# ---- design 1 ----
==> config.mk <==
export PLATFORM = sky130hd
export DESIGN_NAME = mem_access_unit
export DESIGN_NICKNAME = d
export VERILOG_FILES = /design/src/rtl/mem_pkg.sv /design/src/rtl/lane_align.sv /design/src/rtl/mem_access_unit.sv
export SDC_FILE = /design/constraint.sdc
export NUM_CORES = 1
export LEC_CHECK = 0
export CORE_UTILIZATION = 50
export CTS_BUF_LIST = sky130_fd_sc_hd__clkbuf_16
export CTS_CLUSTER_SIZE = 24
export DETAILED_ROUTE_END_ITERATION = 7
export PLACE_DENSITY = 0.8
export REMOVE_ABC_BUFFERS = 1
export SYNTH_ARGS = -nofsm -noshare
export SYNTH_HDL_FRONTEND = slang
export SYNTH_SLANG_ARGS = --single-unit
==> constraint.sdc <==
create_clock -name clk -period 3.3 [get_ports clk]
set_clock_uncertainty 0.05 [all_clocks]
set_input_delay 0.33 -clock clk [delete_from_list [all_inputs] [get_ports clk]]
set_output_delay 0.33 -clock clk [all_outputs]
set_load 0.02 [all_outputs]
==> src/rtl/mem_pkg.sv <==
// Shared types and constants for the load/store stage.
// Size codes, FSM states and memory strobe levels.
package mem_pkg;

  localparam int DEF_ADDR_W = 10;

  localparam logic [1:0] SZ_BYTE = 2'b00;
  localparam logic [1:0] SZ_HALF = 2'b01;
  localparam logic [1:0] SZ_WORD = 2'b10;

  localparam logic MEM_READ  = 1'b0;
  localparam logic MEM_WRITE = 1'b1;

  typedef enum logic [1:0] {
    S_IDLE,
    S_RD_WAIT,
    S_WRITE,
    S_RESP
  } state_e;

  function automatic logic bad_access(
    input logic [1:0] size,
    input logic [1:0] off
  );
    return (size == 2'b11) ||
           ((size == SZ_HALF) && off[0]) ||
           ((size == SZ_WORD) && (off != 2'b00));
  endfunction

endpackage

==> src/rtl/lane_align.sv <==
// Byte-lane extraction for loads and lane merge for
// sub-word stores against a 32-bit memory word.
module lane_align
  import mem_pkg::*;
(
  input  logic [31:0] word_i,
  input  logic [1:0]  off_i,
  input  logic [1:0]  size_i,
  input  logic        sgn_i,
  input  logic [31:0] wdata_i,
  output logic [31:0] load_o,
  output logic [31:0] store_o
);

  logic [7:0]  b;
  logic [15:0] h;

  always_comb begin
    b       = word_i[{off_i, 3'b000} +: 8];
    h       = off_i[1] ? word_i[31:16] : word_i[15:0];
    load_o  = word_i;
    store_o = wdata_i;
    unique case (1'b1)
      (size_i == SZ_BYTE): begin
        load_o  = {{24{sgn_i & b[7]}}, b};
        store_o = word_i;
        store_o[{off_i, 3'b000} +: 8] = wdata_i[7:0];
      end
      (size_i == SZ_HALF): begin
        load_o  = {{16{sgn_i & h[15]}}, h};
        store_o = word_i;
        store_o[{off_i[1], 4'b0000} +: 16] = wdata_i[15:0];
      end
      default: ;
    endcase
  end

endmodule

==> src/rtl/mem_access_unit.sv <==
// Load/store stage in front of a word-only data memory.
// Sub-word stores are done as read-modify-write.
module mem_access_unit
  import mem_pkg::*;
#(
  parameter int ADDR_W = DEF_ADDR_W,
  parameter int DATA_W = 32,
  parameter int RD_LAT = 1
) (
  input  logic              clk,
  input  logic              rst_n,
  input  logic              req_valid,
  output logic              req_ready,
  input  logic              req_we,
  input  logic [1:0]        req_size,
  input  logic              req_signed,
  input  logic [ADDR_W+1:0] req_addr,
  input  logic [DATA_W-1:0] req_wdata,
  output logic              rsp_valid,
  input  logic              rsp_ready,
  output logic [DATA_W-1:0] rsp_rdata,
  output logic              rsp_err,
  output logic              mem_rw,
  output logic [ADDR_W-1:0] mem_location,
  output logic [DATA_W-1:0] mem_data,
  input  logic [DATA_W-1:0] mem_rdata
);

  localparam logic [2:0] LAT = 3'(RD_LAT);

  state_e            state_q, state_d;
  logic [2:0]        cnt_q, cnt_d;
  logic              we_q, we_d;
  logic [1:0]        size_q, size_d;
  logic              sgn_q, sgn_d;
  logic [1:0]        off_q, off_d;
  logic [DATA_W-1:0] wdata_q, wdata_d;
  logic [ADDR_W-1:0] loc_q, loc_d;
  logic [DATA_W-1:0] mdata_q, mdata_d;
  logic              rw_q, rw_d;
  logic [DATA_W-1:0] rdata_q, rdata_d;
  logic              err_q, err_d;
  logic [31:0]       ld_word, st_word;

  lane_align u_lane (
    .word_i  (mem_rdata),
    .off_i   (off_q),
    .size_i  (size_q),
    .sgn_i   (sgn_q),
    .wdata_i (wdata_q),
    .load_o  (ld_word),
    .store_o (st_word)
  );

  assign req_ready    = (state_q == S_IDLE);
  assign rsp_valid    = (state_q == S_RESP);
  assign rsp_rdata    = rdata_q;
  assign rsp_err      = err_q;
  assign mem_rw       = rw_q;
  assign mem_location = loc_q;
  assign mem_data     = mdata_q;

  always_comb begin
    state_d = state_q;
    cnt_d   = cnt_q;
    we_d    = we_q;
    size_d  = size_q;
    sgn_d   = sgn_q;
    off_d   = off_q;
    wdata_d = wdata_q;
    loc_d   = loc_q;
    mdata_d = mdata_q;
    rw_d    = MEM_READ;
    rdata_d = rdata_q;
    err_d   = err_q;
    unique case (state_q)
      S_IDLE: begin
        if (req_valid) begin
          we_d    = req_we;
          size_d  = req_size;
          sgn_d   = req_signed;
          off_d   = req_addr[1:0];
          wdata_d = req_wdata;
          rdata_d = '0;
          err_d   = 1'b0;
          if (bad_access(req_size, req_addr[1:0])) begin
            err_d   = 1'b1;
            state_d = S_RESP;
          end else if (req_we && req_size == SZ_WORD) begin
            loc_d   = req_addr[ADDR_W+1:2];
            mdata_d = req_wdata;
            rw_d    = MEM_WRITE;
            state_d = S_WRITE;
          end else begin
            loc_d   = req_addr[ADDR_W+1:2];
            cnt_d   = LAT;
            state_d = S_RD_WAIT;
          end
        end
      end
      S_RD_WAIT: begin
        cnt_d = cnt_q - 3'd1;
        if (cnt_d == 3'd0) begin
          if (we_q) begin
            mdata_d = st_word;
            rw_d    = MEM_WRITE;
            state_d = S_WRITE;
          end else begin
            rdata_d = ld_word;
            state_d = S_RESP;
          end
        end
      end
      S_WRITE: begin
        rdata_d = '0;
        state_d = S_RESP;
      end
      S_RESP: begin
        if (rsp_ready) state_d = S_IDLE;
      end
      default: state_d = S_IDLE;
    endcase
  end

  always_ff @(posedge clk or negedge rst_n) begin
    if (!rst_n) begin
      state_q <= S_IDLE;
      cnt_q   <= '0;
      we_q    <= 1'b0;
      size_q  <= '0;
      sgn_q   <= 1'b0;
      off_q   <= '0;
      wdata_q <= '0;
      loc_q   <= '0;
      mdata_q <= '0;
      rw_q    <= MEM_READ;
      rdata_q <= '0;
      err_q   <= 1'b0;
    end else begin
      state_q <= state_d;
      cnt_q   <= cnt_d;
      we_q    <= we_d;
      size_q  <= size_d;
      sgn_q   <= sgn_d;
      off_q   <= off_d;
      wdata_q <= wdata_d;
      loc_q   <= loc_d;
      mdata_q <= mdata_d;
      rw_q    <= rw_d;
      rdata_q <= rdata_d;
      err_q   <= err_d;
    end
  end

endmodule
# ---- design 2 ----
## src/rtl/icache_pkg.sv

```systemverilog
// Shared types and address-split helpers for the set-associative instruction cache.
package icache_pkg;

  typedef enum logic [1:0] {
    IDLE,
    REFILL,
    FILL
  } icache_state_t;

  localparam logic [31:0] NOP_INSTR_DEF = 32'h0000_0013;

  function automatic int unsigned offset_bits(input int unsigned words);
    return $clog2(words) + 2;
  endfunction

  function automatic int unsigned index_bits(input int unsigned sets);
    return $clog2(sets);
  endfunction

  function automatic int unsigned tag_bits(input int unsigned words, input int unsigned sets);
    return 32 - offset_bits(words) - index_bits(sets);
  endfunction

  // Width of a selector over n items; never zero so degenerate configs still elaborate.
  function automatic int unsigned sel_width(input int unsigned n);
    return (n > 1) ? $clog2(n) : 1;
  endfunction

endpackage

```

## src/rtl/icache_assoc_if.sv

```systemverilog
// Fetch-side and refill-side signals of the instruction cache.
interface icache_assoc_if #(
  parameter int unsigned WORDS_PER_LINE = 4
);
  logic [31:0]                   pc_in;
  logic                          fetch_en;
  logic                          flush;
  logic [31:0]                   instr_out;
  logic                          stall_out;
  logic                          mem_req;
  logic [31:0]                   mem_addr;
  logic                          mem_ack;
  logic [32*WORDS_PER_LINE-1:0]  mem_line;

  modport slave (
    input  pc_in, fetch_en, flush, mem_ack, mem_line,
    output instr_out, stall_out, mem_req, mem_addr
  );

  modport master (
    output pc_in, fetch_en, flush, mem_ack, mem_line,
    input  instr_out, stall_out, mem_req, mem_addr
  );
endinterface

```

## src/rtl/icache_way.sv

```systemverilog
// One cache way: valid/tag/data per set, combinational read, single write port.
module icache_way #(
  parameter int unsigned NUM_SETS = 16,
  parameter int unsigned IDX_W    = 4,
  parameter int unsigned TAG_W    = 24,
  parameter int unsigned LINE_W   = 128
) (
  input  logic              clock,
  input  logic              reset,
  input  logic              clear,
  input  logic [IDX_W-1:0]  rd_index,
  output logic              rd_valid,
  output logic [TAG_W-1:0]  rd_tag,
  output logic [LINE_W-1:0] rd_line,
  input  logic              wr_en,
  input  logic [IDX_W-1:0]  wr_index,
  input  logic [TAG_W-1:0]  wr_tag,
  input  logic [LINE_W-1:0] wr_line
);

  logic [NUM_SETS-1:0] valid_q;
  logic [TAG_W-1:0]    tag_q  [NUM_SETS];
  logic [LINE_W-1:0]   data_q [NUM_SETS];

  // Clear has priority so a flush coinciding with a fill leaves the way empty.
  always_ff @(posedge clock or posedge reset) begin
    if (reset) begin
      valid_q <= '0;
    end else if (clear) begin
      valid_q <= '0;
    end else if (wr_en) begin
      valid_q[wr_index] <= 1'b1;
    end
  end

  always_ff @(posedge clock) begin
    if (wr_en) begin
      tag_q[wr_index]  <= wr_tag;
      data_q[wr_index] <= wr_line;
    end
  end

  assign rd_valid = valid_q[rd_index];
  assign rd_tag   = tag_q[rd_index];
  assign rd_line  = data_q[rd_index];

endmodule

```

## src/rtl/icache_assoc.sv

```systemverilog
// Set-associative instruction cache: combinational lookup, refill FSM, round-robin replacement, flush.
module icache_assoc
  import icache_pkg::*;
#(
  parameter int unsigned NUM_WAYS       = 2,
  parameter int unsigned NUM_SETS       = 16,
  parameter int unsigned WORDS_PER_LINE = 4,
  parameter logic [31:0] NOP_INSTR      = NOP_INSTR_DEF
) (
  input  logic            clock,
  input  logic            reset,
  icache_assoc_if.slave   bus
);

  localparam int unsigned OFF_W      = offset_bits(WORDS_PER_LINE);
  localparam int unsigned IDX_BITS   = index_bits(NUM_SETS);
  localparam int unsigned IDX_W      = sel_width(NUM_SETS);
  localparam int unsigned TAG_W      = tag_bits(WORDS_PER_LINE, NUM_SETS);
  localparam int unsigned WSEL_W     = sel_width(WORDS_PER_LINE);
  localparam int unsigned WAY_W      = sel_width(NUM_WAYS);
  localparam int unsigned LINE_W     = 32 * WORDS_PER_LINE;
  localparam int unsigned LINE_BYTES = 4 * WORDS_PER_LINE;

  icache_state_t state_q, state_d;

  logic [IDX_W-1:0]  idx_c;
  logic [TAG_W-1:0]  tag_c;
  logic [WSEL_W-1:0] wsel_c;

  logic [NUM_WAYS-1:0] way_valid;
  logic [TAG_W-1:0]    way_tag  [NUM_WAYS];
  logic [LINE_W-1:0]   way_line [NUM_WAYS];

  logic              hit_c;
  logic [LINE_W-1:0] hit_line_c;
  logic [WAY_W-1:0]  victim_c;
  logic              full_c;
  logic [WAY_W-1:0]  rr_c;

  logic              start_miss_c;
  logic              fill_we_c;
  logic              stall_c;
  logic [31:0]       instr_c;

  logic [31:0]       mem_addr_q;
  logic [TAG_W-1:0]  fill_tag_q;
  logic [IDX_W-1:0]  fill_idx_q;
  logic [WAY_W-1:0]  victim_q;
  logic              victim_full_q;
  logic [LINE_W-1:0] line_q;
  logic              kill_q;

  assign idx_c  = IDX_W'((bus.pc_in >> OFF_W) & (NUM_SETS - 1));
  assign tag_c  = TAG_W'(bus.pc_in >> (OFF_W + IDX_BITS));
  assign wsel_c = WSEL_W'((bus.pc_in >> 2) & (WORDS_PER_LINE - 1));

  for (genvar g = 0; g < NUM_WAYS; g++) begin : g_way
    icache_way #(
      .NUM_SETS (NUM_SETS),
      .IDX_W    (IDX_W),
      .TAG_W    (TAG_W),
      .LINE_W   (LINE_W)
    ) u_way (
      .clock    (clock),
      .reset    (reset),
      .clear    (bus.flush),
      .rd_index (idx_c),
      .rd_valid (way_valid[g]),
      .rd_tag   (way_tag[g]),
      .rd_line  (way_line[g]),
      .wr_en    (fill_we_c && (victim_q == WAY_W'(g))),
      .wr_index (fill_idx_q),
      .wr_tag   (fill_tag_q),
      .wr_line  (line_q)
    );
  end

  // Tag compare and one-hot line select.
  always_comb begin
    hit_c      = 1'b0;
    hit_line_c = '0;
    for (int w = 0; w < NUM_WAYS; w++) begin
      if (way_valid[w] && (way_tag[w] == tag_c)) begin
        hit_c      = 1'b1;
        hit_line_c = hit_line_c | way_line[w];
      end
    end
  end

  // Victim: lowest-index invalid way, else the set's round-robin pointer.
  always_comb begin
    victim_c = rr_c;
    full_c   = 1'b1;
    for (int w = NUM_WAYS - 1; w >= 0; w--) begin
      if (!way_valid[w]) begin
        victim_c = WAY_W'(w);
        full_c   = 1'b0;
      end
    end
  end

  if (NUM_WAYS > 1) begin : g_rr
    logic [WAY_W-1:0] rr_q [NUM_SETS];

    always_ff @(posedge clock or posedge reset) begin
      if (reset) begin
        for (int s = 0; s < NUM_SETS; s++) rr_q[s] <= '0;
      end else if (fill_we_c && victim_full_q) begin
        rr_q[fill_idx_q] <= WAY_W'(victim_q + 1'b1);
      end
    end

    assign rr_c = rr_q[idx_c];
  end else begin : g_no_rr
    assign rr_c = '0;
  end

  always_ff @(posedge clock or posedge reset) begin
    if (reset) state_q <= IDLE;
    else       state_q <= state_d;
  end

  always_comb begin
    state_d      = state_q;
    stall_c      = 1'b0;
    instr_c      = NOP_INSTR;
    start_miss_c = 1'b0;
    fill_we_c    = 1'b0;
    case (state_q)
      IDLE: begin
        if (bus.fetch_en) begin
          if (hit_c) begin
            instr_c = hit_line_c[{wsel_c, 5'd0} +: 32];
          end else begin
            stall_c      = 1'b1;
            start_miss_c = 1'b1;
            state_d      = REFILL;
          end
        end
      end
      REFILL: begin
        stall_c = 1'b1;
        if (bus.mem_ack) state_d = FILL;
      end
      FILL: begin
        stall_c   = 1'b1;
        fill_we_c = !bus.flush && !kill_q;
        state_d   = IDLE;
      end
      default: state_d = IDLE;
    endcase
  end

  // Miss bookkeeping; a flush seen while refilling suppresses the install.
  always_ff @(posedge clock or posedge reset) begin
    if (reset) begin
      mem_addr_q    <= '0;
      fill_tag_q    <= '0;
      fill_idx_q    <= '0;
      victim_q      <= '0;
      victim_full_q <= 1'b0;
      line_q        <= '0;
      kill_q        <= 1'b0;
    end else begin
      if (start_miss_c) begin
        mem_addr_q    <= bus.pc_in & ~32'(LINE_BYTES - 1);
        fill_tag_q    <= tag_c;
        fill_idx_q    <= idx_c;
        victim_q      <= victim_c;
        victim_full_q <= full_c;
        kill_q        <= 1'b0;
      end
      if (state_q == REFILL) begin
        if (bus.flush) kill_q <= 1'b1;
        if (bus.mem_ack) line_q <= bus.mem_line;
      end
    end
  end

  assign bus.instr_out = instr_c;
  assign bus.stall_out = stall_c;
  assign bus.mem_req   = (state_q == REFILL);
  assign bus.mem_addr  = mem_addr_q;

endmodule

```

## src/flat_wrapper.sv

```systemverilog
// flat-port wrapper written by rule: the top's interface ports become plain ports
module icache_assoc_flat import icache_pkg::*;
#(
  parameter int unsigned NUM_WAYS       = 2,
  parameter int unsigned NUM_SETS       = 16,
  parameter int unsigned WORDS_PER_LINE = 4,
  parameter logic [31:0] NOP_INSTR      = NOP_INSTR_DEF
)
  (clock, reset, bus_pc_in, bus_fetch_en, bus_flush, bus_mem_ack, bus_mem_line, bus_instr_out, bus_stall_out, bus_mem_req, bus_mem_addr);
  icache_assoc_if #(.WORDS_PER_LINE(WORDS_PER_LINE)) bus_i ();
  input  logic clock;
  input  logic reset;
  input wire logic [$bits(bus_i.pc_in)-1:0] bus_pc_in;
  input wire logic [$bits(bus_i.fetch_en)-1:0] bus_fetch_en;
  input wire logic [$bits(bus_i.flush)-1:0] bus_flush;
  input wire logic [$bits(bus_i.mem_ack)-1:0] bus_mem_ack;
  input wire logic [$bits(bus_i.mem_line)-1:0] bus_mem_line;
  output wire logic [$bits(bus_i.instr_out)-1:0] bus_instr_out;
  output wire logic [$bits(bus_i.stall_out)-1:0] bus_stall_out;
  output wire logic [$bits(bus_i.mem_req)-1:0] bus_mem_req;
  output wire logic [$bits(bus_i.mem_addr)-1:0] bus_mem_addr;
  assign bus_i.pc_in = bus_pc_in;
  assign bus_i.fetch_en = bus_fetch_en;
  assign bus_i.flush = bus_flush;
  assign bus_i.mem_ack = bus_mem_ack;
  assign bus_i.mem_line = bus_mem_line;
  assign bus_instr_out = bus_i.instr_out;
  assign bus_stall_out = bus_i.stall_out;
  assign bus_mem_req = bus_i.mem_req;
  assign bus_mem_addr = bus_i.mem_addr;
  icache_assoc #(.NUM_WAYS(NUM_WAYS), .NUM_SETS(NUM_SETS), .WORDS_PER_LINE(WORDS_PER_LINE), .NOP_INSTR(NOP_INSTR)) u_core (.clock(clock), .reset(reset), .bus(bus_i));
endmodule
```

## config.mk

```make
export PLATFORM = sky130hd
export DESIGN_NAME = icache_assoc_flat
export DESIGN_NICKNAME = d
export VERILOG_FILES = /design/src/rtl/icache_pkg.sv /design/src/rtl/icache_assoc_if.sv /design/src/rtl/icache_way.sv /design/src/rtl/icache_assoc.sv /design/src/flat_wrapper.sv
export SDC_FILE = /design/constraint.sdc
export NUM_CORES = 2
export LEC_CHECK = 0
export CAP_MARGIN = 20
export CORE_UTILIZATION = 55
export CTS_CLUSTER_DIAMETER = 120
export DETAILED_ROUTE_END_ITERATION = 10
export PLACE_DENSITY = 0.71
export SYNTH_ARGS = -nofsm -noshare
export SYNTH_HDL_FRONTEND = slang
export SYNTH_MEMORY_MAX_BITS = 65536
export SYNTH_SLANG_ARGS = --single-unit
export TNS_END_PERCENT = 50
```

## constraint.sdc

```tcl
create_clock -name clock -period 13.75 [get_ports clock]
set_input_delay 1.375 -clock clock [delete_from_list [all_inputs] [get_ports clock]]
set_output_delay 1.375 -clock clock [all_outputs]
set_load 0.005 [all_outputs]
```

Fig. 1: design 2, sequential cells coloured by netlist name
(1 px per um) Other sequential cells in the stronger grey, the rest of the logic in the fainter grey.
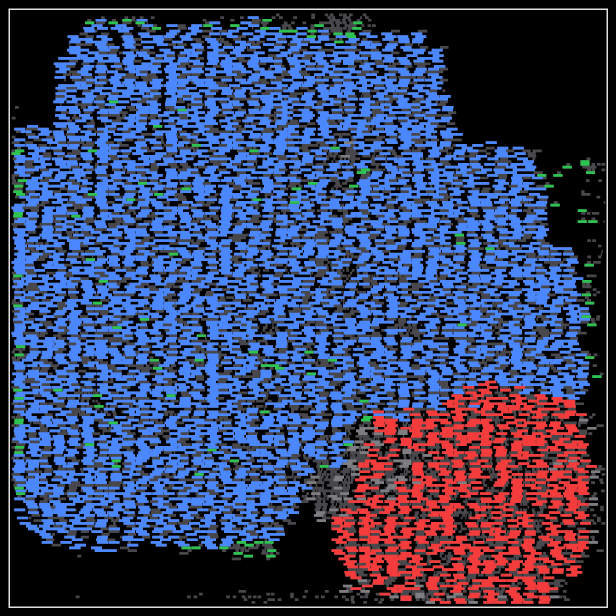
Key: blue = u_core.g_way.u_way.data_q [sequential cells 4096, where spread over the die]; red = u_core.g_way.u_way.tag_q [sequential cells 768, where south-east]; green = u_core.line_q [sequential cells 128, where spread over the die]

Fig. 2: design 2, routing congestion
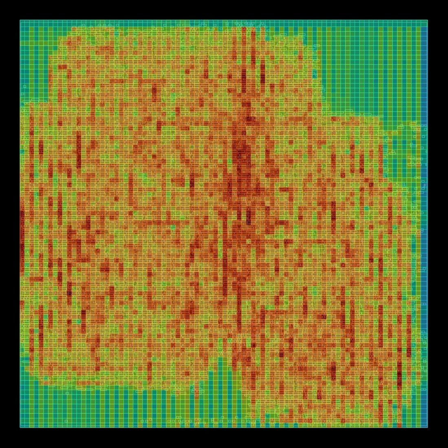
met3 Usage GRT: 4.47%
met2 GRT Util: 46.3%
met1 track demand over resource: 39.2%

==> results.py, design 2 <==
# Generated from Yosys and OpenROAD reports
metrics = {
    "global_route": {
        "grt_pass1_vias": 93422,
    },
    "worst_setup_path": {
        "cp_max_fo": 100,
        "critPathSlowestCell": "o21ai_0",
        "worst-setup-path-type": "in -> out",
        "startpoint_type": "input port",
        "crit_buf_inv": 4,
        "crit_top_cell": "mux2i_1",
        "required_ns": 12.38,
        "crit_cells": 14,
    },
    "synthesis": {
        "yosys.area_share.aoi_pct": 1.22,
        "top_area_share_pct": 75.2,
        "synth_area_leader_cell": "edfxtp_1",
        "yosys-stat-area_um2": 194000,
    },
    "layout": {
        "syn2layout_area_growth_pct": 12.9,
        "layout_top_registers": "u_core.g_way.u_way.data_q x4096, u_core.g_way.u_way.tag_q x768, u_core.line_q x128",
    },
    "status": {
        "outcome": "completed",
    },
    "clock_network": {
        "clk_pin_slew_worst_paths_ns": 0.06,
        "clock_latency_ns": 1.00,
    },
    "sta": {
        "finalCriticalPeriod_ns": 10.27,
        "setup_slack_ns": 3.48,
        "slew_headroom_pct": 21.2,
    },
    "power_and_ir_drop": {
        "p_leak_nw": 69.2,
        "p_int_mw": 28.3,
        "vdd_ir_drop_max_mv": 0.188,
    },
    "run": {
        "warnings": 47,
    },
}
-- design 2: per-layer routing --
layer | track usage (%) | wire length, um | vias up
met5 | 0 | 129 | -
met3 | 4.47 | 48800 | 936
met1 | 39.2 | 185000 | 50293
met2 | 46.3 | 250000 | 5840
li1 | - | - | 35901
met4 | 11.5 | 22800 | 16
-- design 2: final cells by class --
cell class                      count  area, um^2
Clock inverter                    257        2660
Inverter                           57         234
Clock buffer                      651       13500
Timing Repair Buffer              468        4630
Multi-Input combinational cell   2567       41000
Sequential cell                  5073      151000
Tap cell                         4708        5890
Fill cell                       22657      131000
Antenna cell                       18        45.0
Fig. 3: design 1, sequential cells coloured by netlist name
(4 px per um) Other sequential cells in the stronger grey, the rest of the logic in the fainter grey.
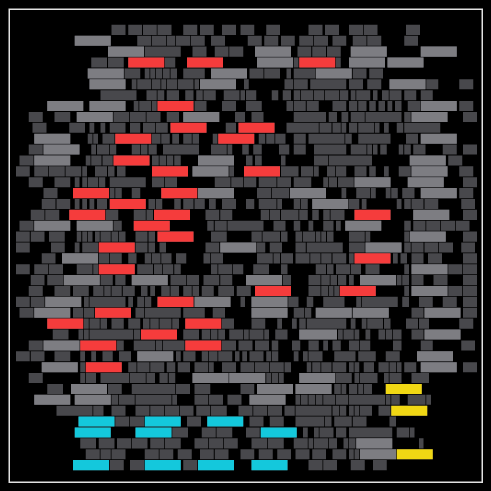
Key: cyan = mem_location [sequential cells 10]; yellow = cnt_q [sequential cells 3]; red = mem_data [sequential cells 32]
Another 74 sequential cells are not coloured.

Fig. 4: design 1, routing congestion
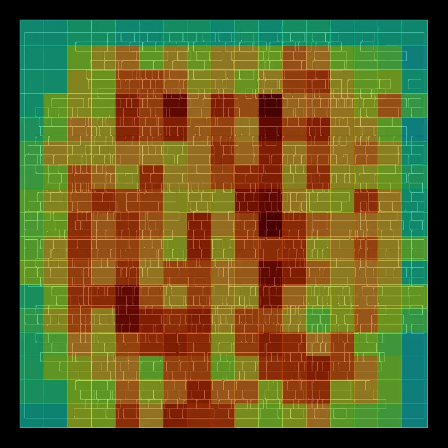
routed len/inst: 21.2 um
met2 GRT Util: 49.1%
met1 track demand over resource: 41.4%
GRT Overall Usage: 31.2%

==> results.py, design 1 <==
# Generated from Yosys and OpenROAD reports
metrics = {
    "sta": {
        "drv_slew": 0,
        "tns_ns": 0,
        "finalCriticalPeriod_ns": 2.67,
        "grt_setup_unrepaired": "false",
        "worst_pin_slew_ns": 0.861,
    },
    "global_route": {
        "grt_antenna_before_repair": 0,
    },
    "layout": {
        "fill_cells": 912,
        "clock_buffers": 17,
        "fin_util_pct": 70.4,
    },
    "worst_setup_path": {
        "startpoint_type": "register",
        "critPathArrivalTime_ns": 2.97,
        "critPathSlowestCell": "dfrtp_1",
        "crit_buf_inv": 1,
    },
    "placement": {
        "place_hpwl_um": 15000,
    },
    "synthesis": {
        "synthTopCellsByCount": "dfrtp_1 (119), nand2_1 (64), o21ai_0 (64), mux2_2 (53), nor2_1 (34)",
        "synth-adder-area-share_pct": 2.05,
        "synth_stat.cells": 659,
        "ys.flops": 119,
    },
    "clock_network": {
        "cts_tree": "built",
        "cts_setup_buffers": 0,
    },
    "status": {
        "outcome": "completed",
    },
    "floorplan": {
        "die_height_um": 118,
    },
    "routing": {
        "num_vias": 6302,
    },
    "power_and_ir_drop": {
        "switchingPower_mw": 4.04,
    },
}
design 1: worst reg2reg max path, cell delays in order, from the launching register on:
cell,delay (ns)
dfrtp_1,0.59
inv_1,0.20
ha_1,0.38
or4b_1,0.55
a31oi_2,0.47
a221oi_1,0.20
o21ai_1,0.17
design 1: per-layer routing:
layer	track usage (%)	wire length (um)	vias up	part of all wire [%]
met2	49.1	9870	423	47
li1	-	-	2765	-
met4	14.8	673	0	3.2
met3	6.10	1940	63	9.2
met1	41.4	8570	3051	41
met5	0	0	-	0

# ---- design 3 ----
Fig. 5: design 3, met1 routing
(8 px per um) Supply wires on this layer in grey. Cells faint in the background.
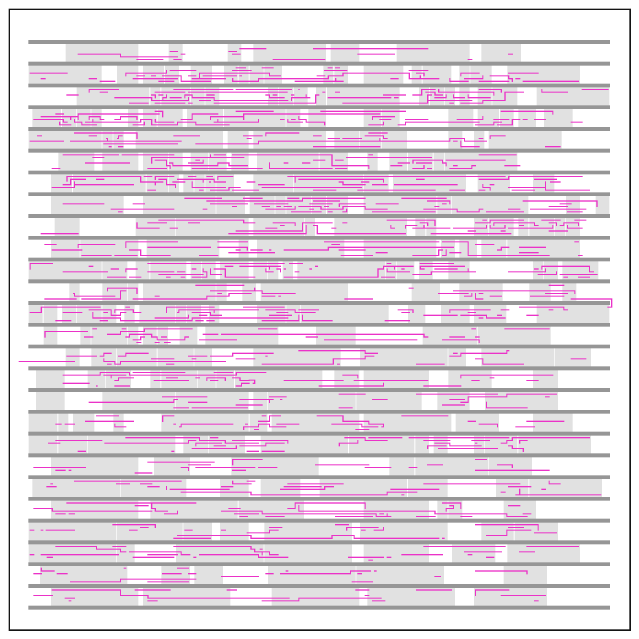

$ cat config.mk
export PLATFORM = sky130hd
export DESIGN_NAME = char_uart_tx
export DESIGN_NICKNAME = d
export VERILOG_FILES = /design/src/rtl/char_uart_tx.sv
export SDC_FILE = /design/constraint.sdc
export NUM_CORES = 1
export LEC_CHECK = 0
export CORE_MARGIN = 2
export CORE_UTILIZATION = 64
export DETAILED_ROUTE_END_ITERATION = 6
export PLACE_DENSITY_LB_ADDON = 0.12
export SETUP_SLACK_MARGIN = 0.1
export SLEW_MARGIN = 40
export SYNTH_ARGS = -nofsm -noshare
export SYNTH_HDL_FRONTEND = slang
export SYNTH_SLANG_ARGS = --single-unit
$ cat constraint.sdc
create_clock -name clk -period 5.9 [get_ports clk]
set_input_delay 0.885 -clock clk [delete_from_list [all_inputs] [get_ports clk]]
set_output_delay 0.885 -clock clk [all_outputs]
set_load 0.1 [all_outputs]
$ cat src/rtl/char_uart_tx.sv
// char_uart_tx: character FIFO followed by an 8N1 UART transmitter.
// It takes the transformer's ASCII byte stream and sends it out on a single
// pin, so a terminal can read the LaTeX text directly.
//
// NUL bytes complete the handshake but are dropped. Character memory padding
// is therefore never sent on the line.
//
// Optional build macro: UART_PARITY_EN
//   defined   -> an even-parity bit is inserted between the data and stop bits
//                (11 bit times per frame)
//   undefined -> strict 8N1 (10 bit times per frame)
//
// Parameters:
//   CLK_DIV    clock cycles per UART bit, 2..65535
//   FIFO_DEPTH character FIFO entries, power of two, 2..16
//
// Transmit FSM:
//   state     | meaning
//   ----------+---------------------------------------------------------------
//   ST_IDLE   | line high, waiting for the FIFO to become non-empty
//   ST_START  | start bit (tx=0) for CLK_DIV cycles
//   ST_DATA   | 8 data bits, LSB first, CLK_DIV cycles each
//   ST_PARITY | even parity over the data byte (UART_PARITY_EN builds only)
//   ST_STOP   | stop bit (tx=1); chains straight into ST_START if a byte waits

module char_uart_tx #(
   parameter int CLK_DIV    = 16,
   parameter int FIFO_DEPTH = 4
) (
   input  logic                          clk,
   input  logic                          rst,
   input  logic [7:0]                    char_in,
   input  logic                          char_valid,
   output logic                          char_ready,
   output logic                          tx,
   output logic                          busy,
   output logic [$clog2(FIFO_DEPTH):0]   fifo_level
);

   localparam int AW = $clog2(FIFO_DEPTH);
   localparam int PW = AW + 1;
   localparam logic [15:0] BAUD_LOAD = 16'(CLK_DIV - 1);

   typedef enum logic [2:0] {
      ST_IDLE,
      ST_START,
      ST_DATA,
      ST_PARITY,
      ST_STOP
   } state_t;

   // ------------------------------------------------------------------
   // Character FIFO
   // ------------------------------------------------------------------
   logic [7:0]    fifo_mem [FIFO_DEPTH];
   logic [PW-1:0] wr_ptr;
   logic [PW-1:0] rd_ptr;
   logic          fifo_full;
   logic          fifo_empty;
   logic          push;
   logic [7:0]    fifo_head;

   // The extra pointer MSB distinguishes full from empty when the addresses match
   assign fifo_full  = (wr_ptr[AW-1:0] == rd_ptr[AW-1:0]) && (wr_ptr[AW] != rd_ptr[AW]);
   assign fifo_empty = (wr_ptr == rd_ptr);
   assign fifo_level = wr_ptr - rd_ptr;
   assign char_ready = ~fifo_full;
   assign fifo_head  = fifo_mem[rd_ptr[AW-1:0]];

   // NUL characters are acknowledged but never stored
   assign push = char_valid && !fifo_full && (char_in != 8'h00);

   // FIFO storage needs no reset; only the pointers define its contents
   always_ff @(posedge clk) begin
      if (push) begin
         fifo_mem[wr_ptr[AW-1:0]] <= char_in;
      end
   end

   // Write pointer advances on every stored character
   always_ff @(posedge clk or posedge rst) begin
      if (rst) begin
         wr_ptr <= '0;
      end else if (push) begin
         wr_ptr <= wr_ptr + PW'(1);
      end
   end

   // ------------------------------------------------------------------
   // Transmit FSM
   // ------------------------------------------------------------------
   state_t      state;
   logic [15:0] baud_cnt;
   logic [2:0]  bit_idx;
   logic [7:0]  shift;
   logic        baud_tc;

`ifdef UART_PARITY_EN
   logic        parity;
`endif

   assign baud_tc = (baud_cnt == 16'd0);
   assign busy    = (state != ST_IDLE) || (fifo_level != '0);

   // Frame sequencing: the baud timer counts down and each state advances at terminal count
   always_ff @(posedge clk or posedge rst) begin
      if (rst) begin
         state    <= ST_IDLE;
         baud_cnt <= 16'd0;
         bit_idx  <= 3'd0;
         shift    <= 8'h00;
         rd_ptr   <= '0;
         tx       <= 1'b1;
`ifdef UART_PARITY_EN
         parity   <= 1'b0;
`endif
      end else begin
         case (state)
            ST_IDLE: begin
               tx <= 1'b1;
               if (!fifo_empty) begin
                  shift    <= fifo_head;
`ifdef UART_PARITY_EN
                  parity   <= ^fifo_head;
`endif
                  rd_ptr   <= rd_ptr + PW'(1);
                  baud_cnt <= BAUD_LOAD;
                  tx       <= 1'b0;
                  state    <= ST_START;
               end
            end

            ST_START: begin
               if (baud_tc) begin
                  baud_cnt <= BAUD_LOAD;
                  bit_idx  <= 3'd0;
                  tx       <= shift[0];
                  state    <= ST_DATA;
               end else begin
                  baud_cnt <= baud_cnt - 16'd1;
               end
            end

            ST_DATA: begin
               if (baud_tc) begin
                  baud_cnt <= BAUD_LOAD;
                  if (bit_idx == 3'd7) begin
`ifdef UART_PARITY_EN
                     tx    <= parity;
                     state <= ST_PARITY;
`else
                     tx    <= 1'b1;
                     state <= ST_STOP;
`endif
                  end else begin
                     shift   <= {1'b0, shift[7:1]};
                     bit_idx <= bit_idx + 3'd1;
                     tx      <= shift[1];
                  end
               end else begin
                  baud_cnt <= baud_cnt - 16'd1;
               end
            end

`ifdef UART_PARITY_EN
            ST_PARITY: begin
               if (baud_tc) begin
                  baud_cnt <= BAUD_LOAD;
                  tx       <= 1'b1;
                  state    <= ST_STOP;
               end else begin
                  baud_cnt <= baud_cnt - 16'd1;
               end
            end
`endif

            ST_STOP: begin
               if (baud_tc) begin
                  if (!fifo_empty) begin
                     // Chain into the next frame with no idle bit time
                     shift    <= fifo_head;
`ifdef UART_PARITY_EN
                     parity   <= ^fifo_head;
`endif
                     rd_ptr   <= rd_ptr + PW'(1);
                     baud_cnt <= BAUD_LOAD;
                     tx       <= 1'b0;
                     state    <= ST_START;
                  end else begin
                     tx    <= 1'b1;
                     state <= ST_IDLE;
                  end
               end else begin
                  baud_cnt <= baud_cnt - 16'd1;
               end
            end

            default: begin
               tx    <= 1'b1;
               state <= ST_IDLE;
            end
         endcase
      end
   end

endmodule

# ---- design 4 ----
## src/rtl/riscv_lsu.sv

```systemverilog
// Load/store unit between a RISC-V core and a single-beat word-addressed memory.
// Optional macro LSU_MISALIGN_TRAP_EN turns misaligned half/word accesses into bus errors.
module riscv_lsu #(
    parameter int unsigned TIMEOUT = 64
) (
    input  logic        clk_i,
    input  logic        rst_i,
    input  logic        core_req_i,
    input  logic        core_we_i,
    input  logic [2:0]  core_size_i,
    input  logic [31:0] core_addr_i,
    input  logic [31:0] core_wd_i,
    output logic [31:0] core_rd_o,
    output logic        core_stall_o,
    output logic        bus_err_o,
    output logic        mem_req_o,
    output logic        mem_we_o,
    output logic [3:0]  mem_be_o,
    output logic [31:0] mem_addr_o,
    output logic [31:0] mem_wd_o,
    input  logic [31:0] mem_rd_i,
    input  logic        mem_ready_i,
    output logic        dbg_state_o
);

    // Handshake: a request is held with core_req_i=1 while core_stall_o=1; the
    // access ends in the cycle the stall drops (completion, timeout or abort).
    typedef enum logic {IDLE = 1'b0, WAIT = 1'b1} state_t;

    localparam logic [9:0] CNT_LAST = 10'(TIMEOUT - 1);

    state_t      state_q, state_d;
    logic [9:0]  cnt_q, cnt_d;
    logic        is_byte, is_half, is_word, is_signed;
    logic        abort, timeout, done;
    logic        req_c, stall_c, err_c;
    logic [7:0]  ld_byte;
    logic [15:0] ld_half;
    logic [31:0] ld_ext;
    logic [3:0]  be_c;
    logic [31:0] wd_c;

    assign is_byte   = (core_size_i == 3'd0) || (core_size_i == 3'd4);
    assign is_half   = (core_size_i == 3'd1) || (core_size_i == 3'd5);
    assign is_word   = ~is_byte & ~is_half;
    assign is_signed = ~core_size_i[2];

`ifdef LSU_MISALIGN_TRAP_EN
    assign abort = (state_q == IDLE) && core_req_i &&
                   ((is_half && core_addr_i[0]) || (is_word && (core_addr_i[1:0] != 2'b00)));
`else
    assign abort = 1'b0;
`endif

    always_ff @(posedge clk_i or negedge rst_i) begin
        if (!rst_i) begin
            state_q <= IDLE;
            cnt_q   <= '0;
        end else begin
            state_q <= state_d;
            cnt_q   <= cnt_d;
        end
    end

    always_comb begin
        state_d = state_q;
        cnt_d   = cnt_q;
        req_c   = 1'b0;
        stall_c = 1'b0;
        err_c   = 1'b0;
        timeout = 1'b0;
        done    = 1'b0;
        case (state_q)
            IDLE: begin
                req_c   = core_req_i & ~abort;
                stall_c = core_req_i & ~abort;
                err_c   = abort;
                if (core_req_i && !abort) begin
                    state_d = WAIT;
                    cnt_d   = '0;
                end
            end
            WAIT: begin
                req_c   = 1'b1;
                timeout = ~mem_ready_i && (cnt_q == CNT_LAST);
                done    = mem_ready_i;
                stall_c = core_req_i & ~(mem_ready_i | timeout);
                err_c   = timeout;
                if (mem_ready_i || timeout) begin
                    state_d = IDLE;
                end else begin
                    cnt_d = cnt_q + 10'd1;
                end
            end
            default: state_d = IDLE;
        endcase
    end

    // Lane select for loads; store data is replicated so any lane carries it.
    assign ld_byte = mem_rd_i[{core_addr_i[1:0], 3'b000} +: 8];
    assign ld_half = mem_rd_i[{core_addr_i[1], 4'b0000} +: 16];

    always_comb begin
        ld_ext = mem_rd_i;
        be_c   = 4'b1111;
        wd_c   = core_wd_i;
        if (is_byte) begin
            ld_ext = {{24{is_signed & ld_byte[7]}}, ld_byte};
            be_c   = 4'b0001 << core_addr_i[1:0];
            wd_c   = {4{core_wd_i[7:0]}};
        end else if (is_half) begin
            ld_ext = {{16{is_signed & ld_half[15]}}, ld_half};
            be_c   = 4'b0011 << {core_addr_i[1], 1'b0};
            wd_c   = {2{core_wd_i[15:0]}};
        end
    end

    assign core_rd_o    = (rst_i && done && !core_we_i) ? ld_ext : 32'h0;
    assign core_stall_o = rst_i & stall_c;
    assign bus_err_o    = rst_i & err_c;
    assign mem_req_o    = rst_i & req_c;
    assign mem_we_o     = rst_i & req_c & core_we_i;
    assign mem_be_o     = rst_i ? be_c : 4'b0000;
    assign mem_addr_o   = rst_i ? {core_addr_i[31:2], 2'b00} : 32'h0;
    assign mem_wd_o     = rst_i ? wd_c : 32'h0;
    assign dbg_state_o  = state_q;

endmodule

```

## config.mk

```make
export PLATFORM = sky130hd
export DESIGN_NAME = riscv_lsu
export DESIGN_NICKNAME = d
export VERILOG_FILES = /design/src/rtl/riscv_lsu.sv
export SDC_FILE = /design/constraint.sdc
export NUM_CORES = 1
export LEC_CHECK = 0
export CORE_UTILIZATION = 34
export CTS_CLUSTER_SIZE = 30
export DETAILED_ROUTE_END_ITERATION = 8
export PLACE_DENSITY = 0.95
export SYNTH_ARGS = -nofsm -noshare
export SYNTH_HDL_FRONTEND = slang
export SYNTH_SLANG_ARGS = --single-unit
export TNS_END_PERCENT = 20
```

## constraint.sdc

```tcl
create_clock -name clk_i -period 3.14 [get_ports clk_i]
set_input_delay 0.628 -clock clk_i [delete_from_list [all_inputs] [get_ports clk_i]]
set_output_delay 0.628 -clock clk_i [all_outputs]
set_load 0.02 [all_outputs]
```

# ---- design 5 ----
[src/rtl/tick_arb_pkg.sv]
`default_nettype none
// +------------------------------------------------------------------------+
// | Module   : tick_arb_pkg                                                |
// | Purpose  : Shared definitions for the tick arbiter: FSM state encoding |
// |            and default sizing of the requester set and the counter.    |
// | Ports    : none (package)                                              |
// | Revision : 1.0 - initial release                                       |
// +------------------------------------------------------------------------+
package tick_arb_pkg;

  localparam int DEF_NUM_REQ = 4;
  localparam int DEF_CNT_W   = 32;

  typedef enum logic [1:0] {
    ST_IDLE  = 2'd0,
    ST_COUNT = 2'd1,
    ST_DONE  = 2'd2
  } state_e;

endpackage
`default_nettype wire

[src/rtl/tick_arbiter_rr_picker.sv]
`default_nettype none
// +------------------------------------------------------------------------+
// | Module   : rr_picker                                                   |
// | Purpose  : Combinational round-robin selector. Returns the first set   |
// |            request bit found searching upward from the pointer,        |
// |            wrapping modulo NUM_REQ.                                    |
// | Ports    : req     [NUM_REQ-1:0] in  - request vector                  |
// |            pointer [IDX_W-1:0]   in  - highest-priority index          |
// |            valid                 out - at least one request is set     |
// |            winner  [IDX_W-1:0]   out - selected index (0 if !valid)    |
// | Revision : 1.0 - initial release                                       |
// +------------------------------------------------------------------------+
module rr_picker
  import tick_arb_pkg::*;
#(
  parameter int NUM_REQ = DEF_NUM_REQ,
  parameter int IDX_W   = $clog2(DEF_NUM_REQ)
) (
  input  logic [NUM_REQ-1:0] req,
  input  logic [IDX_W-1:0]   pointer,
  output logic               valid,
  output logic [IDX_W-1:0]   winner
);

  localparam logic [IDX_W-1:0] LAST_IDX = IDX_W'(NUM_REQ - 1);

  logic [IDX_W-1:0] idx;

  // Walk NUM_REQ positions starting at the pointer; the first hit wins.
  // The explicit wrap at LAST_IDX keeps non-power-of-two sizes correct.
  always_comb begin
    valid  = 1'b0;
    winner = '0;
    idx    = pointer;
    for (int k = 0; k < NUM_REQ; k++) begin
      if (!valid && req[idx]) begin
        valid  = 1'b1;
        winner = idx;
      end
      idx = (idx == LAST_IDX) ? '0 : idx + IDX_W'(1);
    end
  end

endmodule
`default_nettype wire

[src/rtl/tick_arbiter.sv]
`default_nettype none
// +------------------------------------------------------------------------+
// | Module   : tick_arbiter                                                |
// | Purpose  : Shares one countdown timer among NUM_REQ requesters. Grants |
// |            round-robin, latches the winner's period, counts it down    |
// |            and pulses the winner's done for one cycle.                 |
// | Ports    : clk, reset (sync, active high)                              |
// |            abort      in  - only with TICK_ARB_ABORT_EN: cancel count  |
// |            req        in  [NUM_REQ]       level requests               |
// |            period     in  [NUM_REQ*CNT_W] flattened periods            |
// |            grant      out [NUM_REQ]       one-hot timer owner          |
// |            done       out [NUM_REQ]       one-cycle completion pulse   |
// |            busy       out                 not idle                     |
// |            remaining  out [CNT_W]         current countdown value      |
// | Options  : `define TICK_ARB_ABORT_EN adds the abort input.             |
// | Revision : 1.0 - initial release                                       |
// +------------------------------------------------------------------------+
module tick_arbiter
  import tick_arb_pkg::*;
#(
  parameter int NUM_REQ = DEF_NUM_REQ,
  parameter int CNT_W   = DEF_CNT_W
) (
  input  logic                     clk,
  input  logic                     reset,
`ifdef TICK_ARB_ABORT_EN
  input  logic                     abort,
`endif
  input  logic [NUM_REQ-1:0]       req,
  input  logic [NUM_REQ*CNT_W-1:0] period,
  output logic [NUM_REQ-1:0]       grant,
  output logic [NUM_REQ-1:0]       done,
  output logic                     busy,
  output logic [CNT_W-1:0]         remaining
);

  localparam int               IDX_W    = $clog2(NUM_REQ);
  localparam logic [IDX_W-1:0] LAST_IDX = IDX_W'(NUM_REQ - 1);

  state_e               state_q, state_d;
  logic [NUM_REQ-1:0]   grant_q, grant_d;
  logic [NUM_REQ-1:0]   done_q, done_d;
  logic                 busy_q, busy_d;
  logic [CNT_W-1:0]     remaining_q, remaining_d;
  logic [IDX_W-1:0]     ptr_q, ptr_d;
  logic [IDX_W-1:0]     owner_q, owner_d;

  logic                 pick_valid;
  logic [IDX_W-1:0]     pick_idx;
  logic [CNT_W-1:0]     period_arr [NUM_REQ];
  logic [CNT_W-1:0]     sel_period;
  logic [IDX_W-1:0]     ptr_after;
  logic                 abort_req;

`ifdef TICK_ARB_ABORT_EN
  assign abort_req = abort;
`else
  assign abort_req = 1'b0;
`endif

  for (genvar i = 0; i < NUM_REQ; i++) begin : g_unpack_period
    assign period_arr[i] = period[i*CNT_W +: CNT_W];
  end

  rr_picker #(
    .NUM_REQ (NUM_REQ),
    .IDX_W   (IDX_W)
  ) u_picker (
    .req     (req),
    .pointer (ptr_q),
    .valid   (pick_valid),
    .winner  (pick_idx)
  );

  assign sel_period = period_arr[pick_idx];
  // Priority moves to the requester just after the one that owned the timer.
  assign ptr_after  = (owner_q == LAST_IDX) ? '0 : owner_q + IDX_W'(1);

  always_comb begin
    state_d     = state_q;
    grant_d     = grant_q;
    done_d      = '0;
    busy_d      = busy_q;
    remaining_d = remaining_q;
    ptr_d       = ptr_q;
    owner_d     = owner_q;
    case (state_q)
      ST_IDLE: begin
        if (pick_valid) begin
          state_d     = ST_COUNT;
          owner_d     = pick_idx;
          grant_d     = NUM_REQ'(1) << pick_idx;
          busy_d      = 1'b1;
          // Load P-1 so that done lands exactly P cycles after grant;
          // a zero period is treated as one.
          remaining_d = (sel_period == '0) ? '0 : sel_period - CNT_W'(1);
        end
      end
      ST_COUNT: begin
        if (abort_req) begin
          state_d     = ST_IDLE;
          grant_d     = '0;
          busy_d      = 1'b0;
          remaining_d = '0;
          ptr_d       = ptr_after;
        end else if (remaining_q == '0) begin
          state_d = ST_DONE;
          done_d  = grant_q;
        end else begin
          remaining_d = remaining_q - CNT_W'(1);
        end
      end
      ST_DONE: begin
        state_d = ST_IDLE;
        grant_d = '0;
        busy_d  = 1'b0;
        ptr_d   = ptr_after;
      end
      default: begin
        state_d     = ST_IDLE;
        grant_d     = '0;
        busy_d      = 1'b0;
        remaining_d = '0;
      end
    endcase
  end

  always_ff @(posedge clk) begin
    if (reset) begin
      state_q     <= ST_IDLE;
      grant_q     <= '0;
      done_q      <= '0;
      busy_q      <= 1'b0;
      remaining_q <= '0;
      ptr_q       <= '0;
      owner_q     <= '0;
    end else begin
      state_q     <= state_d;
      grant_q     <= grant_d;
      done_q      <= done_d;
      busy_q      <= busy_d;
      remaining_q <= remaining_d;
      ptr_q       <= ptr_d;
      owner_q     <= owner_d;
    end
  end

  assign grant     = grant_q;
  assign done      = done_q;
  assign busy      = busy_q;
  assign remaining = remaining_q;

endmodule
`default_nettype wire

[config.mk]
export PLATFORM = sky130hd
export DESIGN_NAME = tick_arbiter
export DESIGN_NICKNAME = d
export VERILOG_FILES = /design/src/rtl/tick_arb_pkg.sv /design/src/rtl/tick_arbiter_rr_picker.sv /design/src/rtl/tick_arbiter.sv
export SDC_FILE = /design/constraint.sdc
export NUM_CORES = 1
export LEC_CHECK = 0
export ABC_AREA = 1
export CAP_MARGIN = 20
export CORE_ASPECT_RATIO = 1.1
export CORE_UTILIZATION = 30
export DETAILED_ROUTE_END_ITERATION = 10
export PLACE_DENSITY = 0.63
export SETUP_SLACK_MARGIN = 0.05
export SLEW_MARGIN = 20
export SYNTH_ARGS = -nofsm -noshare
export SYNTH_HDL_FRONTEND = slang
export SYNTH_SLANG_ARGS = --single-unit
[constraint.sdc]
create_clock -name clk -period 3.1 [get_ports clk]
set_input_delay 0.31 -clock clk [delete_from_list [all_inputs] [get_ports clk]]
set_output_delay 0.31 -clock clk [all_outputs]
set_load 0.02 [all_outputs]
# ---- design 6 ----
==> src/rtl/uart_pkg.sv <==
// Shared UART definitions: data width and the tx feeder state encoding.
package uart_pkg;
  localparam int UART_DATA_W = 8;

  typedef enum logic [1:0] {
    ST_IDLE  = 2'd0,
    ST_START = 2'd1,
    ST_WAIT  = 2'd2
  } feeder_state_t;
endpackage

==> src/rtl/uart_byte_fifo.sv <==
// Circular byte FIFO with registered occupancy count and overflow pulse.
module uart_byte_fifo
  import uart_pkg::*;
#(
  parameter int DATA_W = UART_DATA_W,
  parameter int DEPTH  = 16,
  parameter int ADDR_W = $clog2(DEPTH)
) (
  input  logic              clk,
  input  logic              rstn,
  input  logic              wr_en,
  input  logic [DATA_W-1:0] wr_data,
  input  logic              rd_en,
  output logic [DATA_W-1:0] rd_data,
  output logic              full,
  output logic              empty,
  output logic [ADDR_W:0]   count,
  output logic              overflow
);
  logic [DEPTH-1:0][DATA_W-1:0] mem;
  logic [ADDR_W-1:0]            wr_ptr, rd_ptr;
  logic                         push, pop;

  // full is never bypassed by a same-cycle pop
  assign full  = (count == (ADDR_W+1)'(DEPTH));
  assign empty = (count == '0);
  assign push  = wr_en & ~full;
  assign pop   = rd_en & ~empty;

  assign rd_data = mem[rd_ptr];

  always_ff @(posedge clk) begin
    if (push) mem[wr_ptr] <= wr_data;
  end

  always_ff @(posedge clk or negedge rstn) begin
    if (!rstn) begin
      wr_ptr   <= '0;
      rd_ptr   <= '0;
      count    <= '0;
      overflow <= 1'b0;
    end else begin
      overflow <= wr_en & full;
      if (push) wr_ptr <= wr_ptr + 1'b1;
      if (pop)  rd_ptr <= rd_ptr + 1'b1;
      case ({push, pop})
        2'b10:   count <= count + 1'b1;
        2'b01:   count <= count - 1'b1;
        default: count <= count;
      endcase
    end
  end
endmodule

==> src/rtl/uart_tx_feeder.sv <==
// Buffers bytes and launches them one at a time into the UART transmitter.
module uart_tx_feeder
  import uart_pkg::*;
#(
  parameter int DATA_W = UART_DATA_W,
  parameter int DEPTH  = 16,
  parameter int ADDR_W = $clog2(DEPTH)
) (
  input  logic              clk,
  input  logic              rstn,
  input  logic              wr_en,
  input  logic [DATA_W-1:0] wr_data,
  output logic              full,
  output logic              empty,
  output logic [ADDR_W:0]   count,
  output logic              overflow,
  output logic              busy,
  output logic              tx_start,
  output logic [DATA_W-1:0] tx_data_in,
  input  logic              tx_done
);
  feeder_state_t     state, state_nxt;
  logic              pop;
  logic [DATA_W-1:0] head;

  uart_byte_fifo #(.DATA_W(DATA_W), .DEPTH(DEPTH), .ADDR_W(ADDR_W)) u_fifo (
    .clk      (clk),
    .rstn     (rstn),
    .wr_en    (wr_en),
    .wr_data  (wr_data),
    .rd_en    (pop),
    .rd_data  (head),
    .full     (full),
    .empty    (empty),
    .count    (count),
    .overflow (overflow)
  );

  always_ff @(posedge clk or negedge rstn) begin
    if (!rstn) state <= ST_IDLE;
    else       state <= state_nxt;
  end

  always_comb begin
    state_nxt = state;
    pop       = 1'b0;
    case (state)
      ST_IDLE: if (!empty) begin
        pop       = 1'b1;
        state_nxt = ST_START;
      end
      ST_START: state_nxt = ST_WAIT;
      ST_WAIT:  if (tx_done) state_nxt = ST_IDLE;
      default:  state_nxt = ST_IDLE;
    endcase
  end

  // tx_data_in only moves on the IDLE->START pop, so it is stable through the frame
  always_ff @(posedge clk or negedge rstn) begin
    if (!rstn)    tx_data_in <= '0;
    else if (pop) tx_data_in <= head;
  end

  assign tx_start = (state == ST_START);
  assign busy     = (state != ST_IDLE);
endmodule
==> config.mk <==
export PLATFORM = sky130hd
export DESIGN_NAME = uart_tx_feeder
export DESIGN_NICKNAME = d
export VERILOG_FILES = /design/src/rtl/uart_pkg.sv /design/src/rtl/uart_byte_fifo.sv /design/src/rtl/uart_tx_feeder.sv
export SDC_FILE = /design/constraint.sdc
export NUM_CORES = 1
export LEC_CHECK = 0
export CAP_MARGIN = 10
export CORE_ASPECT_RATIO = 0.5
export CORE_MARGIN = 3
export CORE_UTILIZATION = 64
export DETAILED_ROUTE_END_ITERATION = 8
export HOLD_SLACK_MARGIN = 0.02
export PLACE_DENSITY_LB_ADDON = 0.25
export SKIP_LAST_GASP = 1
export SYNTH_ARGS = -nofsm -noshare
export SYNTH_HDL_FRONTEND = slang
export SYNTH_HIERARCHICAL = 1
export SYNTH_SLANG_ARGS = --single-unit
export TNS_END_PERCENT = 1
==> constraint.sdc <==
create_clock -name clk -period 7.02 [get_ports clk]
set_input_delay 0.702 -clock clk [delete_from_list [all_inputs] [get_ports clk]]
set_output_delay 0.702 -clock clk [all_outputs]
set_load 0.01 [all_outputs]
Fig. 6: design 4, metal 4
(6 px per um) Supply wires on this layer in grey.
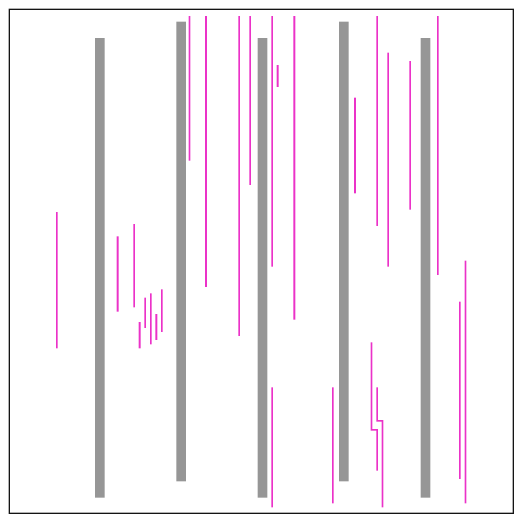
The layer carries 625 um of wire. The longest straight run is 53.0 um. The wires run mostly vertical. 26 nets have wire on it. The layer holds 5.8% of the routed length.

==> results.py, design 4 <==
# Generated from Yosys and OpenROAD reports
metrics = {
    "status": {
        "outcome": "completed",
    },
    "synthesis": {
        "yosys.stat.seqShare_pct": 12.1,
        "synth_area_um2": 2270,
        "synthCells": 316,
        "xor_share_pct": 0.385,
    },
    "power_and_ir_drop": {
        "pg_comb_mw": 0.598,
        "switchingPower_mw": 0.351,
    },
    "layout": {
        "layout.cells.most_common": "clkdlybuf4s50_1",
        "largest_class": "buffers",
    },
    "worst_setup_path": {
        "reg2regPathDepth": 4,
        "r2r_slack_ns": 1.31,
        "critPathSlowestCell": "clkdlybuf4s50_1",
        "cp-startpoint": "mem_ready_i",
        "r2r-end": "cnt_q[7]$_DFFE_PN0P_",
    },
    "routing": {
        "wl_um": 10800,
        "wire_per_inst_um": 17.7,
    },
    "sta": {
        "drv_slew": 0,
        "fin_crit_sh_pct": 98.4,
    },
    "global_route": {
        "grt_antenna_before_repair": 0,
    },
    "floorplan": {
        "coreArea_um2": 6390,
    },
}
-- design 4: sequential cells by signal, summed over array words and instances (netlist names) --
name and flops:
cnt_q 10, dbg_state_o 1
-- design 4: stage by stage --
step	TNS [ns]	area (um^2)
after floorplan	0	2280
final	0	4520
after CTS	0	4560
after global routing	-0.0406	4520
after detailed placement	-7.94	4570
after global placement	-5.64	4570
-- design 4: routing by layer --
| metal | share of wire (%) | vias to the layer above |
|---|---|---|
| li1 | - | 1547 |
| met1 | 35 | 1537 |
| met2 | 50 | 194 |
| met3 | 8.6 | 52 |
| met4 | 5.8 | 0 |
| met5 | 0 | - |
Fig. 7: design 3, routing congestion
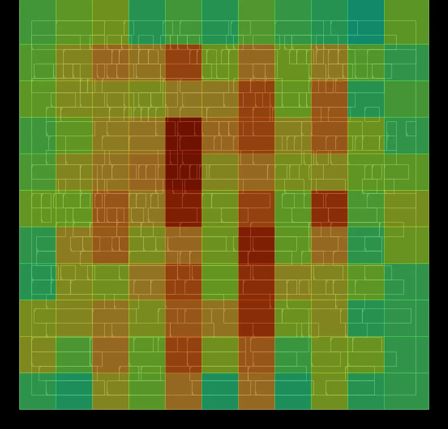
Util after Layout: 74.5%
gr busiest metal: met2
met2 GRT Util: 35.6%

About Fig. 5:
The layer holds 47% of the routed length. 285 nets have wire on it. The wires run mostly horizontal. The layer carries 2900 um of wire. The longest straight run is 27.1 um.

==> results.py, design 3 <==
# Generated from Yosys and OpenROAD reports
metrics = {
    "layout": {
        "final_area_um2": 3830,
        "combGateArea_um2": 1460,
    },
    "floorplan": {
        "io_pins": 17,
        "fp_util_pct": 67.1,
    },
    "sta": {
        "whs_ns": 0.492,
        "worst_pin_slew_ns": 0.683,
    },
    "synthesis": {
        "synthCells": 271,
        "ys_top_logic_family": "simple AND/OR/NAND/NOR gates",
        "synth-adder-area-share_pct": 4.86,
        "xor_share_pct": 2.28,
        "synth-edff-count": 32,
        "area_leaders": "edfxtp_1 (28%), dfrtp_1 (26%), mux4_2 (5.2%)",
        "synth_area_leader_cell": "edfxtp_1",
    },
    "placement": {
        "io_buffer_count": 16,
        "gp_congestion": 0.782,
    },
    "min_path": {
        "hold_start": "wr_ptr[2]$_DFFE_PP0P_",
    },
    "global_route": {
        "grt_pass1_wl_um": 10900,
        "grtUsageMet3_pct": 8.14,
    },
    "worst_setup_path": {
        "cp_slowest_stage_delay_ns": 0.61,
        "r2r_slack_ns": 3.26,
        "r2r-end": "shift[4]$_DFFE_PP0P_",
        "cp_top_family": "adder cells",
    },
    "clock_network": {
        "cts_buffers": 9,
    },
    "run": {
        "warnings": 31,
    },
    "status": {
        "outcome": "completed",
    },
}
[design 3: flip-flops by register name, indices dropped and copies added (netlist names)]
signal / count
fifo_mem: 32
wr_ptr: 3
baud_cnt: 16
bit_idx: 3
tx: 1
shift: 8
rd_ptr: 3
state: 3
[design 3: area by class of cell]
cell class              count  share of cell area [%]
flip-flops and latches     69                    49.3
multi-input cells         175                    38.1
repair buffers             17                    3.59
clock buffers               9                    3.23
well taps                  70                    2.29
clock inverters             7                    2.06
inverters                  15                    1.47
[design 3: where the power goes]
part,internal (mW),switching (mW)
sequential,0.562,0.0178
combinational,0.0722,0.254
clock,0.201,0.191
Fig. 8: design 6, metal 4
(4 px per um) Supply wires on this layer in grey.
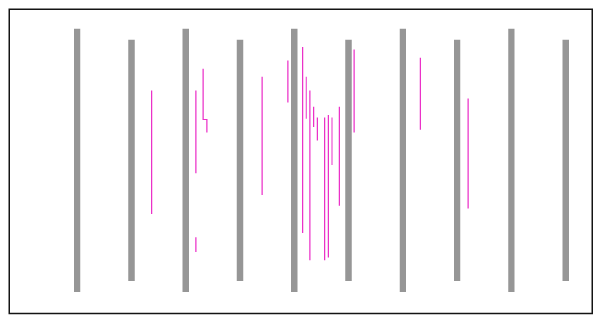
The wires run mostly vertical. The layer carries 391 um of wire. The layer holds 3.0% of the routed length. The longest straight run is 46.2 um.

==> results.py, design 6 <==
# Generated from Yosys and OpenROAD reports
metrics = {
    "sta": {
        "slew_headroom_pct": 20.8,
        "max_freq_mhz": 296,
        "whs_ns": 0.514,
        "hold_viol_final": 0,
    },
    "worst_setup_path": {
        "worstSetupEndpoint": "u_fifo/count[4]$_DFFE_PN0P_",
        "cp-end-kind": "register",
        "critPathArrivalTime_ns": 3.67,
    },
    "placement": {
        "gp_congestion": 0.837,
    },
    "clock_network": {
        "cts_setup_buffers": 0,
    },
    "power_and_ir_drop": {
        "power_density_nw_per_um2": 446,
        "pg_seq_mw": 1.29,
    },
    "floorplan": {
        "chip_area_um2": 11000,
        "fp_util_pct": 68.5,
    },
    "routing": {
        "vias_per_cell": 6.63,
        "drt-pass1-iter-count": 6,
    },
    "synthesis": {
        "synth-edff-count": 128,
    },
    "global_route": {
        "overflow": 0,
    },
    "status": {
        "outcome": "completed",
    },
    "layout": {
        "final_area_um2": 7100,
    },
}
-- design 6: area by class of cell --
cell class              count  area [um^2]
repair buffers             31          305
clock inverters            10          104
well taps                 130          163
flip-flops and latches    152         4450
clock buffers              22          444
inverters                   8         30.0
fillers                   489         1970
multi-input cells         180         1610
-- design 6: per-layer routing --
layer,track usage [%],up-vias,routed length (um)
li1,-,1446,-
met1,34.3,1798,5440
met2,39.7,255,6000
met3,8.50,37,1360
met4,10.7,0,391
met5,0,-,0
Fig. 9: design 5, sequential cells coloured by netlist name
(3 px per um) Other sequential cells in the stronger grey, the rest of the logic in the fainter grey.
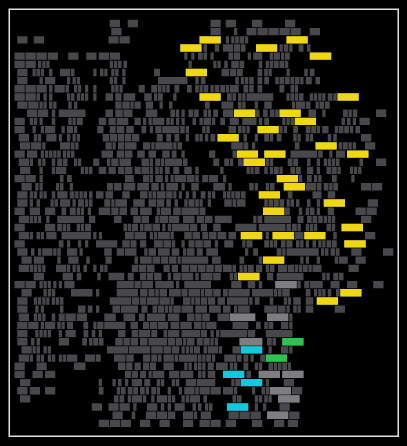
Key: green = owner_q [sequential cells 2]; cyan = grant [sequential cells 4, where south]; yellow = remaining [sequential cells 32]
Another 9 sequential cells are not coloured.

==> results.py, design 5 <==
# Generated from Yosys and OpenROAD reports
metrics = {
    "layout": {
        "comb_cells": 831,
        "seq_share_pct": 10.4,
        "final_layout_top_logic_cells": "nand2_1 (397), clkdlybuf4s50_1 (173), buf_4 (116), nand3_1 (83), nor2_1 (81)",
    },
    "worst_setup_path": {
        "r2r_slack_ns": 0.01,
        "cp_top_family": "simple AND/OR/NAND/NOR gates",
        "cp_slowest_stage_delay_ns": 0.34,
    },
    "placement": {
        "io_buffer_count": 174,
    },
    "min_path": {
        "holdPathEnd": "done[2]$_SDFF_PP0_",
        "hold_start": "grant[2]$_SDFFE_PP0P_",
    },
    "synthesis": {
        "top_area_share_pct": 31.5,
        "ys_top_logic_family": "simple AND/OR/NAND/NOR gates",
        "synth_area_um2": 5340,
    },
    "power_and_ir_drop": {
        "vdd_ir_drop_max_mv": 0.233,
    },
    "status": {
        "outcome": "completed",
    },
    "sta": {
        "grt_setup_unrepaired": "true",
        "drv_slew": 0,
        "hold_viol_final": 0,
    },
    "floorplan": {
        "fp_util_pct": 31.0,
        "io_pins": 175,
        "num_rows": 50,
        "fp.dieW_um": 129,
        "coreArea_um2": 17200,
    },
    "routing": {
        "antenna_left": 0,
    },
    "clock_network": {
        "cts_tree": "built",
        "clock_sinks": 47,
        "clk_pin_slew_worst_paths_ns": 0.07,
    },
}
design 5: where the power goes:
group	total [mW]	internal, mW	leakage [nW]	switching [mW]
Combinational	2.11	0.970	3.88	1.14
Clock	0.646	0.402	0.0868	0.245
Sequential	0.792	0.685	0.387	0.108
Total	3.55	2.06	4.35	1.50
design 5: stage by stage:
stage	setup TNS, ns	area (um^2)
2_1_floorplan	0	5350
3_3_place_gp	-6.05	8070
3_5_place_dp	-7.94	8070
4_1_cts	0	8500
5_1_grt	-4.20	9110
6_report	0	9110


## Gallery

Metal 4.
panel A
(3 px per um) Supply wires on this layer in grey.
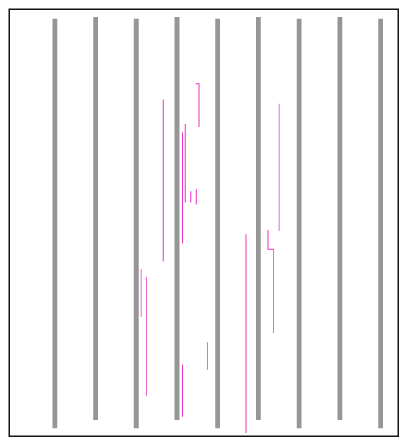
panel B
(1 px per um) Supply wires on this layer in grey.
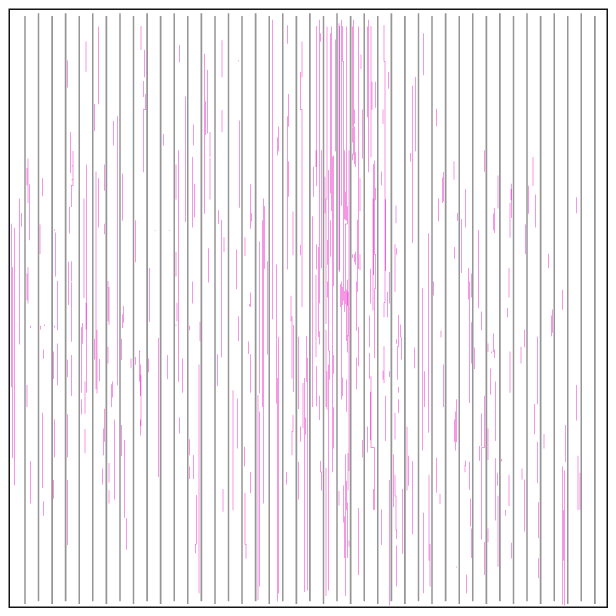
panel C
(4 px per um) Supply wires on this layer in grey.
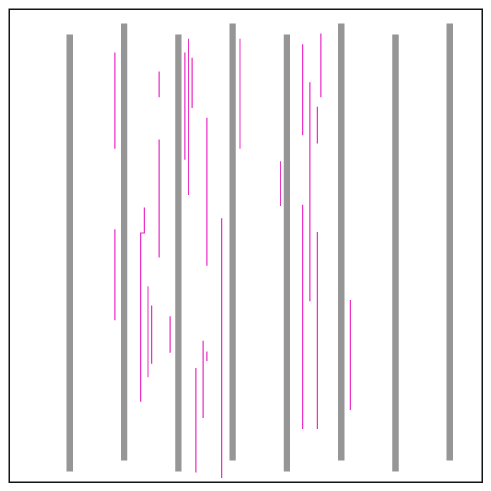
Of these, largest die: panel B
- panel B = design 2
- panel A = design 5
- panel C = design 1


==> notes/layouts.md <==
Pictures saved along the way, in no particular order.

Routed metal, one colour a layer.
picture 1
(6 px per um) Two of the layers only.
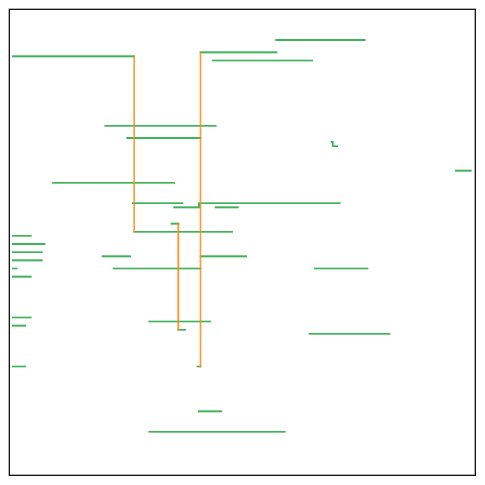
picture 2
(3 px per um) Two of the layers only.
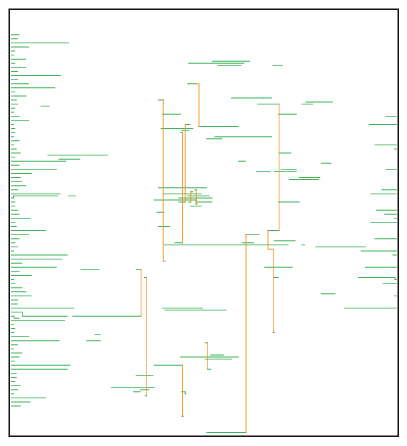
picture 3
(6 px per um) Two of the layers only.
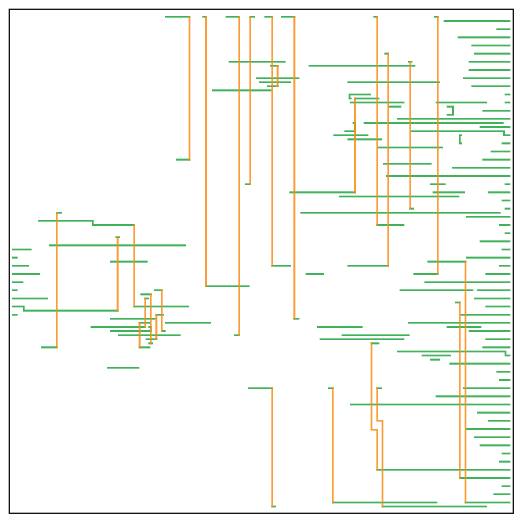
picture 4
(4 px per um) Two of the layers only.
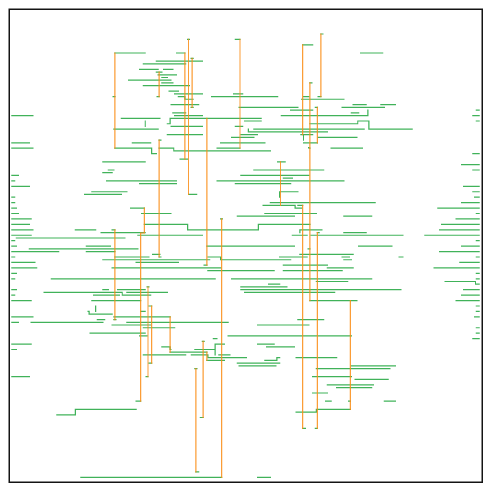
picture 5
(1 px per um) Two of the layers only.
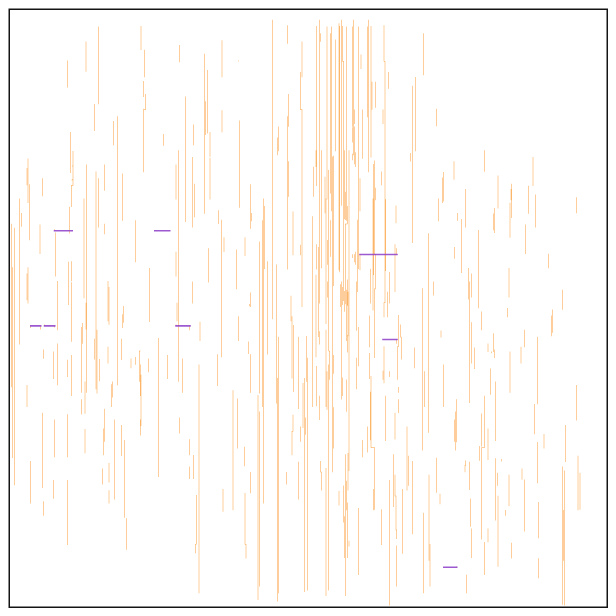
picture 6
(4 px per um) Two of the layers only.
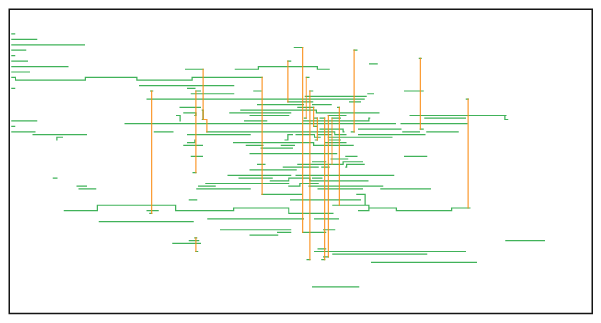
design 1: picture 4
design 6: picture 6
design 4: picture 3
design 3: picture 1
design 5: picture 2
design 2: picture 5
Of these, smallest die: picture 1
Of these, least wire: picture 1

Key to picture 1:
Key: green = metal 3 [wire length 292 um]; orange = metal 4 [wire length 99.3 um]

Power figures rest on the tool's default switching activity, not on a simulated workload.
